# ---- block 1 ----
Figure 1. Cell sizes after repair (block 1).
Drawn at 3 px/um.
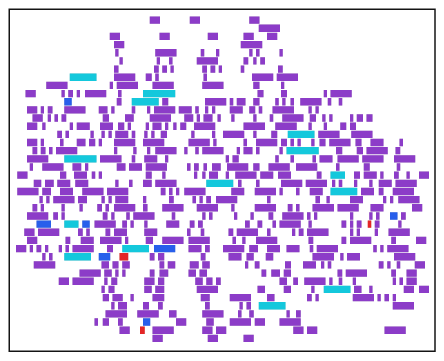

$ cat src/rtl/wtm_pkg.sv
// Shared constants, the pipeline stage record and tree-sizing helpers for the Wallace multiplier.
package wtm_pkg;

    localparam int WTM_LATENCY = 3;
    localparam int ACC_GUARD   = 8;
    localparam int MAX_WIDTH   = 32;

    typedef struct packed {
        logic [MAX_WIDTH-1:0] a;
        logic [MAX_WIDTH-1:0] b;
        logic                 sgn;
        logic                 clr;
        logic                 valid;
    } stage_t;

    // Each 3:2 layer turns every full group of three rows into two; leftovers pass on.
    function automatic int next_rows(input int n);
        return 2 * (n / 3) + (n % 3);
    endfunction

    function automatic int tree_levels(input int n);
        int r;
        int l;
        r = n;
        l = 0;
        while (r > 2) begin
            r = next_rows(r);
            l++;
        end
        return l;
    endfunction

    function automatic int rows_at(input int n, input int lvl);
        int r;
        r = n;
        for (int k = 0; k < lvl; k++) r = next_rows(r);
        return r;
    endfunction

endpackage

$ cat src/rtl/wallace_reduce.sv
// Combinational partial-product array (Baugh-Wooley when sgn=1) reduced to sum/carry rows.
module wallace_reduce
    import wtm_pkg::*;
#(
    parameter int WIDTH = 8
) (
    input  logic [WIDTH-1:0]   a,
    input  logic [WIDTH-1:0]   b,
    input  logic               sgn,
    output logic [2*WIDTH-1:0] sum_r,
    output logic [2*WIDTH-1:0] carry_r
);
    localparam int OUT_W  = 2 * WIDTH;
    localparam int NROWS  = WIDTH + 1;
    localparam int LEVELS = tree_levels(NROWS);

    logic [OUT_W-1:0] pp [NROWS];

    // Row WIDTH carries the two Baugh-Wooley correction constants.
    always_comb begin
        for (int i = 0; i < NROWS; i++) pp[i] = '0;
        for (int i = 0; i < WIDTH; i++) begin
            for (int j = 0; j < WIDTH; j++) begin
                pp[i][i+j] = (a[j] & b[i]) ^ (sgn & ((i == WIDTH-1) != (j == WIDTH-1)));
            end
        end
        if (sgn) begin
            pp[WIDTH][WIDTH]   = 1'b1;
            pp[WIDTH][OUT_W-1] = 1'b1;
        end
    end

    for (genvar l = 0; l <= LEVELS; l++) begin : g_lvl
        localparam int RN = rows_at(NROWS, l);
        logic [OUT_W-1:0] row [RN];

        if (l == 0) begin : g_init
            for (genvar r = 0; r < RN; r++) begin : g_r
                assign row[r] = pp[r];
            end
        end else begin : g_red
            localparam int PN = rows_at(NROWS, l-1);
            localparam int G  = PN / 3;

            for (genvar k = 0; k < G; k++) begin : g_csa
                logic [OUT_W-1:0] x, y, z, s;
                logic [OUT_W-2:0] c;
                assign x = g_lvl[l-1].row[3*k];
                assign y = g_lvl[l-1].row[3*k+1];
                assign z = g_lvl[l-1].row[3*k+2];
                for (genvar bt = 0; bt < OUT_W-1; bt++) begin : g_bit
                    fa u_fa (.a(x[bt]), .b(y[bt]), .ci(z[bt]), .s(s[bt]), .co(c[bt]));
                end
                // Carry out of the top column falls outside the product width.
                assign s[OUT_W-1] = x[OUT_W-1] ^ y[OUT_W-1] ^ z[OUT_W-1];
                assign row[2*k]   = s;
                assign row[2*k+1] = {c, 1'b0};
            end

            if (PN % 3 == 2) begin : g_pair
                logic [OUT_W-1:0] x, y, s;
                logic [OUT_W-2:0] c;
                assign x = g_lvl[l-1].row[3*G];
                assign y = g_lvl[l-1].row[3*G+1];
                for (genvar bt = 0; bt < OUT_W-1; bt++) begin : g_bit
                    ha u_ha (.a(x[bt]), .b(y[bt]), .s(s[bt]), .co(c[bt]));
                end
                assign s[OUT_W-1]   = x[OUT_W-1] ^ y[OUT_W-1];
                assign row[2*G]     = s;
                assign row[2*G+1]   = {c, 1'b0};
            end else if (PN % 3 == 1) begin : g_pass
                assign row[2*G] = g_lvl[l-1].row[3*G];
            end
        end
    end

    assign sum_r   = g_lvl[LEVELS].row[0];
    assign carry_r = g_lvl[LEVELS].row[1];

endmodule

$ cat src/rtl/wtm_cells.sv
// Full-adder and half-adder cells used by the reduction tree.
module fa (
    input  logic a,
    input  logic b,
    input  logic ci,
    output logic s,
    output logic co
);
    assign s  = a ^ b ^ ci;
    assign co = (a & b) | (a & ci) | (b & ci);
endmodule

module ha (
    input  logic a,
    input  logic b,
    output logic s,
    output logic co
);
    assign s  = a ^ b;
    assign co = a & b;
endmodule

$ cat src/rtl/pipelined_wallace_multiplier.sv
// WIDTH x WIDTH signed/unsigned multiplier; optional accumulator under WTM_ACCUMULATE_EN.
// Latency 3 cycles (capture, Wallace reduce, final add), 1 result per cycle.
// Backpressure: global stall, in_ready = !out_valid | out_ready; all stages hold while stalled.
module pipelined_wallace_multiplier
    import wtm_pkg::*;
#(
    parameter int WIDTH = 8,
    parameter int OUT_W = 2 * WIDTH
) (
    input  logic             clk,
    input  logic             rst,
    input  logic             in_valid,
    output logic             in_ready,
    input  logic [WIDTH-1:0] in_a,
    input  logic [WIDTH-1:0] in_b,
    input  logic             in_signed,
    output logic             out_valid,
    input  logic             out_ready,
    output logic [OUT_W-1:0] out_p
`ifdef WTM_ACCUMULATE_EN
    ,
    input  logic                       acc_clr,
    output logic [OUT_W+ACC_GUARD-1:0] acc_out
`endif
);
    logic             advance;
    logic             clr_in;
    stage_t           s1;
    logic [OUT_W-1:0] sum_c, carry_c, sum_q, carry_q;
    logic             v2;
    logic             unused_stage_bits;

    assign advance  = !out_valid || out_ready;
    assign in_ready = advance;

`ifdef WTM_ACCUMULATE_EN
    assign clr_in = acc_clr;
`else
    assign clr_in = 1'b0;
`endif

    wallace_reduce #(.WIDTH(WIDTH)) u_reduce (
        .a       (s1.a[WIDTH-1:0]),
        .b       (s1.b[WIDTH-1:0]),
        .sgn     (s1.sgn),
        .sum_r   (sum_c),
        .carry_r (carry_c)
    );

    always_ff @(posedge clk) begin
        if (rst) begin
            s1        <= '0;
            v2        <= 1'b0;
            sum_q     <= '0;
            carry_q   <= '0;
            out_valid <= 1'b0;
            out_p     <= '0;
        end else if (advance) begin
            s1.a      <= MAX_WIDTH'(in_a);
            s1.b      <= MAX_WIDTH'(in_b);
            s1.sgn    <= in_signed;
            s1.clr    <= clr_in;
            s1.valid  <= in_valid;
            v2        <= s1.valid;
            sum_q     <= sum_c;
            carry_q   <= carry_c;
            out_valid <= v2;
            // out_p keeps the last product across bubbles.
            if (v2) out_p <= sum_q + carry_q;
        end
    end

    assign unused_stage_bits = ^s1;

`ifdef WTM_ACCUMULATE_EN
    logic                       s2_sgn, s2_clr, out_sgn, out_clr;
    logic [OUT_W+ACC_GUARD-1:0] p_ext;

    always_ff @(posedge clk) begin
        if (rst) begin
            s2_sgn  <= 1'b0;
            s2_clr  <= 1'b0;
            out_sgn <= 1'b0;
            out_clr <= 1'b0;
        end else if (advance) begin
            s2_sgn <= s1.sgn;
            s2_clr <= s1.clr;
            if (v2) begin
                out_sgn <= s2_sgn;
                out_clr <= s2_clr;
            end
        end
    end

    assign p_ext = out_sgn ? {{ACC_GUARD{out_p[OUT_W-1]}}, out_p} : {{ACC_GUARD{1'b0}}, out_p};

    always_ff @(posedge clk) begin
        if (rst) begin
            acc_out <= '0;
        end else if (out_valid && out_ready) begin
            acc_out <= (out_clr ? '0 : acc_out) + p_ext;
        end
    end
`endif

endmodule

$ cat config.mk
export PLATFORM = sky130hd
export DESIGN_NAME = pipelined_wallace_multiplier
export DESIGN_NICKNAME = d
export VERILOG_FILES = /design/src/rtl/wtm_pkg.sv /design/src/rtl/wallace_reduce.sv /design/src/rtl/wtm_cells.sv /design/src/rtl/pipelined_wallace_multiplier.sv
export SDC_FILE = /design/constraint.sdc
export NUM_CORES = 1
export LEC_CHECK = 0
export CAP_MARGIN = 20
export CELL_PAD_IN_SITES_DETAIL_PLACEMENT = 1
export CELL_PAD_IN_SITES_GLOBAL_PLACEMENT = 2
export CORE_ASPECT_RATIO = 0.8
export CORE_UTILIZATION = 28
export DETAILED_ROUTE_END_ITERATION = 8
export PLACE_DENSITY = 0.74
export SETUP_SLACK_MARGIN = 0.1
export SLEW_MARGIN = 25
export SYNTH_ARGS = -nofsm -noshare
export SYNTH_HDL_FRONTEND = slang
export SYNTH_SLANG_ARGS = --single-unit
$ cat constraint.sdc
create_clock -name clk -period 6.8 [get_ports clk]
set_input_delay 1.36 -clock clk [delete_from_list [all_inputs] [get_ports clk]]
set_output_delay 1.36 -clock clk [all_outputs]
set_load 0.03 [all_outputs]
# ---- block 2 ----
$ cat src/rtl/huffman_pkg.sv
// Shared constants, state encoding and symbol-to-entry mapping for the Huffman packer.
package huffman_pkg;

  localparam int unsigned NUM_SYM = 6;
  localparam int unsigned SYM_W   = 8;
  localparam int unsigned CODE_W  = 8;
  localparam int unsigned BUF_W   = 16;
  localparam int unsigned BYTE_W  = 8;
  localparam int unsigned LEN_W   = 4;
  localparam int unsigned SEL_W   = 3;

  typedef enum logic [1:0] {
    IDLE  = 2'd0,
    RUN   = 2'd1,
    FLUSH = 2'd2
  } state_t;

  // Symbols 1..5 select entries 0..4; everything else falls back to the last entry.
  function automatic logic [SEL_W-1:0] sym_index(input logic [SYM_W-1:0] sym);
    if (sym >= SYM_W'(1) && sym <= SYM_W'(NUM_SYM - 1)) begin
      return SEL_W'(sym - SYM_W'(1));
    end
    return SEL_W'(NUM_SYM - 1);
  endfunction

endpackage

$ cat src/rtl/huffman_code_len.sv
// Code length of an LSB-aligned contiguous mask, i.e. its popcount.
module huffman_code_len
  import huffman_pkg::*;
#(
  parameter int unsigned MASK_W = CODE_W
) (
  input  logic [MASK_W-1:0] mask,
  output logic [LEN_W-1:0]  len
);

  always_comb begin
    len = '0;
    for (int i = 0; i < int'(MASK_W); i++) begin
      len = len + LEN_W'(mask[i]);
    end
  end

endmodule

$ cat src/rtl/huffman_packer.sv
// Encodes gray symbols with a captured Huffman table and packs the codes MSB-first
// into a valid/ready byte stream; sym_last flushes the trailing partial byte.
module huffman_packer #(
  parameter int unsigned SYM_W  = 8,
  parameter int unsigned CODE_W = 8,
  parameter int unsigned BUF_W  = 16
) (
  input  logic              clk,
  input  logic              reset,
  input  logic              code_valid,
  input  logic [CODE_W-1:0] HC1,
  input  logic [CODE_W-1:0] HC2,
  input  logic [CODE_W-1:0] HC3,
  input  logic [CODE_W-1:0] HC4,
  input  logic [CODE_W-1:0] HC5,
  input  logic [CODE_W-1:0] HC6,
  input  logic [CODE_W-1:0] M1,
  input  logic [CODE_W-1:0] M2,
  input  logic [CODE_W-1:0] M3,
  input  logic [CODE_W-1:0] M4,
  input  logic [CODE_W-1:0] M5,
  input  logic [CODE_W-1:0] M6,
  input  logic              sym_valid,
  input  logic [SYM_W-1:0]  sym_data,
  input  logic              sym_last,
  output logic              sym_ready,
  output logic              out_valid,
  output logic [7:0]        out_data,
  output logic              out_last,
  input  logic              out_ready,
  output logic              table_loaded
);

  import huffman_pkg::*;

  localparam int unsigned CNT_W = $clog2(BUF_W + 1);

  state_t                  state_q;
  logic [BUF_W-1:0]        pack_buf_q;
  logic [CNT_W-1:0]        bit_cnt_q;
  logic [CODE_W-1:0]       code_q [NUM_SYM];
  logic [LEN_W-1:0]        len_q  [NUM_SYM];

  logic [CODE_W-1:0]       hc_in  [NUM_SYM];
  logic [CODE_W-1:0]       m_in   [NUM_SYM];
  logic [LEN_W-1:0]        len_c  [NUM_SYM];

  logic                    pop;
  logic                    push;
  logic [SEL_W-1:0]        sel;
  logic [BUF_W-1:0]        buf_pop;
  logic [CNT_W-1:0]        cnt_pop;
  logic [CNT_W-1:0]        shamt;
  logic [BUF_W-1:0]        buf_next;
  logic [CNT_W-1:0]        cnt_next;

  assign hc_in[0] = HC1;
  assign hc_in[1] = HC2;
  assign hc_in[2] = HC3;
  assign hc_in[3] = HC4;
  assign hc_in[4] = HC5;
  assign hc_in[5] = HC6;
  assign m_in[0]  = M1;
  assign m_in[1]  = M2;
  assign m_in[2]  = M3;
  assign m_in[3]  = M4;
  assign m_in[4]  = M5;
  assign m_in[5]  = M6;

  for (genvar g = 0; g < int'(NUM_SYM); g++) begin : g_len
    huffman_code_len #(
      .MASK_W (CODE_W)
    ) u_code_len (
      .mask (m_in[g]),
      .len  (len_c[g])
    );
  end

  // Stream outputs are decoded from registered state only.
  assign sym_ready = (state_q == RUN) && (bit_cnt_q <= CNT_W'(BYTE_W));
  assign out_valid = ((state_q == RUN) && (bit_cnt_q >= CNT_W'(BYTE_W))) ||
                     ((state_q == FLUSH) && (bit_cnt_q != '0));
  assign out_data  = pack_buf_q[BUF_W-1 -: BYTE_W];
  assign out_last  = (state_q == FLUSH) && (bit_cnt_q != '0) &&
                     (bit_cnt_q <= CNT_W'(BYTE_W));

  // Pop first, then append the selected code just below the remaining valid bits.
  always_comb begin
    pop      = out_valid && out_ready;
    push     = sym_valid && sym_ready;
    sel      = sym_index(sym_data);
    buf_pop  = pack_buf_q;
    cnt_pop  = bit_cnt_q;
    shamt    = '0;
    if (pop) begin
      buf_pop = pack_buf_q << BYTE_W;
      cnt_pop = (bit_cnt_q > CNT_W'(BYTE_W)) ? bit_cnt_q - CNT_W'(BYTE_W) : '0;
    end
    buf_next = buf_pop;
    cnt_next = cnt_pop;
    if (push) begin
      shamt    = CNT_W'(int'(BUF_W) - int'(cnt_pop) - int'(len_q[sel]));
      buf_next = buf_pop | (BUF_W'(code_q[sel]) << shamt);
      cnt_next = cnt_pop + CNT_W'(len_q[sel]);
    end
  end

  always_ff @(posedge clk or posedge reset) begin
    if (reset) begin
      state_q      <= IDLE;
      pack_buf_q   <= '0;
      bit_cnt_q    <= '0;
      table_loaded <= 1'b0;
      for (int i = 0; i < int'(NUM_SYM); i++) begin
        code_q[i] <= '0;
        len_q[i]  <= '0;
      end
    end else begin
      pack_buf_q <= buf_next;
      bit_cnt_q  <= cnt_next;
      case (state_q)
        IDLE: begin
          if (code_valid) begin
            for (int i = 0; i < int'(NUM_SYM); i++) begin
              code_q[i] <= hc_in[i] & m_in[i];
              len_q[i]  <= len_c[i];
            end
            table_loaded <= 1'b1;
            state_q      <= RUN;
          end
        end
        RUN: begin
          if (push && sym_last) begin
            state_q <= FLUSH;
          end
        end
        FLUSH: begin
          // An empty flush (zero-length packet) returns without emitting a byte.
          if ((bit_cnt_q == '0) || (pop && out_last)) begin
            state_q <= RUN;
          end
        end
        default: state_q <= IDLE;
      endcase
    end
  end

endmodule
$ cat config.mk
export PLATFORM = sky130hd
export DESIGN_NAME = huffman_packer
export DESIGN_NICKNAME = d
export VERILOG_FILES = /design/src/rtl/huffman_pkg.sv /design/src/rtl/huffman_code_len.sv /design/src/rtl/huffman_packer.sv
export SDC_FILE = /design/constraint.sdc
export NUM_CORES = 1
export LEC_CHECK = 0
export CAP_MARGIN = 20
export CORE_MARGIN = 4
export CORE_UTILIZATION = 32
export CTS_CLUSTER_SIZE = 24
export DETAILED_ROUTE_END_ITERATION = 16
export DONT_BUFFER_PORTS = 1
export SETUP_SLACK_MARGIN = 0.05
export SLEW_MARGIN = 10
export SYNTH_ARGS = -nofsm -noshare
export SYNTH_HDL_FRONTEND = slang
export SYNTH_SLANG_ARGS = --single-unit
$ cat constraint.sdc
create_clock -name clk -period 11.2 [get_ports clk]
set_input_delay 3.36 -clock clk [delete_from_list [all_inputs] [get_ports clk]]
set_output_delay 3.36 -clock clk [all_outputs]
set_load 0.01 [all_outputs]
Figure 2. Cell sizes after repair (block 2).
Drawn at 2 px/um.
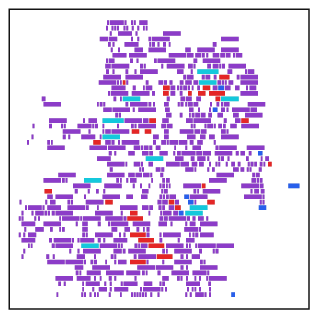
color	size	cells	share
cyan	drive 6 and up	11	1.6%
purple	drive 1 or less	633	93%
blue	drive 3 to 4	9	1.3%
red	drive 2	28	4.1%

Figure 3. The metal 3 layer (block 2).
Drawn at 3 px/um.
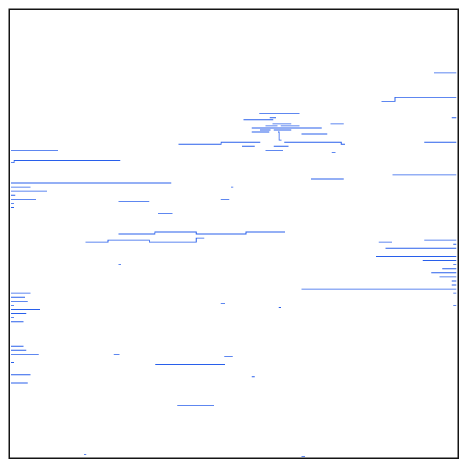
nets with wire on the layer	66
wire length on this layer	740 um
longest straight run	53.1 um

==> CHANGELOG.md, block 2 <==
### Implementation results

* Post-cts gate resize count at 0
* Total track usage at 14.96%
* DIE HEIGHT at 149.1 um
* Horizontal extent of the die at 149.1 um
* Post-layout nets at 843
* Max-cap check violation count at 0
* Endpoint of the most critical setup path: pack_buf_q[6]
* Max-slew violation count at 0
* Result of the run: finished, final reports clean
* P&R area growth vs syn at 7.833%
* Area of combinational cells with multiple inputs at 3533 um2
* Total via count after detailed routing at 4743
* Post-route met1 wirelength at 7450 um
* Syn avg cell area at 9.131 um2
* Min Tclk post-route at 7398 ps
* PD cells at 281.1 nW/um2
* Worst stage delay on the critical path at 980 ps
* Buffer cell driving the clock tree root: sky130_fd_sc_hd__clkbuf_16
* Crit Path Class: in2reg
* EDFF count, synth at 0
* Inverters, non-clock at 71
* Sequential cell area in the final layout at 2402 um2
* Flops at 96
* Wirelength, routed at 16310 um
* Ys flops at 96
* Critical-path cell list: inv_1, ha_1, inv_1, o2111ai_1, nor2_1, a222oi_1, o22ai_1, ha_1, inv_1, ha_1, fa_1, mux4_2, and2_4, o31ai_1
* # H-tree levels at 3
* Most numerous logic cells after layout: 147 x sky130_fd_sc_hd__nand2_1, 96 x sky130_fd_sc_hd__dfrtp_1, 73 x sky130_fd_sc_hd__o21ai_0, 69 x sky130_fd_sc_hd__inv_1, 30 x sky130_fd_sc_hd__ha_1
* Post-route clock period utilization at 66.05%
* Number of hold violations in the final report at 0
* Uppermost routed layer: met4
* Largest cell class by area: logic gates
* Number of buffers added to fix hold violations after cts at 0
* Top logic family: AND-OR/OR-AND gates
* Normalized max-slew margin at 33.00%
* Post-synth area from yosys stat at 6374 um2
* Global-route wire length before repair at 25650 um
* Final tally of setup violations at 0
* XOR/XNOR Area Share at 1.924%
* Fraction of standard cell area that is sequential at 34.95%
* Async set-or-reset flop fraction in the synthesized netlist at 100.0%
* Weighted congestion at the end of routability-driven global placement at 0.8869
* Critical path fanouts, max at 22
==> block 2: state kept, by name, summed over array words and instances (netlist names) <==
name,flops
bit_cnt_q,5
len_q,24
table_loaded,1
pack_buf_q,16
code_q,48
state_q,2
==> block 2: per-stage QoR <==
stage               hold slack (ps)  std cells  utilization (%)
CTS                           481.8        946            35.20
global placement              461.9        930            33.59
floorplan                     441.2        698                -
finish                        479.8        946            35.20
global route                  509.7        946            35.20
detailed placement            465.7        930            33.59
==> block 2: power by group <==
part	internal, uW	switching [uW]
Sequential	503	122
Clock	196	135
Combinational	388	589
Figure 4. Routing congestion map (block 1).
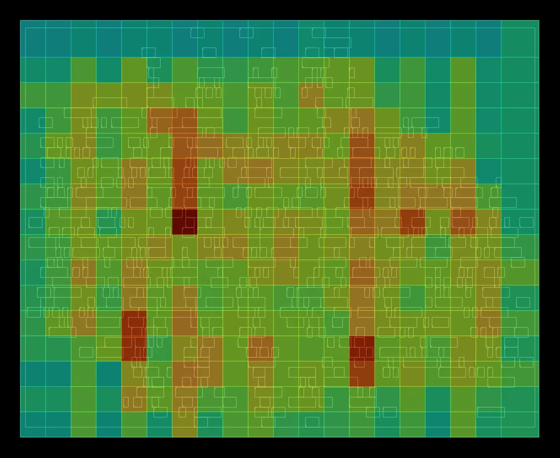
fraction of met2 tracks used by global routing: 23.37%
Layout Utilization: 34.59%
Avg WL per Cell: 13.96 um

Notes on Figure 1 above:
color	size	cells	share
blue	drive 3 to 4	7	1.3%
cyan	drive 6 and up	14	2.6%
red	drive 2	3	0.55%
purple	drive 1 or less	524	96%

==> CHANGELOG.md, block 1 <==
### Implementation results

* Post-synth area from yosys stat at 4354 um2
* Remaining DRCs at 0
* Length of routed met2 wiring at 5017 um
* Post-Route Hold Slack at 455.7 ps
* Latest clock arrival within the worst-skew pair at 330 ps
* Number of hold violations in the final report at 0
* Adder Area Share at 26.95%
* Maximum buffer depth of the clock tree at 2
* Wirelength, routed at 10580 um
* Cts bufs inserted at 9
* Worst hold path cell count at 2
* Top area cells in the synthesized netlist: sky130_fd_sc_hd__dfxtp_1 29%, sky130_fd_sc_hd__fa_1 17%, sky130_fd_sc_hd__nand2_1 12%
* Fp_density at 28.81%
* Setup WS pre-CTS at 2773 ps
* Initial DRC Count at 108
* Power share of the sequential group at 36.4%
* Syn avg cell area at 8.262 um2
* Critical path fanouts, max at 2
* Buffer cell driving the clock tree root: sky130_fd_sc_hd__clkbuf_16
* Max rail drop VDD at 115.2 uV
* EDFF count, synth at 0
* Reg2Reg Depth at 9
* Ant. Diodes at 0
* DIE HEIGHT at 113.5 um
* Required time at the worst-slack endpoint at 5440 ps
* Multiplexer share at 0.2299%
* Yosys stat cell total at 527
* P_leak at 0.002177 uW
* Compound-cell area share of the yosys netlist at 11.70%
* Normalized max-slew margin at 49.98%
* Type of element launching the critical path: primary input
* Max power group: the clock network
* Number of placement rows at 40
* CTS clk-pin slew, worst paths at 50 ps
* CTS tree: built
* Register name with the most flops: s1
* Fraction of power spent switching nets at 26.37%
* Result of the run: finished, final reports clean
* Post-cts gate resize count at 0
* Most used logic cell in the final layout: sky130_fd_sc_hd__nand2_1
* Ports placed on the boundary at 39
* Clock group total power at 544 uW
* Max FFs per register at 18
-- block 1: area by class of cell --
type,instances,area [um2],area share [%]
flip-flops and latches,63,1261,24.12
inverters,48,180.2,3.446
multi-input cells,380,2773,53.03
repair buffers,42,405.4,7.753
well taps,210,262.8,5.025
clock buffers,12,256.5,4.905
clock inverters,3,90.09,1.723
-- block 1: worst max-delay path: stages --
cell and delay (ps):
sky130_fd_sc_hd__clkdlybuf4s50_1 440, sky130_fd_sc_hd__nor2b_4 210, sky130_fd_sc_hd__inv_2 60, sky130_fd_sc_hd__clkdlybuf4s50_1 590

==> notes/layouts.md <==
Pictures saved along the way, in no particular order.

Logic cells by family.
shot_01.png
Drawn at 3 px/um.
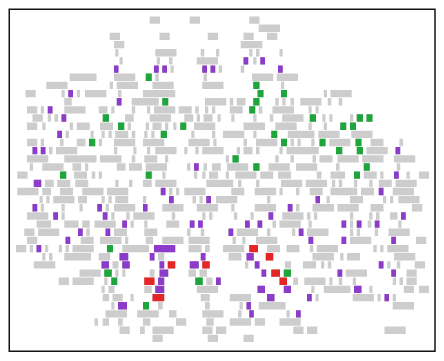
shot_02.png
Drawn at 2 px/um.
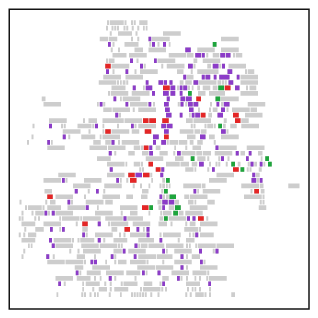
block 2: shot_02.png
block 1: shot_01.png
The one with the largest die is shot_02.png.
The one with the most cells is shot_02.png.

Key to shot_02.png:
color	family	cells
red	AND-OR and OR-AND gates	26
green	AND and OR gates	17
purple	inverting AOI/OAI gates	145


# ---- block 3 ----
Figure 5. Cell sizes after repair (block 3).
Drawn at 3 px/um.
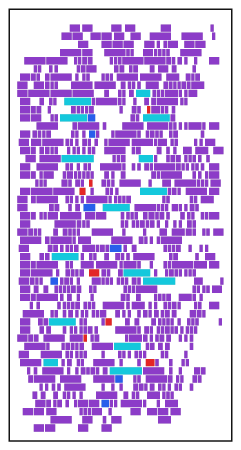

==> config.mk <==
export PLATFORM = sky130hd
export DESIGN_NAME = shift_add_multiplier
export DESIGN_NICKNAME = d
export VERILOG_FILES = /design/src/rtl/shift_add_multiplier.sv
export SDC_FILE = /design/constraint.sdc
export NUM_CORES = 1
export LEC_CHECK = 0
export ABC_AREA = 1
export CORE_ASPECT_RATIO = 2
export CORE_MARGIN = 2
export CORE_UTILIZATION = 46
export DETAILED_ROUTE_END_ITERATION = 8
export GPL_TIMING_DRIVEN = 1
export HOLD_SLACK_MARGIN = 0.06
export PLACE_DENSITY = 0.73
export RECOVER_POWER = 50
export SLEW_MARGIN = 20
export SYNTH_ARGS = -nofsm -noshare
export SYNTH_HDL_FRONTEND = slang
export SYNTH_SLANG_ARGS = --single-unit
==> constraint.sdc <==
create_clock -name clk -period 4.7 [get_ports clk]
set_input_delay 0.705 -clock clk [delete_from_list [all_inputs] [get_ports clk]]
set_output_delay 0.705 -clock clk [all_outputs]
set_load 0.005 [all_outputs]
==> src/rtl/shift_add_multiplier.sv <==
// Sequential unsigned shift-and-add multiplier that uses the external combinational Shifter.
// It handles one multiplier bit per RUN cycle and returns a wrapped product plus a true-overflow flag.
module shift_add_multiplier #(
    parameter int WIDTH = 16,
    parameter int IDX_W = 4
) (
    input  logic             clk,
    input  logic             reset,
    input  logic             start,
    input  logic [WIDTH-1:0] multiplicand,
    input  logic [WIDTH-1:0] multiplier,
    output logic [WIDTH-1:0] sh_value,
    output logic [7:0]       sh_amount,
    input  logic [WIDTH-1:0] sh_result,
    output logic [WIDTH-1:0] product,
    output logic             overflow,
    output logic             busy,
    output logic             done
);

    typedef enum logic [1:0] {
        ST_IDLE = 2'd0,
        ST_RUN  = 2'd1,
        ST_DONE = 2'd2
    } state_t;

    state_t           state_q;
    logic [WIDTH-1:0] a_q;
    logic [WIDTH-1:0] b_q;
    logic [WIDTH-1:0] acc_q;
    logic             ovf_q;
    logic [IDX_W-1:0] idx_q;
    logic [WIDTH-1:0] product_q;
    logic             overflow_q;
    logic             busy_q;
    logic             done_q;

    logic [WIDTH-1:0] acc_d;
    logic             ovf_d;
    logic             carry_s;
    logic [WIDTH-1:0] sum_s;
    logic [WIDTH-1:0] lost_mask_s;
    logic             lost_s;
    logic [WIDTH-1:0] above_mask_s;
    logic             last_s;

    // Accumulate step: the Shifter drops the top idx bits of A, so check A directly for lost bits
    always_comb begin
        {carry_s, sum_s} = {1'b0, acc_q} + {1'b0, sh_result};
        lost_mask_s      = ~({WIDTH{1'b1}} >> idx_q);
        lost_s           = |(a_q & lost_mask_s);
        above_mask_s     = ({WIDTH{1'b1}} << idx_q) << 1;
        last_s           = (idx_q == IDX_W'(WIDTH - 1)) || ((b_q & above_mask_s) == {WIDTH{1'b0}});
        if (b_q[idx_q]) begin
            acc_d = sum_s;
            ovf_d = ovf_q | carry_s | lost_s;
        end else begin
            acc_d = acc_q;
            ovf_d = ovf_q;
        end
    end

    // Control FSM with registered product, flags and handshake
    always_ff @(posedge clk) begin
        if (reset) begin
            state_q    <= ST_IDLE;
            a_q        <= {WIDTH{1'b0}};
            b_q        <= {WIDTH{1'b0}};
            acc_q      <= {WIDTH{1'b0}};
            ovf_q      <= 1'b0;
            idx_q      <= {IDX_W{1'b0}};
            product_q  <= {WIDTH{1'b0}};
            overflow_q <= 1'b0;
            busy_q     <= 1'b0;
            done_q     <= 1'b0;
        end else begin
            case (state_q)
                ST_IDLE, ST_DONE: begin
                    done_q <= 1'b0;
                    if (start) begin
                        a_q        <= multiplicand;
                        b_q        <= multiplier;
                        acc_q      <= {WIDTH{1'b0}};
                        ovf_q      <= 1'b0;
                        idx_q      <= {IDX_W{1'b0}};
                        product_q  <= {WIDTH{1'b0}};
                        overflow_q <= 1'b0;
                        busy_q     <= 1'b1;
                        state_q    <= ST_RUN;
                    end else begin
                        busy_q  <= 1'b0;
                        state_q <= ST_IDLE;
                    end
                end
                ST_RUN: begin
                    acc_q <= acc_d;
                    ovf_q <= ovf_d;
                    if (last_s) begin
                        product_q  <= acc_d;
                        overflow_q <= ovf_d;
                        busy_q     <= 1'b0;
                        done_q     <= 1'b1;
                        state_q    <= ST_DONE;
                    end else begin
                        idx_q <= idx_q + IDX_W'(1);
                    end
                end
                default: begin
                    busy_q  <= 1'b0;
                    done_q  <= 1'b0;
                    state_q <= ST_IDLE;
                end
            endcase
        end
    end

    assign sh_value  = a_q;
    assign sh_amount = (state_q == ST_RUN) ? {{(8 - IDX_W){1'b0}}, idx_q} : 8'd0;
    assign product   = product_q;
    assign overflow  = overflow_q;
    assign busy      = busy_q;
    assign done      = done_q;

endmodule

# ---- block 4 ----
`src/rtl/counter_pkg.sv`:
```
// +----------------------------------------------------------------------+
// | counter_pkg : shared constants, FSM states and command encoding for  |
// |               the counter command controller.                        |
// | Revision    : 1.0                                                    |
// +----------------------------------------------------------------------+
`default_nettype none

package counter_pkg;

  localparam int CNT_MAX = 12;
  localparam int DATA_W  = 4;

  typedef enum logic [1:0] {
    MANUAL    = 2'd0,
    AUTO_UP   = 2'd1,
    AUTO_DOWN = 2'd2
  } state_t;

  typedef enum logic [1:0] {
    CMD_NONE = 2'd0,
    CMD_UP   = 2'd1,
    CMD_DOWN = 2'd2,
    CMD_LOAD = 2'd3
  } cmd_t;

endpackage

`default_nettype wire

```
`src/rtl/counter_ctrl_if.sv`:
```
// +----------------------------------------------------------------------+
// | counter_ctrl_if : board-side inputs and counter-side controls of the |
// |                   counter command controller.                        |
// | Revision        : 1.0                                                |
// +----------------------------------------------------------------------+
`default_nettype none

interface counter_ctrl_if #(
  parameter int DATA_W = counter_pkg::DATA_W
);
  logic              btn_up;
  logic              btn_down;
  logic              btn_load;
  logic              sw_auto;
  logic [DATA_W-1:0] sw_data;
  logic [DATA_W-1:0] cnt;
  logic              en;
  logic              dir;
  logic              load;
  logic [DATA_W-1:0] data;
  logic              err;

  // master is the controller; slave is the board/counter environment
  modport master (
    input  btn_up, btn_down, btn_load, sw_auto, sw_data, cnt,
    output en, dir, load, data, err
  );

  modport slave (
    output btn_up, btn_down, btn_load, sw_auto, sw_data, cnt,
    input  en, dir, load, data, err
  );
endinterface

`default_nettype wire

```
`src/rtl/btn_debounce.sv`:
```
// +----------------------------------------------------------------------+
// | btn_debounce : 2-FF synchronizer, saturating debounce counter and    |
// |                one-cycle press pulse on the debounced rising edge.   |
// | Revision     : 1.0                                                   |
// +----------------------------------------------------------------------+
`default_nettype none

module btn_debounce #(
  parameter int DEBOUNCE_CYCLES = 4
) (
  input  wire  clk,
  input  wire  rst,
  input  wire  btn,
  output logic press
);

  localparam int c_cnt_w = $clog2(DEBOUNCE_CYCLES + 1);
  localparam logic [c_cnt_w-1:0] c_cnt_top = c_cnt_w'(DEBOUNCE_CYCLES);

  logic [1:0]         r_sync;
  logic [c_cnt_w-1:0] r_db_cnt;
  logic               r_level_q;
  logic               w_level;

  assign w_level = (r_db_cnt == c_cnt_top);
  assign press   = w_level & ~r_level_q;

  always_ff @(posedge clk or posedge rst) begin
    if (rst) begin
      r_sync    <= 2'b00;
      r_db_cnt  <= '0;
      r_level_q <= 1'b0;
    end else begin
      r_sync    <= {r_sync[0], btn};
      r_level_q <= w_level;
      if (!r_sync[1])
        r_db_cnt <= '0;
      else if (r_db_cnt != c_cnt_top)
        r_db_cnt <= r_db_cnt + 1'b1;
    end
  end

endmodule

`default_nettype wire

```
`src/rtl/counter_ctrl.sv`:
```
// +----------------------------------------------------------------------+
// | counter_ctrl : button/switch front end and ping-pong auto sweep that |
// |                drives the lab up/down counter's en/dir/load/data.    |
// |                CNT_CTRL_RANGE_CHECK_EN builds the sticky err check.  |
// | Revision     : 1.0                                                   |
// +----------------------------------------------------------------------+
`default_nettype none

module counter_ctrl #(
  parameter int DEBOUNCE_CYCLES = 4,
  parameter int TICK_DIV        = 8,
  parameter int CNT_MAX         = counter_pkg::CNT_MAX,
  parameter int DATA_W          = counter_pkg::DATA_W
) (
  input wire             clk,
  input wire             rst,
  counter_ctrl_if.master bus
);
  import counter_pkg::*;

  localparam int                 c_tick_w    = $clog2(TICK_DIV);
  localparam logic [c_tick_w-1:0] c_tick_last = c_tick_w'(TICK_DIV - 1);
  localparam logic [DATA_W-1:0]  c_cnt_max   = DATA_W'(CNT_MAX);

  logic                w_press_up, w_press_down, w_press_load;
  logic [1:0]          r_auto_sync;
  logic                w_auto;
  logic                w_err;

  state_t              r_state, w_state_nxt;
  logic [c_tick_w-1:0] r_tick, w_tick_nxt;
  cmd_t                w_cmd;
  logic                r_en, r_dir, r_load;
  logic [DATA_W-1:0]   r_data;
  logic                w_dir_nxt;
  logic [DATA_W-1:0]   w_data_nxt;

  btn_debounce #(.DEBOUNCE_CYCLES(DEBOUNCE_CYCLES)) u_db_up (
    .clk(clk), .rst(rst), .btn(bus.btn_up), .press(w_press_up)
  );
  btn_debounce #(.DEBOUNCE_CYCLES(DEBOUNCE_CYCLES)) u_db_down (
    .clk(clk), .rst(rst), .btn(bus.btn_down), .press(w_press_down)
  );
  btn_debounce #(.DEBOUNCE_CYCLES(DEBOUNCE_CYCLES)) u_db_load (
    .clk(clk), .rst(rst), .btn(bus.btn_load), .press(w_press_load)
  );

  assign w_auto = r_auto_sync[1];

`ifdef CNT_CTRL_RANGE_CHECK_EN
  logic r_err;
  always_ff @(posedge clk or posedge rst) begin
    if (rst)
      r_err <= 1'b0;
    else if (bus.cnt > c_cnt_max)
      r_err <= 1'b1;
  end
  assign w_err = r_err;
`else
  assign w_err = 1'b0;
`endif

  always_comb begin
    w_state_nxt = r_state;
    w_tick_nxt  = r_tick;
    w_cmd       = CMD_NONE;
    case (r_state)
      MANUAL: begin
        if (w_press_load)
          w_cmd = CMD_LOAD;
        else if (w_press_up && !w_press_down)
          w_cmd = CMD_UP;
        else if (w_press_down && !w_press_up)
          w_cmd = CMD_DOWN;
        // a latched range error keeps the sweep from restarting
        if (w_auto && !w_err) begin
          w_state_nxt = AUTO_UP;
          w_tick_nxt  = '0;
        end
      end
      default: begin
        if (!w_auto || w_err) begin
          w_state_nxt = MANUAL;
          w_tick_nxt  = '0;
          if (w_press_load)
            w_cmd = CMD_LOAD;
        end else if (w_press_load) begin
          w_cmd      = CMD_LOAD;
          w_tick_nxt = '0;
        end else if (r_tick == c_tick_last) begin
          w_tick_nxt = '0;
          if (r_state == AUTO_UP) begin
            if (bus.cnt >= c_cnt_max) begin
              w_state_nxt = AUTO_DOWN;
              w_cmd       = CMD_DOWN;
            end else begin
              w_cmd = CMD_UP;
            end
          end else begin
            if (bus.cnt == '0) begin
              w_state_nxt = AUTO_UP;
              w_cmd       = CMD_UP;
            end else begin
              w_cmd = CMD_DOWN;
            end
          end
        end else begin
          w_tick_nxt = r_tick + 1'b1;
        end
      end
    endcase

    w_dir_nxt  = r_dir;
    w_data_nxt = r_data;
    case (w_cmd)
      CMD_UP:   w_dir_nxt = 1'b1;
      CMD_DOWN: w_dir_nxt = 1'b0;
      CMD_LOAD: w_data_nxt = (bus.sw_data > c_cnt_max) ? c_cnt_max : bus.sw_data;
      default:  ;
    endcase
  end

  always_ff @(posedge clk or posedge rst) begin
    if (rst) begin
      r_auto_sync <= 2'b00;
      r_state     <= MANUAL;
      r_tick      <= '0;
      r_en        <= 1'b0;
      r_dir       <= 1'b1;
      r_load      <= 1'b0;
      r_data      <= '0;
    end else begin
      r_auto_sync <= {r_auto_sync[0], bus.sw_auto};
      r_state     <= w_state_nxt;
      r_tick      <= w_tick_nxt;
      r_en        <= (w_cmd != CMD_NONE);
      r_load      <= (w_cmd == CMD_LOAD);
      r_dir       <= w_dir_nxt;
      r_data      <= w_data_nxt;
    end
  end

  assign bus.en   = r_en;
  assign bus.dir  = r_dir;
  assign bus.load = r_load;
  assign bus.data = r_data;
  assign bus.err  = w_err;

endmodule

`default_nettype wire
```
`src/flat_wrapper.sv`:
```
// flat-port wrapper written by rule: the top's interface ports become plain ports
module counter_ctrl_flat import counter_pkg::*;
#(
  parameter int DEBOUNCE_CYCLES = 4,
  parameter int TICK_DIV        = 8,
  parameter int CNT_MAX         = counter_pkg::CNT_MAX,
  parameter int DATA_W          = counter_pkg::DATA_W
)
  (clk, rst, bus_btn_up, bus_btn_down, bus_btn_load, bus_sw_auto, bus_sw_data, bus_cnt, bus_en, bus_dir, bus_load, bus_data, bus_err);
  counter_ctrl_if #(.DATA_W(DATA_W)) bus_i ();
  input wire clk;
  input wire rst;
  input wire logic [$bits(bus_i.btn_up)-1:0] bus_btn_up;
  input wire logic [$bits(bus_i.btn_down)-1:0] bus_btn_down;
  input wire logic [$bits(bus_i.btn_load)-1:0] bus_btn_load;
  input wire logic [$bits(bus_i.sw_auto)-1:0] bus_sw_auto;
  input wire logic [$bits(bus_i.sw_data)-1:0] bus_sw_data;
  input wire logic [$bits(bus_i.cnt)-1:0] bus_cnt;
  output wire logic [$bits(bus_i.en)-1:0] bus_en;
  output wire logic [$bits(bus_i.dir)-1:0] bus_dir;
  output wire logic [$bits(bus_i.load)-1:0] bus_load;
  output wire logic [$bits(bus_i.data)-1:0] bus_data;
  output wire logic [$bits(bus_i.err)-1:0] bus_err;
  assign bus_i.btn_up = bus_btn_up;
  assign bus_i.btn_down = bus_btn_down;
  assign bus_i.btn_load = bus_btn_load;
  assign bus_i.sw_auto = bus_sw_auto;
  assign bus_i.sw_data = bus_sw_data;
  assign bus_i.cnt = bus_cnt;
  assign bus_en = bus_i.en;
  assign bus_dir = bus_i.dir;
  assign bus_load = bus_i.load;
  assign bus_data = bus_i.data;
  assign bus_err = bus_i.err;
  counter_ctrl #(.DEBOUNCE_CYCLES(DEBOUNCE_CYCLES), .TICK_DIV(TICK_DIV), .CNT_MAX(CNT_MAX), .DATA_W(DATA_W)) u_core (.clk(clk), .rst(rst), .bus(bus_i));
endmodule
```
`config.mk`:
```
export PLATFORM = sky130hd
export DESIGN_NAME = counter_ctrl_flat
export DESIGN_NICKNAME = d
export VERILOG_FILES = /design/src/rtl/counter_pkg.sv /design/src/rtl/counter_ctrl_if.sv /design/src/rtl/btn_debounce.sv /design/src/rtl/counter_ctrl.sv /design/src/flat_wrapper.sv
export SDC_FILE = /design/constraint.sdc
export NUM_CORES = 1
export LEC_CHECK = 0
export CORE_ASPECT_RATIO = 1.5
export CORE_MARGIN = 2
export CORE_UTILIZATION = 43
export DETAILED_ROUTE_END_ITERATION = 8
export MAX_ROUTING_LAYER = met4
export PLACE_DENSITY = 0.72
export SYNTH_ARGS = -nofsm -noshare
export SYNTH_HDL_FRONTEND = slang
export SYNTH_HIERARCHICAL = 1
export SYNTH_SLANG_ARGS = --single-unit
```
`constraint.sdc`:
```
create_clock -name clk -period 2.1 [get_ports clk]
set_clock_uncertainty 0.2 [all_clocks]
set_input_delay 0.21 -clock clk [delete_from_list [all_inputs] [get_ports clk]]
set_output_delay 0.21 -clock clk [all_outputs]
set_load 0.03 [all_outputs]
```
Figure 6. Logic cells by family (block 3).
Drawn at 3 px/um.
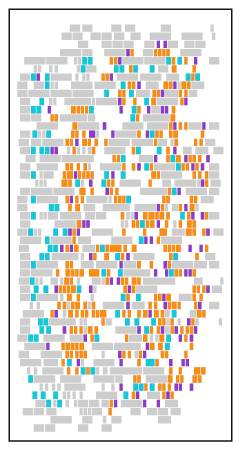
color	family	cells
cyan	inverting AOI/OAI gates	101
purple	inverters	104
orange	NAND gates	298

Figure 7. The metal 3 layer (block 3).
Drawn at 4 px/um.
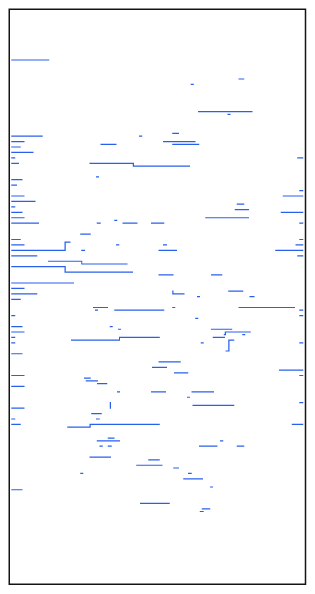
wire length on this layer	508 um
longest straight run	17.2 um
share of all routed wire	3.8%
nets with wire on the layer	97
main direction	horizontal

Notes on Figure 5 above:
color	size	cells	share
cyan	drive 6 and up	15	1.8%
blue	drive 3 to 4	7	0.86%
red	drive 2	7	0.86%
purple	drive 1 or less	783	96%

==> CHANGELOG.md, block 3 <==
### Implementation results

* Syn. warnings at 0
* Routing usage on met3 at 4.769%
* Global-route wire length before repair at 21200 um
* Reg2Reg Depth at 6
* Syn Inst Count at 731
* Internal power at 1400 uW
* Min Tclk post-route at 3258 ps
* Remaining DRCs at 0
* CTS clk-pin slew, worst paths at 50 ps
* Max-slew violation count at 49
* Post-layout nets at 879
* Violated checks: max-capacitance violations, max-slew violations
* Result of the run: finished, violations left
* Max-cap check violation count at 1
* Endpoint of the most critical setup path: b_q[2]
* Post-synthesis cell type count at 30
* Clock skew after layout at 5.540 ps
* Transition at the pin with the smallest max-transition slack at 1653 ps
* Worst hold path cell count at 2
* Top area contributor share at 32.70%
* Netlist area before placement at 4469 um2
* Number of antenna-violating nets in the routed design at 0
==> block 3: metrics by stage <==
stage	util, %	setup WS, ps	cell area, um2
finish	60.88	1442	5713
global route	60.88	1029	5713
CTS	60.92	2049	5717
detailed placement	57.04	1822	5353
global placement	57.04	1875	5353
floorplan	-	2577	4481
==> block 3: cell usage after synthesis (all sizes together) <==
cell type / instances
nand3b: 1
fa: 1
and2: 2
o21ai: 39
xor2: 2
buf: 14
o211a: 1
xnor2: 5
conb: 1
dfxtp: 73
ha: 20
nor2: 89
inv: 104
clkbuf: 17
nand4: 6
a21oi: 62
nor3: 3
nand3: 46
nand2: 245
Figure 8. Routing congestion map (block 4).
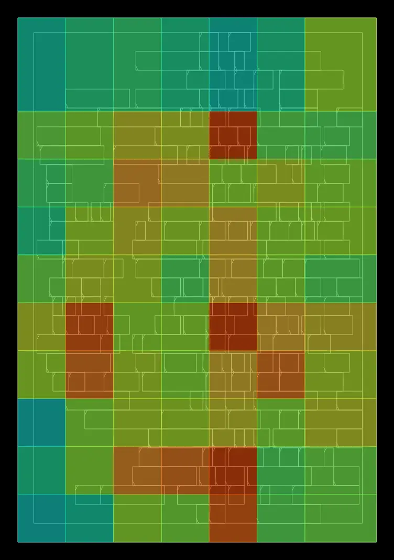
total track usage: 18.41%
routing usage on met3: 5.490%
busiest layer in global routing: met2
GRT met1 Usage: 16.75%

Figure 9. The metal 3 layer (block 4).
Drawn at 6 px/um.
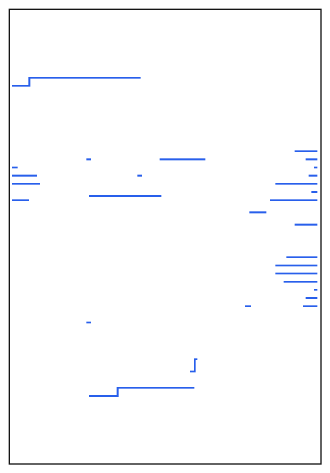
nets with wire on the layer	23
wire length on this layer	131 um
share of all routed wire	4.2%
main direction	horizontal
longest straight run	18.4 um

==> CHANGELOG.md, block 4 <==
### Implementation results

* Ant. Diodes at 0
* Setup repair after global routing missed its margin: true
* PD cells at 837.5 nW/um2
* Normalized max-slew margin at 63.30%
* Setup WS pre-CTS at -387.3 ps
* Congestion Overflow GR at 0
* Data buffer area share at 20.08%
* Total via count after detailed routing at 1174
* Die ar. at 3906 um2
* Final setup slack of the worst path at -74.52 ps
* Area after detailed placement at 1914 um2
* Violated checks: negative setup slack
* Clock-cell share at 5.165%
* Post-layout nets at 211
* Inverters, non-clock at 19
* Maximum number of pins on one net before global-route repair at 15
* Length of the first detailed-routing pass in iterations at 4
* Crit-path slowest cell: sky130_fd_sc_hd__dfrtp_1
* Max rail drop VDD at 633.9 uV
* Layout Utilization at 64.34%
* Netlist area before placement at 1468 um2
* Fmax at 459.9 MHz
* Result of the run: finished, violations left
* Synth Net Count at 154
* Global-route wire length before repair at 4961 um
* Final tally of setup violations at 4
[block 4: cell families (layout without fill, tap and decap cells)]
kind of cell	Yosys count	in the layout	synth area share, %
DFF	32	32	54.65
and+or+nand+nor	32	32	13.81
AOI/OAI and AO/OA	27	27	12.70
buffers and inverters	20	78	5.371
adders and majority gates	12	12	10.23
muxes	4	4	2.984
other	1	1	0.2555
[block 4: power breakdown]
group          internal, uW  leakage, uW  switching [uW]  total [uW]
registers               696     0.000404            45.3         741
clock network           351    0.0000541             224         574
logic                   250     0.000576             240         490

# ---- block 5 ----
Figure 10. Routing congestion map (block 5).
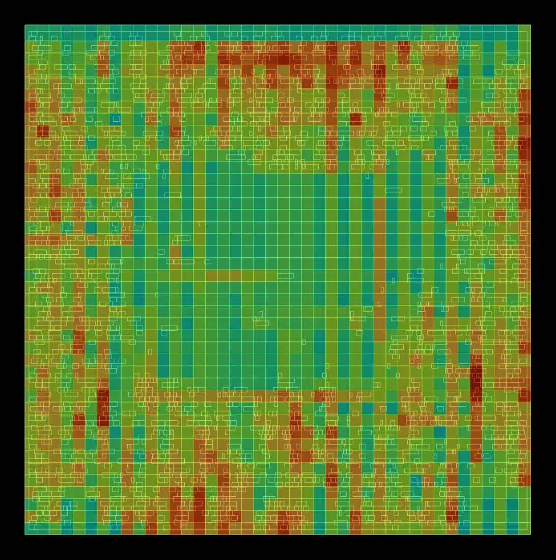

<file path="config.mk">
export PLATFORM = sky130hd
export DESIGN_NAME = pipe_hazard_regs
export DESIGN_NICKNAME = d
export VERILOG_FILES = /design/src/rtl/pipe_hazard_regs.sv
export SDC_FILE = /design/constraint.sdc
export NUM_CORES = 1
export LEC_CHECK = 0
export CAP_MARGIN = 0
export CELL_PAD_IN_SITES_DETAIL_PLACEMENT = 0
export CELL_PAD_IN_SITES_GLOBAL_PLACEMENT = 1
export CORE_AREA = 2 2 288 290
export DETAILED_ROUTE_END_ITERATION = 8
export DIE_AREA = 0 0 290 292
export GPL_TIMING_DRIVEN = 0
export PLACE_DENSITY_LB_ADDON = 0.15
export SYNTH_ARGS = -nofsm -noshare
export SYNTH_HDL_FRONTEND = slang
export SYNTH_SLANG_ARGS = --single-unit
</file>
<file path="constraint.sdc">
create_clock -name clk -period 3.95 [get_ports clk]
set_clock_uncertainty 0.15 [all_clocks]
set_input_delay 0.395 -clock clk [delete_from_list [all_inputs] [get_ports clk]]
set_output_delay 0.395 -clock clk [all_outputs]
set_load 0.01 [all_outputs]
</file>
<file path="src/rtl/pipe_hazard_regs.sv">
// Pipeline register banks IF/ID, ID/EX, EX/MEM and MEM/WB with per-stage valid bits and
// hazard handling: load-use stall, taken-branch flush (branch resolved in MEM), external
// freeze, EX-stage forwarding selects and saturating stall/flush event counters.
//
// Ports:
//   clk, rst                      clock; synchronous active-high reset
//   ifid_d/idex_d/exmem_d/memwb_d next contents of each bank
//   id_rs, id_rt, id_uses_rs/rt   source registers of the instruction in ID
//   idex_rs/rt/rd, idex_memread   fields of the instruction in EX
//   exmem_rd/regwrite             destination of the instruction in MEM
//   memwb_rd/regwrite             destination of the instruction in WB
//   branch_taken                  MEM stage resolves a taken branch
//   ext_stall                     freeze the entire pipeline
//   ifid_q/idex_q/exmem_q/memwb_q registered banks
//   ifid_v/idex_v/exmem_v/memwb_v stage valid bits
//   pc_en                         PC update enable for IF
//   fwd_a, fwd_b                  ALU operand select: 00 regfile, 01 MEM/WB, 10 EX/MEM
//   load_use                      load-use hazard detected this cycle
//   stall_cnt, flush_cnt          saturating event counters
module pipe_hazard_regs #(
  parameter int unsigned IFID_W  = 44,
  parameter int unsigned IDEX_W  = 127,
  parameter int unsigned EXMEM_W = 87,
  parameter int unsigned MEMWB_W = 71,
  parameter int unsigned REG_AW  = 5,
  parameter int unsigned CNT_W   = 16
) (
  input  logic               clk,
  input  logic               rst,
  input  logic [IFID_W-1:0]  ifid_d,
  input  logic [IDEX_W-1:0]  idex_d,
  input  logic [EXMEM_W-1:0] exmem_d,
  input  logic [MEMWB_W-1:0] memwb_d,
  input  logic [REG_AW-1:0]  id_rs,
  input  logic [REG_AW-1:0]  id_rt,
  input  logic               id_uses_rs,
  input  logic               id_uses_rt,
  input  logic [REG_AW-1:0]  idex_rs,
  input  logic [REG_AW-1:0]  idex_rt,
  input  logic [REG_AW-1:0]  idex_rd,
  input  logic               idex_memread,
  input  logic [REG_AW-1:0]  exmem_rd,
  input  logic [REG_AW-1:0]  memwb_rd,
  input  logic               exmem_regwrite,
  input  logic               memwb_regwrite,
  input  logic               branch_taken,
  input  logic               ext_stall,
  output logic [IFID_W-1:0]  ifid_q,
  output logic [IDEX_W-1:0]  idex_q,
  output logic [EXMEM_W-1:0] exmem_q,
  output logic [MEMWB_W-1:0] memwb_q,
  output logic               ifid_v,
  output logic               idex_v,
  output logic               exmem_v,
  output logic               memwb_v,
  output logic               pc_en,
  output logic [1:0]         fwd_a,
  output logic [1:0]         fwd_b,
  output logic               load_use,
  output logic [CNT_W-1:0]   stall_cnt,
  output logic [CNT_W-1:0]   flush_cnt
);

  logic flush;
  logic stall_sat;
  logic flush_sat;

  assign load_use = ifid_v & idex_v & idex_memread & (idex_rd != '0) &
                    ((id_uses_rs & (id_rs == idex_rd)) | (id_uses_rt & (id_rt == idex_rd)));

  assign flush     = branch_taken & exmem_v;
  assign stall_sat = (stall_cnt == {CNT_W{1'b1}});
  assign flush_sat = (flush_cnt == {CNT_W{1'b1}});

  // PC enable follows the same priority as the bank update below.
  always_comb begin
    pc_en = 1'b1;
    if (rst || ext_stall) begin
      pc_en = 1'b0;
    end else if (flush) begin
      pc_en = 1'b1;
    end else if (load_use) begin
      pc_en = 1'b0;
    end
  end

  function automatic logic [1:0] fwd_sel(input logic [REG_AW-1:0] src,
                                         input logic              ex_v,
                                         input logic              mem_v,
                                         input logic              mem_wr,
                                         input logic [REG_AW-1:0] mem_rd,
                                         input logic              wb_v,
                                         input logic              wb_wr,
                                         input logic [REG_AW-1:0] wb_rd);
    logic [1:0] sel;
    sel = 2'b00;
    // EX/MEM is checked first: it holds the younger result.
    if (ex_v) begin
      if (mem_v && mem_wr && (mem_rd != '0) && (mem_rd == src)) begin
        sel = 2'b10;
      end else if (wb_v && wb_wr && (wb_rd != '0) && (wb_rd == src)) begin
        sel = 2'b01;
      end
    end
    return sel;
  endfunction

  always_comb begin
    fwd_a = fwd_sel(idex_rs, idex_v, exmem_v, exmem_regwrite, exmem_rd,
                    memwb_v, memwb_regwrite, memwb_rd);
    fwd_b = fwd_sel(idex_rt, idex_v, exmem_v, exmem_regwrite, exmem_rd,
                    memwb_v, memwb_regwrite, memwb_rd);
  end

  // A bank whose valid bit goes low is loaded with zeros so its control fields are inert.
  always_ff @(posedge clk) begin
    if (rst) begin
      ifid_q    <= '0;
      idex_q    <= '0;
      exmem_q   <= '0;
      memwb_q   <= '0;
      ifid_v    <= 1'b0;
      idex_v    <= 1'b0;
      exmem_v   <= 1'b0;
      memwb_v   <= 1'b0;
      stall_cnt <= '0;
      flush_cnt <= '0;
    end else if (ext_stall) begin
      // Full freeze: nothing moves.
    end else if (flush) begin
      ifid_q    <= '0;
      idex_q    <= '0;
      exmem_q   <= '0;
      ifid_v    <= 1'b0;
      idex_v    <= 1'b0;
      exmem_v   <= 1'b0;
      memwb_q   <= memwb_d;
      memwb_v   <= exmem_v;
      flush_cnt <= flush_sat ? flush_cnt : flush_cnt + 1'b1;
    end else if (load_use) begin
      // IF/ID holds; a bubble enters EX while older instructions drain.
      idex_q    <= '0;
      idex_v    <= 1'b0;
      exmem_q   <= idex_v ? exmem_d : '0;
      exmem_v   <= idex_v;
      memwb_q   <= exmem_v ? memwb_d : '0;
      memwb_v   <= exmem_v;
      stall_cnt <= stall_sat ? stall_cnt : stall_cnt + 1'b1;
    end else begin
      ifid_q    <= ifid_d;
      ifid_v    <= 1'b1;
      idex_q    <= ifid_v ? idex_d : '0;
      idex_v    <= ifid_v;
      exmem_q   <= idex_v ? exmem_d : '0;
      exmem_v   <= idex_v;
      memwb_q   <= exmem_v ? memwb_d : '0;
      memwb_v   <= exmem_v;
    end
  end

endmodule
</file>
# ---- block 6 ----
### src/rtl/scanner_pkg.sv
// Shared definitions for the window scanner family: FSM encoding and border modes.
package scanner_pkg;

  typedef enum logic [1:0] {
    IDLE,
    SCAN,
    DONE
  } scanState_e;

  localparam logic BORDER_CLAMP = 1'b0;
  localparam logic BORDER_SKIP  = 1'b1;

endpackage

### src/rtl/window_tap_counter.sv
// Row-major dx/dy offset walker for one WIN x WIN window; exposes next offsets so the
// parent can register tap addresses without an extra cycle.
module window_tap_counter #(
  parameter int unsigned WIN  = 3,
  parameter int unsigned TapW = $clog2(WIN * WIN),
  parameter int unsigned OffW = $clog2(WIN)
) (
  input  logic            clk_i,
  input  logic            rst_ni,
  input  logic            clear_i,
  input  logic            advance_i,
  output logic [OffW-1:0] dxNext_o,
  output logic [OffW-1:0] dyNext_o,
  output logic [TapW-1:0] tapIndex_o,
  output logic            windowLast_o
);

  logic [OffW-1:0] dxQ, dxD, dyQ, dyD;
  logic [TapW-1:0] tapQ, tapD;
  logic            lastQ;

  always_comb begin
    dxD  = dxQ;
    dyD  = dyQ;
    tapD = tapQ;
    if (clear_i) begin
      dxD  = '0;
      dyD  = '0;
      tapD = '0;
    end else if (advance_i) begin
      if (lastQ) begin
        dxD  = '0;
        dyD  = '0;
        tapD = '0;
      end else begin
        tapD = tapQ + TapW'(1);
        if (dxQ == OffW'(WIN - 1)) begin
          dxD = '0;
          dyD = dyQ + OffW'(1);
        end else begin
          dxD = dxQ + OffW'(1);
        end
      end
    end
  end

  always_ff @(posedge clk_i) begin
    if (!rst_ni) begin
      dxQ   <= '0;
      dyQ   <= '0;
      tapQ  <= '0;
      lastQ <= 1'b0;
    end else begin
      dxQ   <= dxD;
      dyQ   <= dyD;
      tapQ  <= tapD;
      lastQ <= (tapD == TapW'(WIN * WIN - 1));
    end
  end

  assign dxNext_o     = dxD;
  assign dyNext_o     = dyD;
  assign tapIndex_o   = tapQ;
  assign windowLast_o = lastQ;

endmodule

### src/rtl/window_scanner.sv
// Raster-order window scanner: walks every centre pixel and emits WIN x WIN tap
// addresses with clamp or skip border handling. All outputs are registered.
module window_scanner
  import scanner_pkg::*;
#(
  parameter int unsigned ADDR_W = 8,
  parameter int unsigned WIN    = 3
) (
  input  logic                         clk,
  input  logic                         reset,
  input  logic                         start,
  input  logic [ADDR_W-1:0]            imgWidth,
  input  logic [ADDR_W-1:0]            imgHeight,
  input  logic                         borderMode,
  input  logic                         nextAddress,
  output logic [ADDR_W-1:0]            xAddress,
  output logic [ADDR_W-1:0]            yAddress,
  output logic [ADDR_W-1:0]            centreX,
  output logic [ADDR_W-1:0]            centreY,
  output logic [$clog2(WIN*WIN)-1:0]   tapIndex,
  output logic                         addrValid,
  output logic                         windowLast,
  output logic                         imageDone,
  output logic                         busy
);

  localparam int unsigned R    = (WIN - 1) / 2;
  localparam int unsigned SW   = ADDR_W + 2;
  localparam int unsigned OffW = $clog2(WIN);

  typedef logic signed [SW-1:0] sCoord_t;
  localparam sCoord_t ROff = sCoord_t'(R);
  localparam sCoord_t One  = sCoord_t'(1);

  scanState_e        stateQ, stateD;
  logic [ADDR_W-1:0] cxQ, cxD, cyQ, cyD;
  logic [ADDR_W-1:0] widthQ, widthD, heightQ, heightD;
  logic              modeQ, modeD;
  logic              tapClear, tapAdvance, tapLast;
  logic [OffW-1:0]   dxNext, dyNext;

  logic [ADDR_W-1:0] startLo, scanLo, hiX, hiY;
  logic              startEmpty;
  sCoord_t           xRaw, yRaw, xMax, yMax;
  logic [ADDR_W-1:0] xC, yC;
  logic              inScanD;

  window_tap_counter #(
    .WIN (WIN),
    .TapW($clog2(WIN * WIN)),
    .OffW(OffW)
  ) uTapCounter (
    .clk_i       (clk),
    .rst_ni      (reset),
    .clear_i     (tapClear),
    .advance_i   (tapAdvance),
    .dxNext_o    (dxNext),
    .dyNext_o    (dyNext),
    .tapIndex_o  (tapIndex),
    .windowLast_o(tapLast)
  );

  assign startLo = (borderMode == BORDER_SKIP) ? ADDR_W'(R) : '0;
  assign scanLo  = (modeQ == BORDER_SKIP) ? ADDR_W'(R) : '0;
  assign hiX     = widthQ - ADDR_W'(1) - scanLo;
  assign hiY     = heightQ - ADDR_W'(1) - scanLo;

  // Skip mode needs at least WIN pixels per axis to have any valid centre.
  assign startEmpty = (imgWidth == '0) || (imgHeight == '0) ||
                      ((borderMode == BORDER_SKIP) &&
                       ((imgWidth < ADDR_W'(WIN)) || (imgHeight < ADDR_W'(WIN))));

  always_comb begin
    stateD     = stateQ;
    cxD        = cxQ;
    cyD        = cyQ;
    widthD     = widthQ;
    heightD    = heightQ;
    modeD      = modeQ;
    tapClear   = 1'b0;
    tapAdvance = 1'b0;
    unique case (stateQ)
      IDLE, DONE: begin
        if (start) begin
          widthD   = imgWidth;
          heightD  = imgHeight;
          modeD    = borderMode;
          cxD      = startLo;
          cyD      = startLo;
          tapClear = 1'b1;
          stateD   = startEmpty ? DONE : SCAN;
        end
      end
      SCAN: begin
        if (nextAddress) begin
          tapAdvance = 1'b1;
          if (tapLast) begin
            if (cxQ == hiX) begin
              cxD = scanLo;
              if (cyQ == hiY) stateD = DONE;
              else            cyD = cyQ + ADDR_W'(1);
            end else begin
              cxD = cxQ + ADDR_W'(1);
            end
          end
        end
      end
      default: stateD = IDLE;
    endcase
  end

  // Tap coordinates for the next cycle, widened so edge offsets never wrap.
  always_comb begin
    xRaw = $signed({2'b00, cxD}) + $signed({{(SW - OffW){1'b0}}, dxNext}) - ROff;
    yRaw = $signed({2'b00, cyD}) + $signed({{(SW - OffW){1'b0}}, dyNext}) - ROff;
    xMax = $signed({2'b00, widthD}) - One;
    yMax = $signed({2'b00, heightD}) - One;
    if (xRaw[SW-1])       xC = '0;
    else if (xRaw > xMax) xC = xMax[ADDR_W-1:0];
    else                  xC = xRaw[ADDR_W-1:0];
    if (yRaw[SW-1])       yC = '0;
    else if (yRaw > yMax) yC = yMax[ADDR_W-1:0];
    else                  yC = yRaw[ADDR_W-1:0];
    inScanD = (stateD == SCAN);
  end

  always_ff @(posedge clk) begin
    if (!reset) begin
      stateQ     <= IDLE;
      cxQ        <= '0;
      cyQ        <= '0;
      widthQ     <= '0;
      heightQ    <= '0;
      modeQ      <= BORDER_CLAMP;
      xAddress   <= '0;
      yAddress   <= '0;
      centreX    <= '0;
      centreY    <= '0;
      addrValid  <= 1'b0;
      imageDone  <= 1'b0;
      busy       <= 1'b0;
    end else begin
      stateQ     <= stateD;
      cxQ        <= cxD;
      cyQ        <= cyD;
      widthQ     <= widthD;
      heightQ    <= heightD;
      modeQ      <= modeD;
      xAddress   <= inScanD ? xC : '0;
      yAddress   <= inScanD ? yC : '0;
      centreX    <= inScanD ? cxD : '0;
      centreY    <= inScanD ? cyD : '0;
      addrValid  <= inScanD;
      imageDone  <= (stateD == DONE);
      busy       <= inScanD;
    end
  end

  assign windowLast = tapLast;

endmodule

### config.mk
export PLATFORM = sky130hd
export DESIGN_NAME = window_scanner
export DESIGN_NICKNAME = d
export VERILOG_FILES = /design/src/rtl/scanner_pkg.sv /design/src/rtl/window_tap_counter.sv /design/src/rtl/window_scanner.sv
export SDC_FILE = /design/constraint.sdc
export NUM_CORES = 1
export LEC_CHECK = 0
export ABC_AREA = 1
export CORE_ASPECT_RATIO = 0.5
export CORE_MARGIN = 8
export CORE_UTILIZATION = 58
export CTS_BUF_LIST = sky130_fd_sc_hd__clkbuf_16
export CTS_CLUSTER_SIZE = 10
export DETAILED_ROUTE_END_ITERATION = 12
export DONT_BUFFER_PORTS = 1
export PLACE_DENSITY_LB_ADDON = 0.05
export SLEW_MARGIN = 5
export SYNTH_ARGS = -nofsm -noshare
export SYNTH_HDL_FRONTEND = slang
export SYNTH_SLANG_ARGS = --single-unit
### constraint.sdc
create_clock -name clk -period 5.5 [get_ports clk]
set_input_delay 1.1 -clock clk [delete_from_list [all_inputs] [get_ports clk]]
set_output_delay 1.1 -clock clk [all_outputs]
set_load 0.005 [all_outputs]
# ---- block 7 ----
### config.mk
export PLATFORM = sky130hd
export DESIGN_NAME = tx_arb_p
export DESIGN_NICKNAME = d
export VERILOG_FILES = /design/src/rtl/tx_arb_p.sv
export SDC_FILE = /design/constraint.sdc
export NUM_CORES = 1
export LEC_CHECK = 0
export CORE_MARGIN = 5
export CORE_UTILIZATION = 39
export DETAILED_ROUTE_END_ITERATION = 10
export PLACE_DENSITY = 0.79
export SYNTH_ARGS = -nofsm -noshare
export SYNTH_HDL_FRONTEND = slang
export SYNTH_SLANG_ARGS = --single-unit
export TNS_END_PERCENT = 20
### constraint.sdc
create_clock -name clk -period 2.4 [get_ports clk]
set_input_delay 0.36 -clock clk [delete_from_list [all_inputs] [get_ports clk]]
set_output_delay 0.36 -clock clk [all_outputs]
set_load 0.02 [all_outputs]
### src/rtl/tx_arb_p.sv
// Round-robin arbiter sharing one two-phase (transition-signalled) output
// channel between PORTS local requesters; one transfer in flight at a time.
module tx_arb_p #(
  parameter int PORTS = 4,
  parameter int SIZE  = 8,
  parameter int GW    = 2
) (
  input  logic                  clk,
  input  logic                  reset,
  input  logic [PORTS-1:0]      req_in,
  output logic [PORTS-1:0]      ack_in,
  input  logic [PORTS*SIZE-1:0] data_in,
  output logic                  req_out,
  input  logic                  ack_out,
  output logic [SIZE-1:0]       data_out,
  output logic [GW-1:0]         grant,
  output logic                  busy
);

  typedef enum logic {IDLE, BUSY} state_t;

  localparam logic [GW-1:0] LAST_PORT = GW'(PORTS - 1);

  state_t           state_q, state_d;
  logic             req_out_q, req_out_d;
  logic [PORTS-1:0] ack_in_q, ack_in_d;
  logic [SIZE-1:0]  data_out_q, data_out_d;
  logic [GW-1:0]    grant_q, grant_d;
  logic [GW-1:0]    last_q, last_d;

  logic [PORTS-1:0] pending;
  logic             out_pending;
  logic             found;
  logic [GW-1:0]    sel;

  // Handshake: a channel is pending while its req and ack levels differ;
  // every completed transfer is one toggle of req followed by one of ack.
  assign pending     = req_in ^ ack_in_q;
  assign out_pending = req_out_q ^ ack_out;

  // Scan starts just after the last served port, so it gets lowest priority.
  always_comb begin
    sel   = last_q;
    found = 1'b0;
    for (int k = 1; k <= PORTS; k++) begin
      if (!found && pending[(int'(last_q) + k) % PORTS]) begin
        found = 1'b1;
        sel   = GW'((int'(last_q) + k) % PORTS);
      end
    end
  end

  always_comb begin
    state_d    = state_q;
    req_out_d  = req_out_q;
    ack_in_d   = ack_in_q;
    data_out_d = data_out_q;
    grant_d    = grant_q;
    last_d     = last_q;
    case (state_q)
      IDLE: begin
        if (found) begin
          data_out_d = data_in[int'(sel)*SIZE +: SIZE];
          req_out_d  = ~req_out_q;
          grant_d    = sel;
          state_d    = BUSY;
        end
      end
      BUSY: begin
        // The pointer only advances once the downstream ack has come back.
        if (!out_pending) begin
          ack_in_d[grant_q] = ~ack_in_q[grant_q];
          last_d            = grant_q;
          state_d           = IDLE;
        end
      end
      default: state_d = IDLE;
    endcase
  end

  always_ff @(posedge clk or posedge reset) begin
    if (reset) begin
      state_q    <= IDLE;
      req_out_q  <= 1'b0;
      ack_in_q   <= '0;
      data_out_q <= '0;
      grant_q    <= LAST_PORT;
      last_q     <= LAST_PORT;
    end else begin
      state_q    <= state_d;
      req_out_q  <= req_out_d;
      ack_in_q   <= ack_in_d;
      data_out_q <= data_out_d;
      grant_q    <= grant_d;
      last_q     <= last_d;
    end
  end

  assign req_out  = req_out_q;
  assign ack_in   = ack_in_q;
  assign data_out = data_out_q;
  assign grant    = grant_q;
  assign busy     = (state_q == BUSY);

endmodule

# ---- block 8 ----
[src/rtl/uart_pkg.sv]
// Shared UART definitions used by both the transmitter and the receiver.
// Holds the RX state encoding, the default clock/baud settings, and the
// clocks-per-bit rounding helper. Keeping the defaults here means TX and
// RX always derive the same bit period.
package uart_pkg;

  localparam int CLK_HZ = 16000000;
  localparam int BAUD   = 115200;

  localparam logic [2:0] ST_IDLE      = 3'd0;
  localparam logic [2:0] ST_START     = 3'd1;
  localparam logic [2:0] ST_DATA      = 3'd2;
  localparam logic [2:0] ST_STOP      = 3'd3;
  localparam logic [2:0] ST_WAIT_IDLE = 3'd4;

  typedef enum logic [2:0] {
    S_IDLE      = ST_IDLE,
    S_START     = ST_START,
    S_DATA      = ST_DATA,
    S_STOP      = ST_STOP,
    S_WAIT_IDLE = ST_WAIT_IDLE
  } rx_state_e;

  // Nearest-integer bit period: 16 MHz / 115200 -> 139.
  function automatic int clks_per_bit(input int clk_hz, input int baud);
    return (clk_hz + baud / 2) / baud;
  endfunction

endpackage

[src/rtl/uart_rx_sync.sv]
// Two-flop synchronizer for an asynchronous single-bit input.
// Ports:
//   i_clk    - destination clock
//   i_reset  - asynchronous active-high reset, loads RESET_VAL into both flops
//   i_async  - asynchronous input
//   o_sync   - input re-timed to i_clk, two cycles of latency
// RESET_VAL lets idle-high lines (UART RX) come out of reset looking idle.
module uart_rx_sync #(
  parameter logic RESET_VAL = 1'b1
) (
  input  logic i_clk,
  input  logic i_reset,
  input  logic i_async,
  output logic o_sync
);

  logic meta_q;
  logic sync_q;

  always_ff @(posedge i_clk or posedge i_reset) begin
    if (i_reset) begin
      meta_q <= RESET_VAL;
      sync_q <= RESET_VAL;
    end else begin
      meta_q <= i_async;
      sync_q <= meta_q;
    end
  end

  assign o_sync = sync_q;

endmodule

[src/rtl/uart_rx.sv]
// 8N1 LSB-first UART receiver with mid-bit sampling.
// Ports:
//   i_clk        - system clock, rising edge
//   i_reset      - asynchronous active-high reset
//   i_uart_rx    - asynchronous serial line, idle high
//   o_data       - last correctly framed byte, held until the next good byte
//   o_valid      - one-cycle strobe, o_data updated this cycle
//   o_frame_err  - one-cycle strobe, stop bit sampled low
//   o_busy       - high whenever the receiver is not idle
// CLKS_PER_BIT must be at least 4.
module uart_rx
  import uart_pkg::*;
#(
  parameter int CLKS_PER_BIT = clks_per_bit(CLK_HZ, BAUD)
) (
  input  logic       i_clk,
  input  logic       i_reset,
  input  logic       i_uart_rx,
  output logic [7:0] o_data,
  output logic       o_valid,
  output logic       o_frame_err,
  output logic       o_busy
);

  localparam int CW = $clog2(CLKS_PER_BIT);
  localparam logic [CW-1:0] LAST    = CW'(CLKS_PER_BIT - 1);
  localparam logic [CW-1:0] HALF_M1 = CW'(CLKS_PER_BIT / 2 - 1);

  logic rx_s;

  uart_rx_sync #(.RESET_VAL(1'b1)) u_sync (
    .i_clk   (i_clk),
    .i_reset (i_reset),
    .i_async (i_uart_rx),
    .o_sync  (rx_s)
  );

  rx_state_e     state_q, state_d;
  logic [CW-1:0] cnt_q,   cnt_d;
  logic [2:0]    idx_q,   idx_d;
  logic [7:0]    shift_q, shift_d;
  logic [7:0]    data_q,  data_d;
  logic          valid_q, valid_d;
  logic          ferr_q,  ferr_d;
  logic          busy_q,  busy_d;

  always_comb begin
    state_d = state_q;
    cnt_d   = cnt_q + CW'(1);
    idx_d   = idx_q;
    shift_d = shift_q;
    data_d  = data_q;
    valid_d = 1'b0;
    ferr_d  = 1'b0;

    case (state_q)
      S_IDLE: begin
        cnt_d = '0;
        if (!rx_s) state_d = S_START;
      end
      S_START: begin
        // Half a bit in: the line must still be low, otherwise it was a glitch.
        if (cnt_q == HALF_M1) begin
          cnt_d = '0;
          if (!rx_s) begin
            state_d = S_DATA;
            idx_d   = 3'd0;
          end else begin
            state_d = S_IDLE;
          end
        end
      end
      S_DATA: begin
        // Counting a full bit from the start-bit midpoint lands mid data bit.
        if (cnt_q == LAST) begin
          cnt_d          = '0;
          shift_d[idx_q] = rx_s;
          if (idx_q == 3'd7) state_d = S_STOP;
          else               idx_d   = idx_q + 3'd1;
        end
      end
      S_STOP: begin
        if (cnt_q == LAST) begin
          cnt_d = '0;
          if (rx_s) begin
            data_d  = shift_q;
            valid_d = 1'b1;
            state_d = S_IDLE;
          end else begin
            ferr_d  = 1'b1;
            state_d = S_WAIT_IDLE;
          end
        end
      end
      S_WAIT_IDLE: begin
        // Absorb a held-low line (break) so it reports only one frame error.
        cnt_d = '0;
        if (rx_s) state_d = S_IDLE;
      end
      default: begin
        cnt_d   = '0;
        state_d = S_IDLE;
      end
    endcase

    busy_d = (state_d != S_IDLE);
  end

  always_ff @(posedge i_clk or posedge i_reset) begin
    if (i_reset) begin
      state_q <= S_IDLE;
      cnt_q   <= '0;
      idx_q   <= 3'd0;
      shift_q <= 8'h00;
      data_q  <= 8'h00;
      valid_q <= 1'b0;
      ferr_q  <= 1'b0;
      busy_q  <= 1'b0;
    end else begin
      state_q <= state_d;
      cnt_q   <= cnt_d;
      idx_q   <= idx_d;
      shift_q <= shift_d;
      data_q  <= data_d;
      valid_q <= valid_d;
      ferr_q  <= ferr_d;
      busy_q  <= busy_d;
    end
  end

  assign o_data      = data_q;
  assign o_valid     = valid_q;
  assign o_frame_err = ferr_q;
  assign o_busy      = busy_q;

endmodule

[config.mk]
export PLATFORM = sky130hd
export DESIGN_NAME = uart_rx
export DESIGN_NICKNAME = d
export VERILOG_FILES = /design/src/rtl/uart_pkg.sv /design/src/rtl/uart_rx_sync.sv /design/src/rtl/uart_rx.sv
export SDC_FILE = /design/constraint.sdc
export NUM_CORES = 1
export LEC_CHECK = 0
export CORE_MARGIN = 4
export CORE_UTILIZATION = 26
export CTS_CLUSTER_DIAMETER = 40
export CTS_CLUSTER_SIZE = 20
export DETAILED_ROUTE_END_ITERATION = 16
export REMOVE_ABC_BUFFERS = 1
export SKIP_LAST_GASP = 1
export SLEW_MARGIN = 20
export SYNTH_ARGS = -nofsm -noshare
export SYNTH_HDL_FRONTEND = slang
export SYNTH_SLANG_ARGS = --single-unit
[constraint.sdc]
create_clock -name i_clk -period 6 [get_ports i_clk]
set_input_delay 1.2 -clock i_clk [delete_from_list [all_inputs] [get_ports i_clk]]
set_output_delay 1.2 -clock i_clk [all_outputs]
set_load 0.005 [all_outputs]
Figure 11. The metal 3 layer (block 7).
Drawn at 8 px/um.
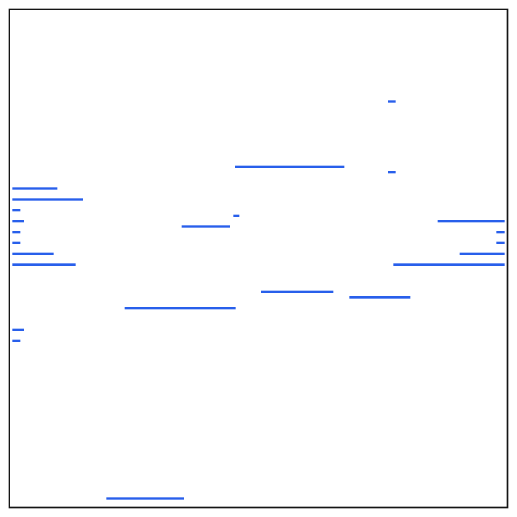
share of all routed wire	4.0%
wire length on this layer	120 um
longest straight run	13.6 um
main direction	horizontal
nets with wire on the layer	20

==> CHANGELOG.md, block 7 <==
### Implementation results

* Result of the run: finished, final reports clean
* Worst Setup End Kind: register
* Worst stage delay on the critical path at 440 ps
* Required time at the worst-slack endpoint at 2570 ps
* Ys flops at 18
* Cell Count Post-Placement at 178
* Endpoint of the most critical setup path: data_out[7]
* Layout Utilization at 65.24%
* Total length of routed met3 wires at 119 um
* Final setup slack of the worst path at 328.8 ps
* CTS tree: built
* Fraction of power consumed by the clock network at 7.9%
* IO Port Bufs at 54
* Top logic family: multiplexers
* Most used logic cell in the final layout: sky130_fd_sc_hd__clkdlybuf4s50_1
* Overall power of the completed layout at 2455 uW
* Area of combinational cells with multiple inputs at 551.8 um2
* Cell family contributing the most delay on the critical path: buffers and inverters
* Critical-path cell list: clkdlybuf4s50_1, xnor2_2, and2_1, o32ai_1, a211oi_4, buf_12, mux2i_1, o221ai_1
* Buffer cell driving the clock tree root: sky130_fd_sc_hd__clkbuf_4
* Tally of non-filler cells in the final layout at 182
* Max power group: combinational logic
* Post-synth area from yosys stat at 1059 um2
* Wirelength, routed at 2986 um
* Sequential cell area in the final layout at 455.4 um2
* P&R area growth vs syn at 56.86%
* Min Tclk post-route at 2071 ps
* Core Box Area at 2545 um2
* Total net switching power at 1056 uW
* OpenROAD warning count at 26
* Total via count after detailed routing at 952
* Final tally of setup violations at 0
* Bufs and invs on worst path at 2
* Post-route met1 wirelength at 1152 um
* Maximum buffer depth of the clock tree at 2
* Critical path fanouts, max at 17
* Sequential power at 672 uW
* Most numerous logic cells after layout: 54 x sky130_fd_sc_hd__clkdlybuf4s50_1, 16 x sky130_fd_sc_hd__mux2i_1, 14 x sky130_fd_sc_hd__nand2_1, 14 x sky130_fd_sc_hd__dfrtp_1, 8 x sky130_fd_sc_hd__o221ai_1
* Transition at the pin with the smallest max-transition slack at 700.1 ps
* Combinational cell fraction of total power at 64.7%
* Worst Setup SP: req_in[3]
* CTS sink cnt at 18
* Yosys stat cell total at 98
* Die ar. at 3856 um2
## block 7: synth_stat cells, drive strengths merged
library cell and instances:
nor2b 1, mux2i 16, nand4 1, and2 1, or2 1, a21oi 1
xnor2 7, mux2 2, o32ai 1, dfrtp 14, nand2b 1, or2b 1
nor2 3, a32oi 1, a211oi 1, buf 5, xor2 3, o2bb2ai 1
o21ai 2, inv 3, nor3 2, nand2 14, clkbuf 1, a21o 1
nor3b 2, o221ai 8, dfstp 4
## block 7: state kept, by name, indices dropped and copies added (netlist names)
register,count
ack_in,4
busy,1
data_out,8
grant,2
last_q,2
req_out,1
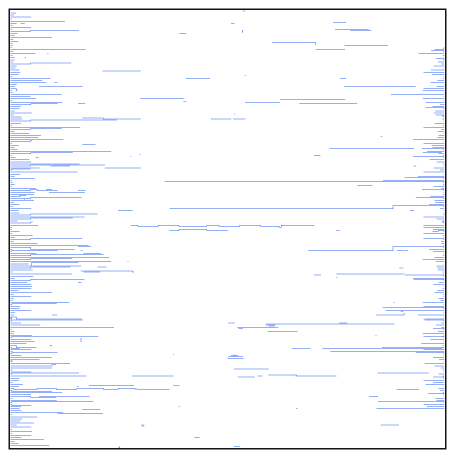
Figure 12: block 5, the metal 3 layer.
Drawn at 1.5 px/um.
longest straight run	186 um
nets with wire on the layer	432
wire length on this layer	7130 um
main direction	horizontal

Figure 13. Placed cells, one color a class (block 5).
Drawn at 1 px/um. Fill, decap, tap and diode cells in gray.
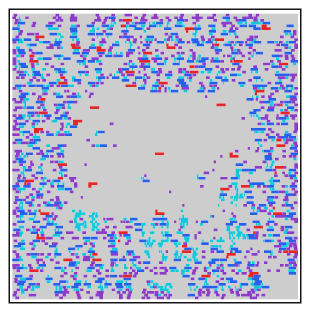
color	class	cells	share of their area
blue	flip-flops	365	33%
purple	other buffers and delay cells	858	36%
cyan	all other logic	851	25%
red	clock drivers and dummy loads	83	6.9%

About Figure 10:
Layout Utilization: 29.16%
total track usage: 15.67%
Avg WL per Cell: 21.42 um

==> CHANGELOG.md, block 5 <==
### Implementation results

* Post-Route Hold Slack at 267.4 ps
* Fraction of met2 tracks used by global routing at 28.10%
* Max rail drop VDD at 251.3 uV
* Type of element launching the critical path: primary input
* Total via count after detailed routing at 13380
* Length of the first detailed-routing pass in iterations at 5
* Remaining DRCs at 0
* Number of placement rows at 105
* Data arrival, critical path at 3050 ps
* Fraction of power consumed by the clock network at 46.0%
* Area of combinational cells with multiple inputs at 5567 um2
* Half-perimeter wire length of the detailed placement result at 54730 um
* Most frequent cells after synthesis: 365 x sky130_fd_sc_hd__dfxtp_1, 186 x sky130_fd_sc_hd__nor2_1, 158 x sky130_fd_sc_hd__a22oi_1
* P_leak at 0.008602 uW
* Startpoint of the worst hold path: ifid_d[6]
* Worst Setup End Kind: output pin
* # H-tree levels at 2
* Normalized max-slew margin at 35.65%
* Post-route met1 wirelength at 25500 um
* Length of routed met2 wiring at 34880 um
* Wirelength, routed at 69230 um
* Simple-gate portion of the synthesized area at 10.01%
* Final setup slack of the worst path at 357.9 ps
* Top area cells in the synthesized netlist: sky130_fd_sc_hd__dfxtp_1 54%, sky130_fd_sc_hd__mux2i_1 9.6%, sky130_fd_sc_hd__a22oi_1 8.8%
* Critical-path cell list: clkdlybuf4s50_1, xor2_1, nor4_1, a32oi_2, clkbuf_2, nor2_1, a211oi_1, clkdlybuf4s50_1
* Horizontal extent of the die at 290 um
* Ports placed on the boundary at 744
* Kind of path behind the tightest hold check: in2reg
* Global-route wire length before repair at 98720 um
* Result of the run: finished, final reports clean
* Cell type with the highest occurrence count on the critical path: sky130_fd_sc_hd__clkdlybuf4s50_1
* Max power group: the clock network
* Routing usage on met3 at 7.360%
* Tally of non-filler cells in the final layout at 3232
* Dominant Register Cell: sky130_fd_sc_hd__dfxtp_1
* Area after detailed placement at 22220 um2
* Initial DRC Count at 523
* Busiest layer in global routing: met2
* Ys flops at 365
* Cell Count Post-Placement at 3145
* Largest registers: idex_q: 127 flops, exmem_q: 87 flops, memwb_q: 71 flops
* Setup WS pre-CTS at -17.48 ps
* Post-synth area from yosys stat at 13450 um2
[block 5: area by class of cell]
type,instances,area share [%]
Inverter,5,0.07890
Clock buffer,73,6.070
Clock inverter,10,0.4629
Sequential cell,365,30.72
Buffer,116,2.362
Multi-Input combinational cell,846,23.40
Timing Repair Buffer,742,31.22
Antenna cell,5,0.05260
Tap cell,1070,5.628
[block 5: critical path: cells and delay by family]
family	cells	cell delay, ps
buffers and inverters	3	1360
and+or+nand+nor	2	690
AOI/OAI and AO/OA	2	400
xor gates and xnor gates	1	200
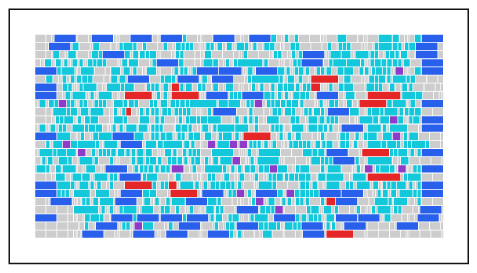
Figure 14: block 6, placed cells, one color a class.
Drawn at 3 px/um. Fill, decap, tap and diode cells in gray.
color	class	cells	share of their area
purple	other buffers and delay cells	20	2.6%
red	clock drivers and dummy loads	16	5.5%
cyan	all other logic	677	65%
blue	flip-flops	78	26%

Figure 15. Cell sizes after repair (block 6).
Drawn at 3 px/um.
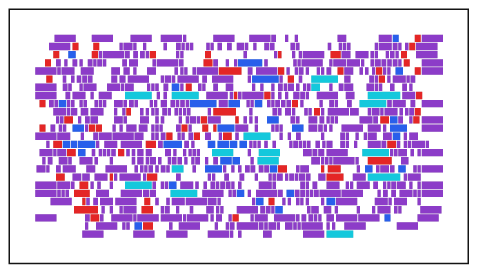
color	size	cells	share
purple	drive 1 or less	666	84%
red	drive 2	69	8.7%
blue	drive 3 to 4	40	5.1%
cyan	drive 6 and up	16	2.0%

==> CHANGELOG.md, block 6 <==
### Implementation results

* XOR/XNOR Area Share at 5.512%
* Total length of routed met3 wires at 650 um
* Busiest layer in global routing: met2
* Number of antenna-violating nets in the routed design at 0
* CTS sink cnt at 78
* Wirelength, routed at 12620 um
* Most numerous logic cells after layout: 156 x sky130_fd_sc_hd__nand2_1, 100 x sky130_fd_sc_hd__nor2_1, 97 x sky130_fd_sc_hd__inv_1, 76 x sky130_fd_sc_hd__dfxtp_1, 46 x sky130_fd_sc_hd__ha_1
* Post-cts gate resize count at 1
* Worst stage delay on the critical path at 360 ps
* Post-layout nets at 858
* PD cells at 348.3 nW/um2
* Multiplexer share at 0.6021%
* Logic depth of the worst setup path including buffers at 38
* Via count of the first global-routing pass at 4466
* Flops at 78
* Fmax at 193.5 MHz
* Well tap count at 121
* Top area contributor share at 28.90%
* Half-perimeter wire length of the detailed placement result at 9776 um
* Clock skew after layout at 6.481 ps
* Max-cap check violation count at 0
* Transition at the pin with the smallest max-transition slack at 498.2 ps
* Multi-input comb cells at 569
* Vias per Instance at 5.219
* Final tally of setup violations at 0
* Compound-cell area share of the yosys netlist at 11.23%
* Cell type with the highest occurrence count on the critical path: sky130_fd_sc_hd__nand2_1
* Buffer cell driving the clock tree root: sky130_fd_sc_hd__clkbuf_16
* Result of the run: finished, final reports clean
* Maximum buffer depth of the clock tree at 2
* Startpoint of the worst hold path: stateQ[0]
* Most frequent cells after synthesis: 160 x sky130_fd_sc_hd__nand2_1, 102 x sky130_fd_sc_hd__nor2_1, 101 x sky130_fd_sc_hd__inv_1
* Number of non-clock buffers at 20
* Required time at the worst-slack endpoint at 5730 ps
* Initial DRC Count at 224
block 6: through the flow:
| stage | util [%] | setup WS (ps) | cells |
|---|---|---|---|
| floorplan | - | 189.4 | 770 |
| global placement | 60.20 | 25.61 | 889 |
| detailed placement | 60.20 | -135.1 | 889 |
| CTS | 63.70 | 35.72 | 905 |
| global route | 65.49 | -55.24 | 912 |
| finish | 65.49 | 332.0 | 912 |
block 6: report_power, final:
part / internal (uW) / switching, uW
registers: 612 / 34.2
logic: 321 / 505
clock network: 399 / 242
total: 1330 / 781
Figure 16. Routing congestion map (block 8).
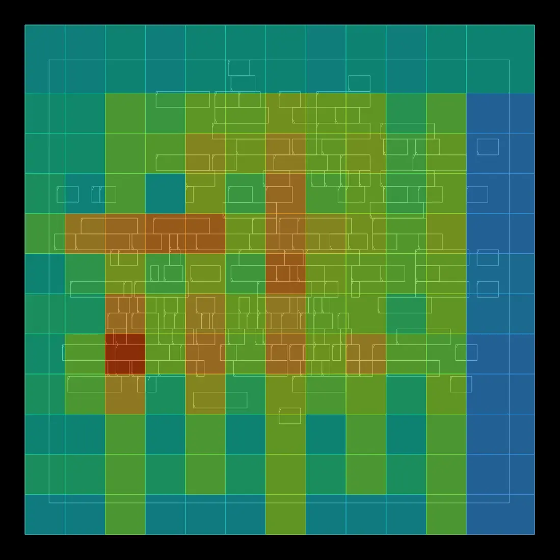
fraction of met2 tracks used by global routing: 11.37%
busiest layer in global routing: met2

Figure 17. Placed cells, one color a class (block 8).
Drawn at 4 px/um. Fill, decap, tap and diode cells in gray.
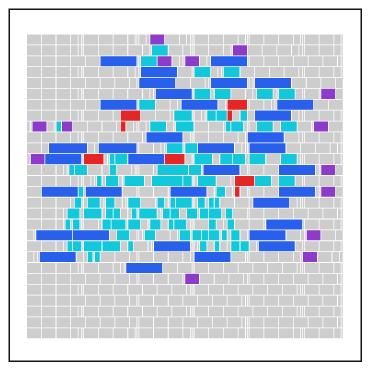
color	class	cells	share of their area
red	clock drivers and dummy loads	8	4.3%
blue	flip-flops	35	47%
purple	other buffers and delay cells	14	7.4%
cyan	all other logic	95	41%

==> CHANGELOG.md, block 8 <==
### Implementation results

* Via count of the first global-routing pass at 1012
* Result of the run: finished, final reports clean
* CTS clk-pin slew, worst paths at 70 ps
* Logic depth of the worst setup path including buffers at 1
* Fp_density at 27.35%
* Fraction of standard cell area that is sequential at 45.09%
* Latest clock arrival within the worst-skew pair at 280 ps
* Length of routed met2 wiring at 1257 um
* Simple-gate portion of the synthesized area at 22.10%
* Maximum number of pins on one net before global-route repair at 36
* Reg2Reg Depth at 4
* Maximum buffer depth of the clock tree at 2
* Core Box Area at 6026 um2
* Clock-cell share at 4.110%
* Power share of the sequential group at 58.9%
* Startpoint of the worst hold path: u_sync.meta_q
* P&R area growth vs syn at 18.22%
* Area after detailed placement at 1868 um2
[block 8: metrics by stage]
stage / setup WS [ps] / instances / hold WS (ps) / util [%] / total power (uW)
finish: 3678 / 227 / 363.7 / 32.33 / 405.0
detailed placement: 3832 / 219 / 348.7 / 31.00 / 250.3
CTS: 3661 / 227 / 364.4 / 32.33 / 412.2
global route: 3617 / 227 / 373.3 / 32.33 / 424.7
floorplan: 4015 / 130 / 345.2 / - / 246.4
global placement: 3858 / 219 / 347.1 / 31.00 / 250.3

# ---- block 9 ----
Figure 18. The metal 3 layer (block 9).
Drawn at 4 px/um.
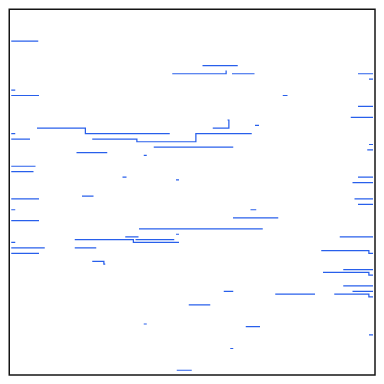

<file path="config.mk">
export PLATFORM = sky130hd
export DESIGN_NAME = fetch_unit
export DESIGN_NICKNAME = d
export VERILOG_FILES = /design/src/rtl/fetch_unit.sv
export SDC_FILE = /design/constraint.sdc
export NUM_CORES = 1
export LEC_CHECK = 0
export CAP_MARGIN = 15
export CORE_MARGIN = 3
export CORE_UTILIZATION = 47
export DETAILED_ROUTE_END_ITERATION = 12
export GPL_TIMING_DRIVEN = 1
export PLACE_DENSITY_LB_ADDON = 0.12
export SLEW_MARGIN = 20
export SYNTH_ARGS = -nofsm -noshare
export SYNTH_HDL_FRONTEND = slang
export SYNTH_SLANG_ARGS = --single-unit
</file>
<file path="constraint.sdc">
create_clock -name clk -period 1.55 [get_ports clk]
set_clock_uncertainty 0.05 [all_clocks]
set_input_delay 0.31 -clock clk [delete_from_list [all_inputs] [get_ports clk]]
set_output_delay 0.31 -clock clk [all_outputs]
set_load 0.01 [all_outputs]
</file>
<file path="src/rtl/fetch_unit.sv">
// rtl/fetch_unit.sv - byte-wide instruction fetch with 16-bit assembly and a small decode queue
// Two-state fetch (LO/HI) fills a circular FIFO; redirect flushes everything and reloads fetch_pc.
module fetch_unit #(
    parameter int          QDEPTH   = 2,
    parameter logic [7:0]  RESET_PC = 8'h00
) (
    input  logic        clk,
    input  logic        rst_n,
    output logic        mem_rd,
    output logic [7:0]  mem_addr,
    input  logic [7:0]  mem_rdata,
    output logic        ins_valid,
    input  logic        ins_ready,
    output logic [15:0] ins,
    output logic [7:0]  ins_pc,
    input  logic        redirect,
    input  logic [7:0]  redirect_pc,
    input  logic        halt,
    output logic [7:0]  fetch_pc
);

    localparam int PW = (QDEPTH > 2) ? 2 : 1;
    localparam int CW = PW + 1;
    localparam logic [CW-1:0] DEPTH_C = CW'(QDEPTH);

    localparam logic [0:0] ST_LO = 1'b0;
    localparam logic [0:0] ST_HI = 1'b1;

    logic [0:0]    state_q, state_d;
    logic          started_q;
    logic [7:0]    fetch_pc_q, fetch_pc_d;
    logic [7:0]    lo_byte_q, lo_byte_d;
    logic [PW-1:0] rd_ptr_q, rd_ptr_d;
    logic [PW-1:0] wr_ptr_q, wr_ptr_d;
    logic [CW-1:0] count_q, count_d;
    logic [15:0]   q_ins_q [QDEPTH];
    logic [7:0]    q_pc_q  [QDEPTH];

    logic start_lo;
    logic push;
    logic pop;

    // The LO entry check reserves a queue slot, so a HI push never overflows.
    assign start_lo  = started_q && (count_q < DEPTH_C) && !halt;
    assign ins_valid = (count_q != '0);
    assign pop       = ins_valid && ins_ready;
    assign push      = (state_q == ST_HI) && !redirect;
    assign fetch_pc  = fetch_pc_q;

    always_comb begin
        mem_rd   = 1'b0;
        mem_addr = 8'h00;
        if (state_q == ST_HI) begin
            mem_rd   = 1'b1;
            mem_addr = fetch_pc_q + 8'd1;
        end else if (start_lo) begin
            mem_rd   = 1'b1;
            mem_addr = fetch_pc_q;
        end
    end

    always_comb begin
        ins    = 16'h0000;
        ins_pc = 8'h00;
        if (ins_valid) begin
            ins    = q_ins_q[rd_ptr_q];
            ins_pc = q_pc_q[rd_ptr_q];
        end
    end

    always_comb begin
        state_d    = state_q;
        fetch_pc_d = fetch_pc_q;
        lo_byte_d  = lo_byte_q;
        rd_ptr_d   = pop  ? rd_ptr_q + PW'(1) : rd_ptr_q;
        wr_ptr_d   = push ? wr_ptr_q + PW'(1) : wr_ptr_q;
        case ({push, pop})
            2'b10:   count_d = count_q + CW'(1);
            2'b01:   count_d = count_q - CW'(1);
            default: count_d = count_q;
        endcase

        if (redirect) begin
            // A pop on this edge still counts as consumed; the flush wins for everything else.
            state_d    = ST_LO;
            fetch_pc_d = redirect_pc;
            lo_byte_d  = 8'h00;
            rd_ptr_d   = '0;
            wr_ptr_d   = '0;
            count_d    = '0;
        end else begin
            case (state_q)
                ST_LO: begin
                    if (start_lo) begin
                        lo_byte_d = mem_rdata;
                        state_d   = ST_HI;
                    end
                end
                default: begin
                    fetch_pc_d = fetch_pc_q + 8'd2;
                    state_d    = ST_LO;
                end
            endcase
        end
    end

    always_ff @(posedge clk or negedge rst_n) begin
        if (!rst_n) begin
            state_q    <= ST_LO;
            started_q  <= 1'b0;
            fetch_pc_q <= RESET_PC;
            lo_byte_q  <= 8'h00;
            rd_ptr_q   <= '0;
            wr_ptr_q   <= '0;
            count_q    <= '0;
        end else begin
            state_q    <= state_d;
            started_q  <= 1'b1;
            fetch_pc_q <= fetch_pc_d;
            lo_byte_q  <= lo_byte_d;
            rd_ptr_q   <= rd_ptr_d;
            wr_ptr_q   <= wr_ptr_d;
            count_q    <= count_d;
        end
    end

    always_ff @(posedge clk or negedge rst_n) begin
        if (!rst_n) begin
            for (int i = 0; i < QDEPTH; i++) begin
                q_ins_q[i] <= 16'h0000;
                q_pc_q[i]  <= 8'h00;
            end
        end else if (push) begin
            q_ins_q[wr_ptr_q] <= {mem_rdata, lo_byte_q};
            q_pc_q[wr_ptr_q]  <= fetch_pc_q;
        end
    end

endmodule
</file>
# ---- block 10 ----
--- config.mk ---
export PLATFORM = sky130hd
export DESIGN_NAME = mmio_stream_out
export DESIGN_NICKNAME = d
export VERILOG_FILES = /design/src/rtl/mmio_stream_out.sv
export SDC_FILE = /design/constraint.sdc
export NUM_CORES = 1
export LEC_CHECK = 0
export ABC_CLOCK_PERIOD_IN_PS = 2950
export CELL_PAD_IN_SITES_DETAIL_PLACEMENT = 1
export CELL_PAD_IN_SITES_GLOBAL_PLACEMENT = 1
export CORE_AREA = 2 2 111 167
export DETAILED_ROUTE_END_ITERATION = 12
export DIE_AREA = 0 0 113 169
export GPL_TIMING_DRIVEN = 0
export PLACE_DENSITY = 0.88
export SKIP_CTS_REPAIR_TIMING = 1
export SYNTH_ARGS = -nofsm -noshare
export SYNTH_HDL_FRONTEND = slang
export SYNTH_SLANG_ARGS = --single-unit
--- constraint.sdc ---
create_clock -name clock -period 2.95 [get_ports clock]
set_input_delay 0.59 -clock clock [delete_from_list [all_inputs] [get_ports clock]]
set_output_delay 0.59 -clock clock [all_outputs]
set_load 0.005 [all_outputs]
--- src/rtl/mmio_stream_out.sv ---
// Memory-mapped byte stream transmitter: core writes bytes into a FIFO drained by a valid/ready sink.
// Optional feature: define MMIO_STREAM_OUT_OVERFLOW_CNT_EN for a dropped-push counter in STATUS[31:16].
module mmio_stream_out #(
  parameter int               WIDTH = 32,
  parameter int               DEPTH = 16,
  parameter logic [WIDTH-1:0] BASE  = 32'h0000_1000
) (
  input  logic             clock,
  input  logic             reset,
  input  logic [WIDTH-1:0] address,
  input  logic [WIDTH-1:0] wdata,
  input  logic             enw,
  output logic [WIDTH-1:0] rdata,
  output logic [7:0]       tx_data,
  output logic             tx_valid,
  input  logic             tx_ready
);

  localparam int AW = (DEPTH > 1) ? $clog2(DEPTH) : 1;
  localparam int CW = AW + 1;

  localparam logic [1:0] SEL_DATA   = 2'd0;
  localparam logic [1:0] SEL_STATUS = 2'd1;
  localparam logic [1:0] SEL_CTRL   = 2'd2;
  localparam logic [1:0] SEL_SENT   = 2'd3;

  logic [7:0]    r_mem [DEPTH];
  logic [AW-1:0] r_wptr;
  logic [AW-1:0] r_rptr;
  logic [CW-1:0] r_count;
  logic [31:0]   r_sent;

  logic          w_hit;
  logic [1:0]    w_sel;
  logic          w_push;
  logic          w_pop;
  logic          w_clear;
  logic          w_sent_wr;
  logic          w_accept;
  logic          w_full;
  logic          w_empty;
  logic [15:0]   w_ovf;
  logic [31:0]   w_status;
  logic [31:0]   w_rd32;

  assign w_hit     = (address[WIDTH-1:4] == BASE[WIDTH-1:4]);
  assign w_sel     = address[3:2];
  assign w_push    = w_hit && enw && (w_sel == SEL_DATA);
  assign w_clear   = w_hit && enw && (w_sel == SEL_CTRL) && wdata[0];
  assign w_sent_wr = w_hit && enw && (w_sel == SEL_SENT);
  assign w_full    = (r_count == CW'(DEPTH));
  assign w_empty   = (r_count == {CW{1'b0}});
  assign w_pop     = !w_empty && tx_ready;
  // A full FIFO still takes a byte when the head leaves in the same cycle.
  assign w_accept  = w_push && (!w_full || w_pop);

  assign tx_valid  = !w_empty;
  assign tx_data   = r_mem[r_rptr];

  // FIFO pointers and occupancy; clear overrides any same-cycle push or pop.
  always_ff @(posedge clock or posedge reset) begin
    if (reset) begin
      r_wptr  <= {AW{1'b0}};
      r_rptr  <= {AW{1'b0}};
      r_count <= {CW{1'b0}};
    end else if (w_clear) begin
      r_wptr  <= {AW{1'b0}};
      r_rptr  <= {AW{1'b0}};
      r_count <= {CW{1'b0}};
    end else begin
      if (w_accept) r_wptr <= r_wptr + AW'(1);
      if (w_pop)    r_rptr <= r_rptr + AW'(1);
      case ({w_accept, w_pop})
        2'b10:   r_count <= r_count + CW'(1);
        2'b01:   r_count <= r_count - CW'(1);
        default: r_count <= r_count;
      endcase
    end
  end

  // FIFO storage is intentionally left unreset.
  always_ff @(posedge clock) begin
    if (w_accept && !w_clear) r_mem[r_wptr] <= wdata[7:0];
  end

  // Popped-byte counter; a pop during a clear still counts, a SENT write wins.
  always_ff @(posedge clock or posedge reset) begin
    if (reset) begin
      r_sent <= 32'h0000_0000;
    end else if (w_sent_wr) begin
      r_sent <= 32'h0000_0000;
    end else if (w_pop) begin
      r_sent <= r_sent + 32'd1;
    end else begin
      r_sent <= r_sent;
    end
  end

`ifdef MMIO_STREAM_OUT_OVERFLOW_CNT_EN
  logic [15:0] r_ovf;
  logic        w_drop;

  assign w_drop = w_push && !w_accept && !w_clear;
  assign w_ovf  = r_ovf;

  // Saturating count of pushes rejected because the FIFO was full.
  always_ff @(posedge clock or posedge reset) begin
    if (reset) begin
      r_ovf <= 16'h0000;
    end else if (w_clear) begin
      r_ovf <= 16'h0000;
    end else if (w_drop && (r_ovf != 16'hFFFF)) begin
      r_ovf <= r_ovf + 16'd1;
    end else begin
      r_ovf <= r_ovf;
    end
  end
`else
  assign w_ovf = 16'h0000;
`endif

  assign w_status = {w_ovf, 16'h0000} | {15'h0000, 9'(r_count), 6'h00, w_empty, w_full};

  // Register read mux; only STATUS and SENT return data.
  always_comb begin
    w_rd32 = 32'h0000_0000;
    if (w_hit) begin
      case (w_sel)
        SEL_STATUS: w_rd32 = w_status;
        SEL_SENT:   w_rd32 = r_sent;
        default:    w_rd32 = 32'h0000_0000;
      endcase
    end else begin
      w_rd32 = 32'h0000_0000;
    end
  end

  assign rdata = WIDTH'(w_rd32);

endmodule


==> screenshots <==
Placed cells, one color a class.
image #1
Drawn at 2 px/um. Fill, decap, tap and diode cells in gray.
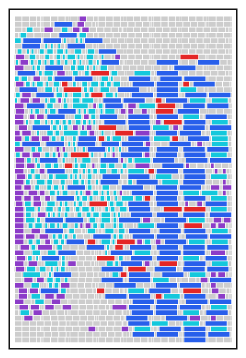
image #2
Drawn at 4 px/um. Fill, decap, tap and diode cells in gray.
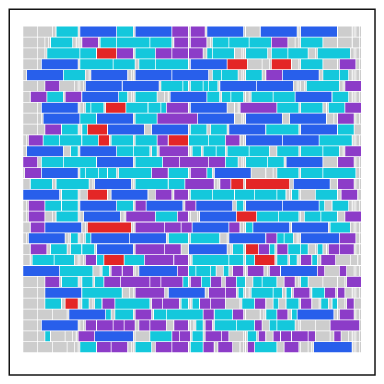
| from | picture |
|---|---|
| block 9 | image #2 |
| block 10 | image #1 |
The one with the largest die is image #1.

Key to image #2:
color	class	cells	share of their area
cyan	all other logic	199	40%
blue	flip-flops	70	32%
purple	other buffers and delay cells	133	25%
red	clock drivers and dummy loads	16	4.2%

Figure 19. The metal 3 layer (block 10).
Drawn at 3 px/um.
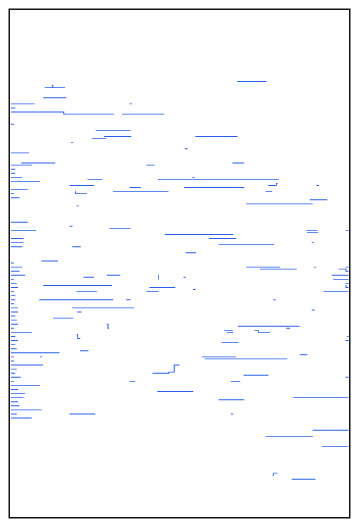
wire length on this layer	878 um
longest straight run	40.0 um
nets with wire on the layer	121
share of all routed wire	3.9%

==> CHANGELOG.md, block 10 <==
### Implementation results

* Crit Path Class: reg2out
* Max FFs per register at 128
* Transition at the pin with the smallest max-transition slack at 967.2 ps
* Violated checks: design-rule violations, negative setup slack
* Combinational cell fraction of total power at 30.0%
* Post-route clock period utilization at 103.7%
* Remaining DRCs at 2
* IO Port Bufs at 82
* Result of the run: finished, violations left
* Top area cells in the synthesized netlist: sky130_fd_sc_hd__edfxtp_1 49%, sky130_fd_sc_hd__dfrtp_1 14%, sky130_fd_sc_hd__mux4_2 11%
* Syn. warnings at 0
* Launching point of the worst reg2reg path: r_count[2]
* Total length of routed met3 wires at 878 um
* Fraction of power consumed by the clock network at 30.8%
* Final tally of setup violations at 8
* Cts bufs inserted at 17
* Clock-cell share at 5.822%
* Ys flops at 173
* Total track usage at 21.99%
* Crit-path slowest cell: sky130_fd_sc_hd__mux4_2
* Multi-input comb cells at 329
* Overall power of the completed layout at 7332 uW
* Fraction of standard cell area that is sequential at 48.58%
* Netlist area before placement at 7869 um2
* P&R area growth vs syn at 30.00%
* Bufs and invs on worst path at 4
* Post-Route Hold Slack at 367.8 ps
* Final setup slack of the worst path at -110.1 ps
* Initial DRC Count at 276
* Half-perimeter wire length of the detailed placement result at 14240 um
* Top area contributor share at 48.85%
* Buffer cell driving the clock tree root: sky130_fd_sc_hd__clkbuf_16
* Max rail drop VDD at 383.8 uV
==> block 10: metrics by stage <==
stage                     util (%)  TNS (ps)  setup WS, ps  instances
after floorplan                  -         0         241.7        541
after global placement       50.58    -95520        -895.0        840
after detailed placement     50.69   -109750         -1086        841
after CTS                    54.05    -61600         -1082        873
after global routing         57.74     -1273        -163.2        904
final                        57.74    -385.1        -110.1        904
==> block 10: layer usage <==
layer	GRT usage, %	vias up
li1	-	2339
met5	0	-
met3	4.082	42
met2	41.06	200
met4	10.39	0
met1	23.66	2731
Figure 20. Routing congestion map (block 9).
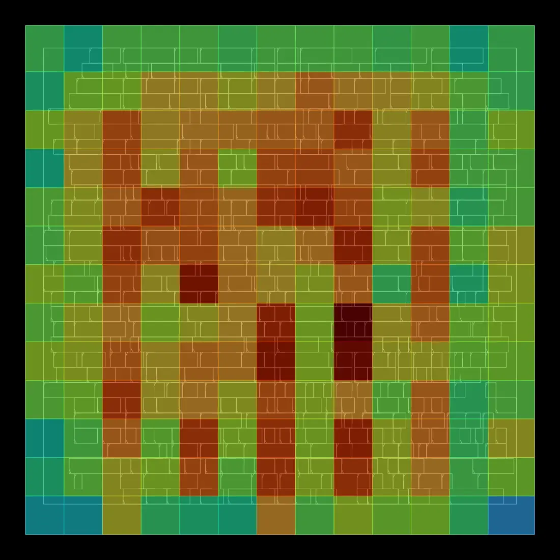
total track usage: 21.94%
routing usage on met3: 5.302%

Figure 21. Logic cells by family (block 9).
Drawn at 4 px/um.
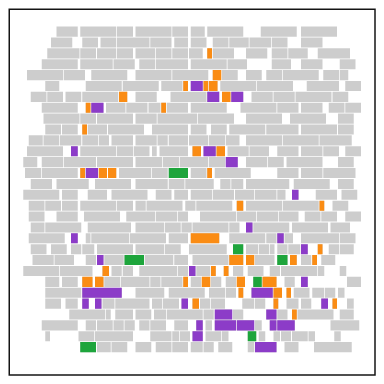
color	family	cells
green	AND and OR gates	7
purple	inverting AOI/OAI gates	31
orange	NAND gates	40

Notes on Figure 18 above:
main direction	horizontal
share of all routed wire	3.9%
wire length on this layer	412 um
nets with wire on the layer	48

==> CHANGELOG.md, block 9 <==
### Implementation results

* Clock-cell share at 4.071%
* Via count of the first global-routing pass at 2765
* Max power group: registers
* Total length of routed met3 wires at 411 um
* Length of routed met2 wiring at 5391 um
* EDFF count, synth at 0
* CTS clk-pin slew, worst paths at 80 ps
* Latest clock arrival within the worst-skew pair at 360 ps
* Maximum number of pins on one net before global-route repair at 71
* Power share of the sequential group at 43.0%
* Vias per Instance at 5.397
* Endpoint of the most critical setup path: mem_addr[6]
* Logic depth of the worst setup path including buffers at 5
* P_leak at 0.002490 uW
* Post-route met1 wirelength at 4460 um
* Final tally of setup violations at 91
* Final setup slack of the worst path at -443.8 ps
* Area after detailed placement at 4413 um2
* Final instance area at 5685 um2
* Compound-cell area share of the yosys netlist at 5.848%
* Required time at the worst-slack endpoint at 1190 ps
* Total net switching power at 1537 uW
* Worst reg2reg setup slack at -110 ps
* Result of the run: finished, violations left
* Weighted congestion at the end of routability-driven global placement at 0.8063
* Flops at 70
* Uppermost routed layer: met4
* Post-route clock period utilization at 128.6%
* Violated checks: negative setup slack
-- block 9: flip-flops by register name, indices dropped and copies added (netlist names) --
register and count:
count_q 2, fetch_pc 8, lo_byte_q 8, q_ins_q 32
q_pc_q 16, rd_ptr_q 1, started_q 1, state_q 1
wr_ptr_q 1
-- block 9: metrics by stage --
stage,std cells,utilization (%),setup WS [ps],power [uW]
final,514,82.32,-443.8,5344
after global routing,514,82.32,-535.4,5562
after CTS,509,71.72,-405.0,4886
after detailed placement,471,63.89,-687.6,3072
after global placement,471,63.89,-666.1,3037
after floorplan,286,-,-11.45,2651

# ---- block 11 ----
Figure 22. Cell sizes after repair (block 11).
Drawn at 1.5 px/um.
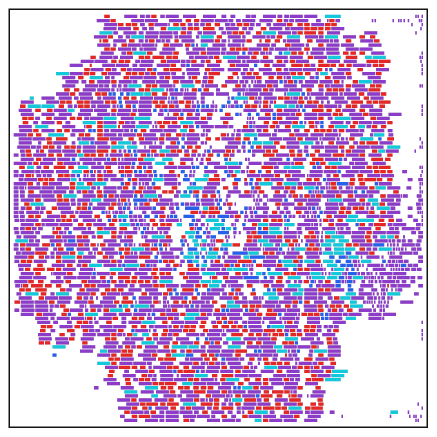
Figure 23. Logic cells by family (block 11).
Drawn at 1.5 px/um.
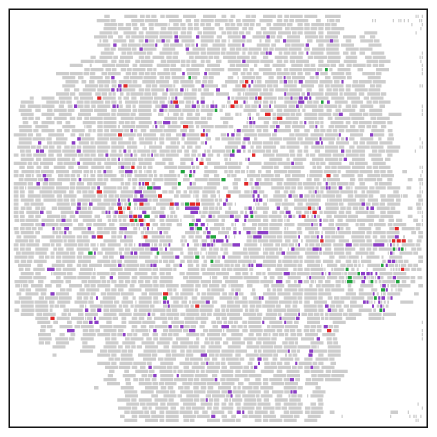
==> config.mk <==
export PLATFORM = sky130hd
export DESIGN_NAME = mips_test_sequencer_flat
export DESIGN_NICKNAME = d
export VERILOG_FILES = /design/src/rtl/mips_test_sequencer_if.sv /design/src/rtl/mips_test_sequencer.sv /design/src/flat_wrapper.sv
export SDC_FILE = /design/constraint.sdc
export NUM_CORES = 1
export LEC_CHECK = 0
export CORE_MARGIN = 2
export CORE_UTILIZATION = 55
export DETAILED_ROUTE_END_ITERATION = 10
export PLACE_DENSITY = 0.8
export SYNTH_ARGS = -nofsm -noshare
export SYNTH_HDL_FRONTEND = slang
export SYNTH_SLANG_ARGS = --single-unit
==> constraint.sdc <==
create_clock -name clk -period 3.4 [get_ports clk]
set_input_delay 0.85 -clock clk [delete_from_list [all_inputs] [get_ports clk]]
set_output_delay 0.85 -clock clk [all_outputs]
set_load 0.01 [all_outputs]
==> src/rtl/mips_test_sequencer_if.sv <==
`default_nettype none
// ============================================================================
// Module   : mips_test_sequencer_if
// Summary  : Core-side bus between the MIPS core and its self-check
//            sequencer: the data-memory write port the sequencer watches and
//            the reset it drives back into the core.
// Revision : 1.0 - initial release
// ============================================================================
interface mips_test_sequencer_if #(
    parameter int ADDR_W = 32,
    parameter int DATA_W = 32
);
    logic              memwrite;
    logic [ADDR_W-1:0] dataadr;
    logic [DATA_W-1:0] writedata;
    logic              dut_reset;

    // Core side: issues stores, receives its reset
    modport master (
        output memwrite,
        output dataadr,
        output writedata,
        input  dut_reset
    );

    // Sequencer side: observes stores, drives the core reset
    modport slave (
        input  memwrite,
        input  dataadr,
        input  writedata,
        output dut_reset
    );
endinterface
`default_nettype wire

==> src/rtl/mips_test_sequencer.sv <==
`default_nettype none
// ============================================================================
// Module   : mips_test_sequencer
// Summary  : Runs NUM_TESTS core programs back to back. Each test holds the
//            core in reset, releases it for a fixed window and passes if the
//            expected {address,data} store is seen inside that window.
//            Expected stores are loaded through the cfg_* port while idle.
// Options  : SEQ_MISMATCH_LOG_EN - capture the first non-matching store of
//            each test on mm_valid/mm_adr/mm_data (otherwise tied to 0).
// Revision : 1.0 - initial release
// ============================================================================
module mips_test_sequencer #(
    parameter int NUM_TESTS     = 13,
    parameter int WINDOW_CYCLES = 100,
    parameter int RESET_CYCLES  = 2,
    parameter int ADDR_W        = 32,
    parameter int DATA_W        = 32,
    localparam int IDX_W        = (NUM_TESTS > 1) ? $clog2(NUM_TESTS) : 1,
    localparam int COUNT_W      = $clog2(NUM_TESTS + 1)
) (
    input  wire logic              clk,
    input  wire logic              reset_n,
    input  wire logic              start,
    input  wire logic              cfg_we,
    input  wire logic [IDX_W-1:0]  cfg_idx,
    input  wire logic [ADDR_W-1:0] cfg_adr,
    input  wire logic [DATA_W-1:0] cfg_data,
    mips_test_sequencer_if.slave   bus,
    output logic [IDX_W-1:0]       test_idx,
    output logic                   test_done,
    output logic                   test_pass,
    output logic [COUNT_W-1:0]     pass_count,
    output logic [COUNT_W-1:0]     fail_count,
    output logic                   all_done,
    output logic                   mm_valid,
    output logic [ADDR_W-1:0]      mm_adr,
    output logic [DATA_W-1:0]      mm_data
);
    // One timer serves both the reset hold and the run window
    localparam int TIMER_MAX = (WINDOW_CYCLES > RESET_CYCLES) ? WINDOW_CYCLES : RESET_CYCLES;
    localparam int TIMER_W   = $clog2(TIMER_MAX + 1);

    typedef enum logic [2:0] {
        S_IDLE   = 3'd0,
        S_RST    = 3'd1,
        S_RUN    = 3'd2,
        S_RESULT = 3'd3,
        S_DONE   = 3'd4
    } state_t;

    state_t             r_state;
    state_t             w_state_nxt;
    logic [TIMER_W-1:0] r_timer;
    logic               r_hit;
    logic [ADDR_W-1:0]  r_exp_adr  [NUM_TESTS];
    logic [DATA_W-1:0]  r_exp_data [NUM_TESTS];

    logic w_idle_or_done;
    logic w_rst_end;
    logic w_run_end;
    logic w_last_test;
    logic w_store_match;
    logic w_cfg_ok;

    assign w_idle_or_done = (r_state == S_IDLE) || (r_state == S_DONE);
    assign w_rst_end      = (r_timer == TIMER_W'(RESET_CYCLES - 1));
    assign w_run_end      = (r_timer == TIMER_W'(WINDOW_CYCLES - 1));
    assign w_last_test    = (test_idx == IDX_W'(NUM_TESTS - 1));
    assign w_store_match  = bus.memwrite
                          && (bus.dataadr   == r_exp_adr[test_idx])
                          && (bus.writedata == r_exp_data[test_idx]);
    assign w_cfg_ok       = cfg_we && w_idle_or_done && (32'(cfg_idx) < NUM_TESTS);

    // State register
    always_ff @(posedge clk or negedge reset_n) begin
        if (!reset_n) begin
            r_state <= S_IDLE;
        end else begin
            r_state <= w_state_nxt;
        end
    end

    // Next-state logic and state-decoded outputs; core is held in reset except in RUN
    always_comb begin
        w_state_nxt   = r_state;
        bus.dut_reset = 1'b1;
        all_done      = 1'b0;
        case (r_state)
            S_IDLE:   if (start) w_state_nxt = S_RST;
            S_RST:    if (w_rst_end) w_state_nxt = S_RUN;
            S_RUN: begin
                bus.dut_reset = 1'b0;
                if (w_run_end) w_state_nxt = S_RESULT;
            end
            S_RESULT: w_state_nxt = w_last_test ? S_DONE : S_RST;
            S_DONE: begin
                all_done = 1'b1;
                if (start) w_state_nxt = S_RST;
            end
            default:  w_state_nxt = S_IDLE;
        endcase
    end

    // Sequencing datapath: timer, sticky hit, result strobe and run counters.
    // The result is registered on the edge entering RESULT so that a store on
    // the last window cycle still counts (hit OR'd with the live match).
    always_ff @(posedge clk or negedge reset_n) begin
        if (!reset_n) begin
            r_timer    <= '0;
            r_hit      <= 1'b0;
            test_idx   <= '0;
            test_done  <= 1'b0;
            test_pass  <= 1'b0;
            pass_count <= '0;
            fail_count <= '0;
        end else begin
            test_done <= 1'b0;
            case (r_state)
                S_IDLE, S_DONE: begin
                    r_timer <= '0;
                    if (start) begin
                        test_idx   <= '0;
                        pass_count <= '0;
                        fail_count <= '0;
                    end
                end
                S_RST: begin
                    r_hit   <= 1'b0;
                    r_timer <= w_rst_end ? '0 : r_timer + 1'b1;
                end
                S_RUN: begin
                    if (w_store_match) r_hit <= 1'b1;
                    if (w_run_end) begin
                        r_timer   <= '0;
                        test_done <= 1'b1;
                        test_pass <= r_hit || w_store_match;
                        if (r_hit || w_store_match) pass_count <= pass_count + 1'b1;
                        else                        fail_count <= fail_count + 1'b1;
                    end else begin
                        r_timer <= r_timer + 1'b1;
                    end
                end
                S_RESULT: begin
                    if (!w_last_test) test_idx <= test_idx + 1'b1;
                end
                default: r_timer <= '0;
            endcase
        end
    end

    // Expected-store table; writable only while no run is in progress
    always_ff @(posedge clk or negedge reset_n) begin
        if (!reset_n) begin
            for (int i = 0; i < NUM_TESTS; i++) begin
                r_exp_adr[i]  <= '0;
                r_exp_data[i] <= '0;
            end
        end else if (w_cfg_ok) begin
            r_exp_adr[cfg_idx]  <= cfg_adr;
            r_exp_data[cfg_idx] <= cfg_data;
        end
    end

`ifdef SEQ_MISMATCH_LOG_EN
    // Capture the first non-matching store of the current test; cleared per test
    always_ff @(posedge clk or negedge reset_n) begin
        if (!reset_n) begin
            mm_valid <= 1'b0;
            mm_adr   <= '0;
            mm_data  <= '0;
        end else if (r_state == S_RST) begin
            mm_valid <= 1'b0;
            mm_adr   <= '0;
            mm_data  <= '0;
        end else if ((r_state == S_RUN) && bus.memwrite && !w_store_match && !mm_valid) begin
            mm_valid <= 1'b1;
            mm_adr   <= bus.dataadr;
            mm_data  <= bus.writedata;
        end
    end
`else
    assign mm_valid = 1'b0;
    assign mm_adr   = '0;
    assign mm_data  = '0;
`endif

endmodule
`default_nettype wire

==> src/flat_wrapper.sv <==
// flat-port wrapper written by rule: the top's interface ports become plain ports
module mips_test_sequencer_flat 
#(
    parameter int NUM_TESTS     = 13,
    parameter int WINDOW_CYCLES = 100,
    parameter int RESET_CYCLES  = 2,
    parameter int ADDR_W        = 32,
    parameter int DATA_W        = 32,
    localparam int IDX_W        = (NUM_TESTS > 1) ? $clog2(NUM_TESTS) : 1,
    localparam int COUNT_W      = $clog2(NUM_TESTS + 1)
)
  (clk, reset_n, start, cfg_we, cfg_idx, cfg_adr, cfg_data, test_idx, test_done, test_pass, pass_count, fail_count, all_done, mm_valid, mm_adr, mm_data, bus_memwrite, bus_dataadr, bus_writedata, bus_dut_reset);
  mips_test_sequencer_if #(.ADDR_W(ADDR_W), .DATA_W(DATA_W)) bus_i ();
  input  wire logic clk;
  input  wire logic reset_n;
  input  wire logic start;
  input  wire logic cfg_we;
  input  wire logic [IDX_W-1:0] cfg_idx;
  input  wire logic [ADDR_W-1:0] cfg_adr;
  input  wire logic [DATA_W-1:0] cfg_data;
  output logic [IDX_W-1:0] test_idx;
  output logic test_done;
  output logic test_pass;
  output logic [COUNT_W-1:0] pass_count;
  output logic [COUNT_W-1:0] fail_count;
  output logic all_done;
  output logic mm_valid;
  output logic [ADDR_W-1:0] mm_adr;
  output logic [DATA_W-1:0] mm_data;
  input wire logic [$bits(bus_i.memwrite)-1:0] bus_memwrite;
  input wire logic [$bits(bus_i.dataadr)-1:0] bus_dataadr;
  input wire logic [$bits(bus_i.writedata)-1:0] bus_writedata;
  output wire logic [$bits(bus_i.dut_reset)-1:0] bus_dut_reset;
  assign bus_i.memwrite = bus_memwrite;
  assign bus_i.dataadr = bus_dataadr;
  assign bus_i.writedata = bus_writedata;
  assign bus_dut_reset = bus_i.dut_reset;
  mips_test_sequencer #(.NUM_TESTS(NUM_TESTS), .WINDOW_CYCLES(WINDOW_CYCLES), .RESET_CYCLES(RESET_CYCLES), .ADDR_W(ADDR_W), .DATA_W(DATA_W)) u_core (.clk(clk), .reset_n(reset_n), .start(start), .cfg_we(cfg_we), .cfg_idx(cfg_idx), .cfg_adr(cfg_adr), .cfg_data(cfg_data), .bus(bus_i), .test_idx(test_idx), .test_done(test_done), .test_pass(test_pass), .pass_count(pass_count), .fail_count(fail_count), .all_done(all_done), .mm_valid(mm_valid), .mm_adr(mm_adr), .mm_data(mm_data));
endmodule
==> CHANGELOG.md <==
### Implementation results

* CTS tree: built
* Number of placement rows at 100
* Total track usage at 32.59%
* Initial DRC Count at 3002
* Total net switching power at 14850 uW
* Bufs and invs on worst path at 3
* Syn Inst Count at 3031
* Remaining DRCs at 0
* Post-Route Hold Slack at 103.4 ps
* Core Box Area at 74320 um2
* # H-tree levels at 3
* Final tally of setup violations at 10
* Final setup slack of the worst path at -465.7 ps
* Total via count after detailed routing at 28500
* Avg WL per Cell at 28.76 um
* Maximum buffer depth of the clock tree at 3
* Post-synthesis cell type count at 79
* Horizontal extent of the die at 277.7 um
* GRT met1 Usage at 43.61%
* Result of the run: finished, violations left
* Violated checks: negative setup slack
* Fmax at 258.7 MHz
* EDFF count, synth at 0
* Worst stage delay on the critical path at 540 ps
* Kind of path behind the tightest hold check: in2async
* Most used logic cell in the final layout: sky130_fd_sc_hd__dfrtp_1
* IO Port Bufs at 152
* Ports placed on the boundary at 218
* Total negative slack for setup checks at -3698 ps
* Wirelength, routed at 126500 um
* Number of hold violations in the final report at 0
* Crit-path slowest cell: sky130_fd_sc_hd__dfrtp_4
* Most numerous logic cells after layout: 853 x sky130_fd_sc_hd__dfrtp_1, 842 x sky130_fd_sc_hd__mux2_2, 258 x sky130_fd_sc_hd__mux2i_1, 242 x sky130_fd_sc_hd__buf_4, 151 x sky130_fd_sc_hd__clkdlybuf4s50_1
* Compound-cell area share of the yosys netlist at 6.354%
* Busiest layer in global routing: met2
About Figure 22:
color	size	cells	share
cyan	drive 6 and up	227	6.6%
purple	drive 1 or less	1936	56%
red	drive 2	982	29%
blue	drive 3 to 4	282	8.2%

About Figure 23:
color	family	cells
red	AND-OR and OR-AND gates	48
green	AND and OR gates	35
purple	inverting AOI/OAI gates	334

-- flip-flops by register name, summed over array words and instances (netlist names) --
register and cells:
u_core.test_pass 1, u_core.r_exp_data 416, u_core.r_exp_adr 416, u_core.pass_count 4
u_core.test_done 1, u_core.r_state 3, u_core.test_idx 4, u_core.r_timer 7
u_core.fail_count 4, u_core.r_hit 1
-- area by class of cell --
cell class / count / area, um2
fill: 5022 / 24660
sequential: 857 / 21460
multi-input combinational: 1895 / 18650
timing repair buffer: 497 / 5259
clock buffer: 129 / 2641
tap: 969 / 1212
clock inverter: 25 / 347.8
inverter: 24 / 90.09
antenna: 4 / 10.01


==> screenshots <==
Cell sizes after repair.
(a)
Drawn at 2 px/um.
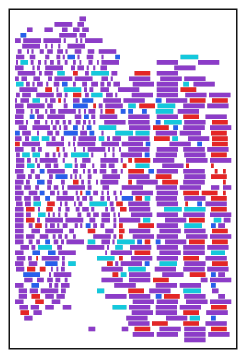
(b)
Drawn at 4 px/um.
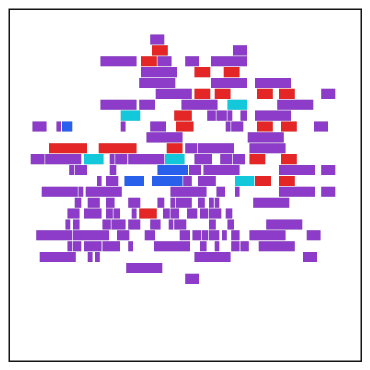
(c)
Drawn at 4 px/um.
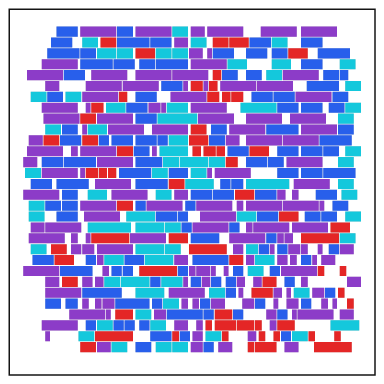
(d)
Drawn at 6 px/um.
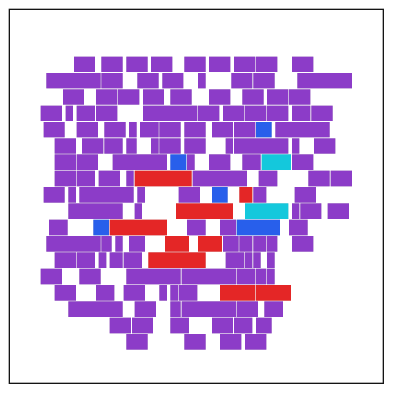
(e)
Drawn at 4 px/um.
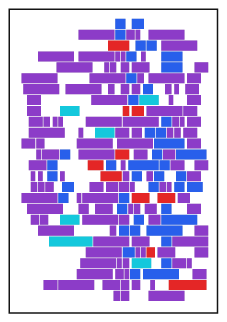
Of these, fewest cells: (d)
Of these, most cells: (a)
| picture | from |
|---|---|
| (c) | block 9 |
| (a) | block 10 |
| (d) | block 7 |
| (e) | block 4 |
| (b) | block 8 |

Key to (d):
color	size	cells	share
cyan	drive 6 and up	2	1.3%
blue	drive 3 to 4	5	3.3%
purple	drive 1 or less	136	89%
red	drive 2	9	5.9%


==> gallery <==
Routing congestion map.
Plate I
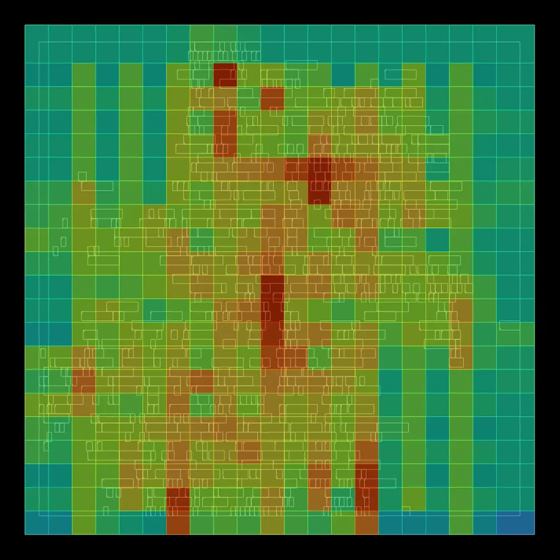
Plate II
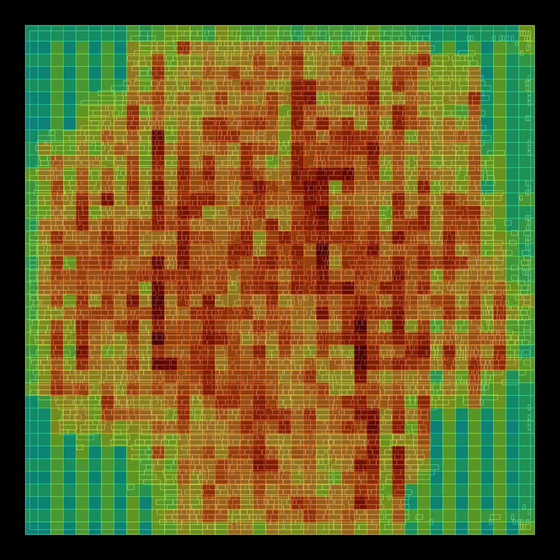
Plate III
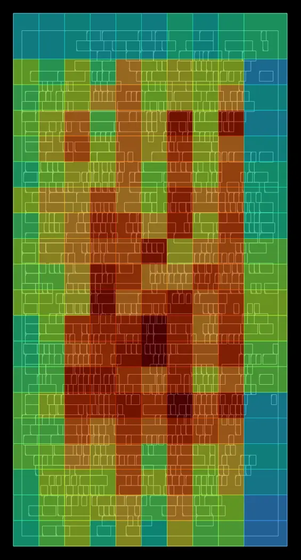
Plate IV
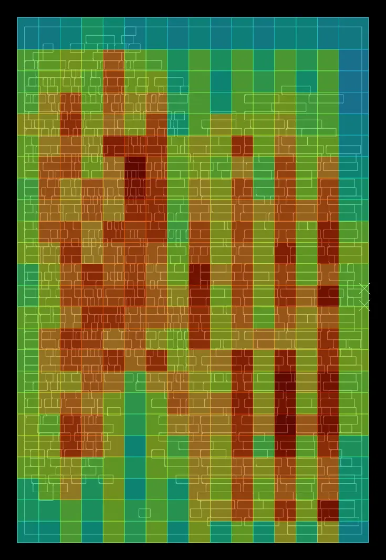
Plate V
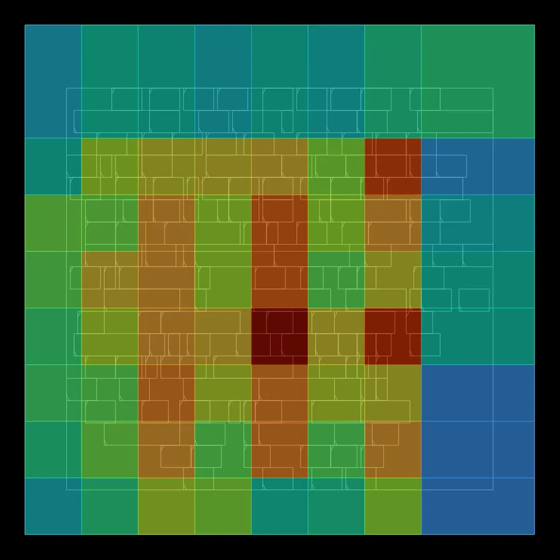
Plate VI
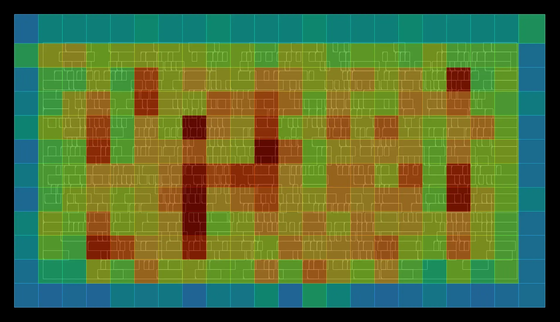
Plate IV is block 10.
Plate III is block 3.
Plate VI is block 6.
Plate I is block 2.
Plate II is block 11.
Plate V is block 7.
- lowest utilization: Plate I
- most wire per cell: Plate II

No activity file was given, so power comes from the tool's default toggle rates.
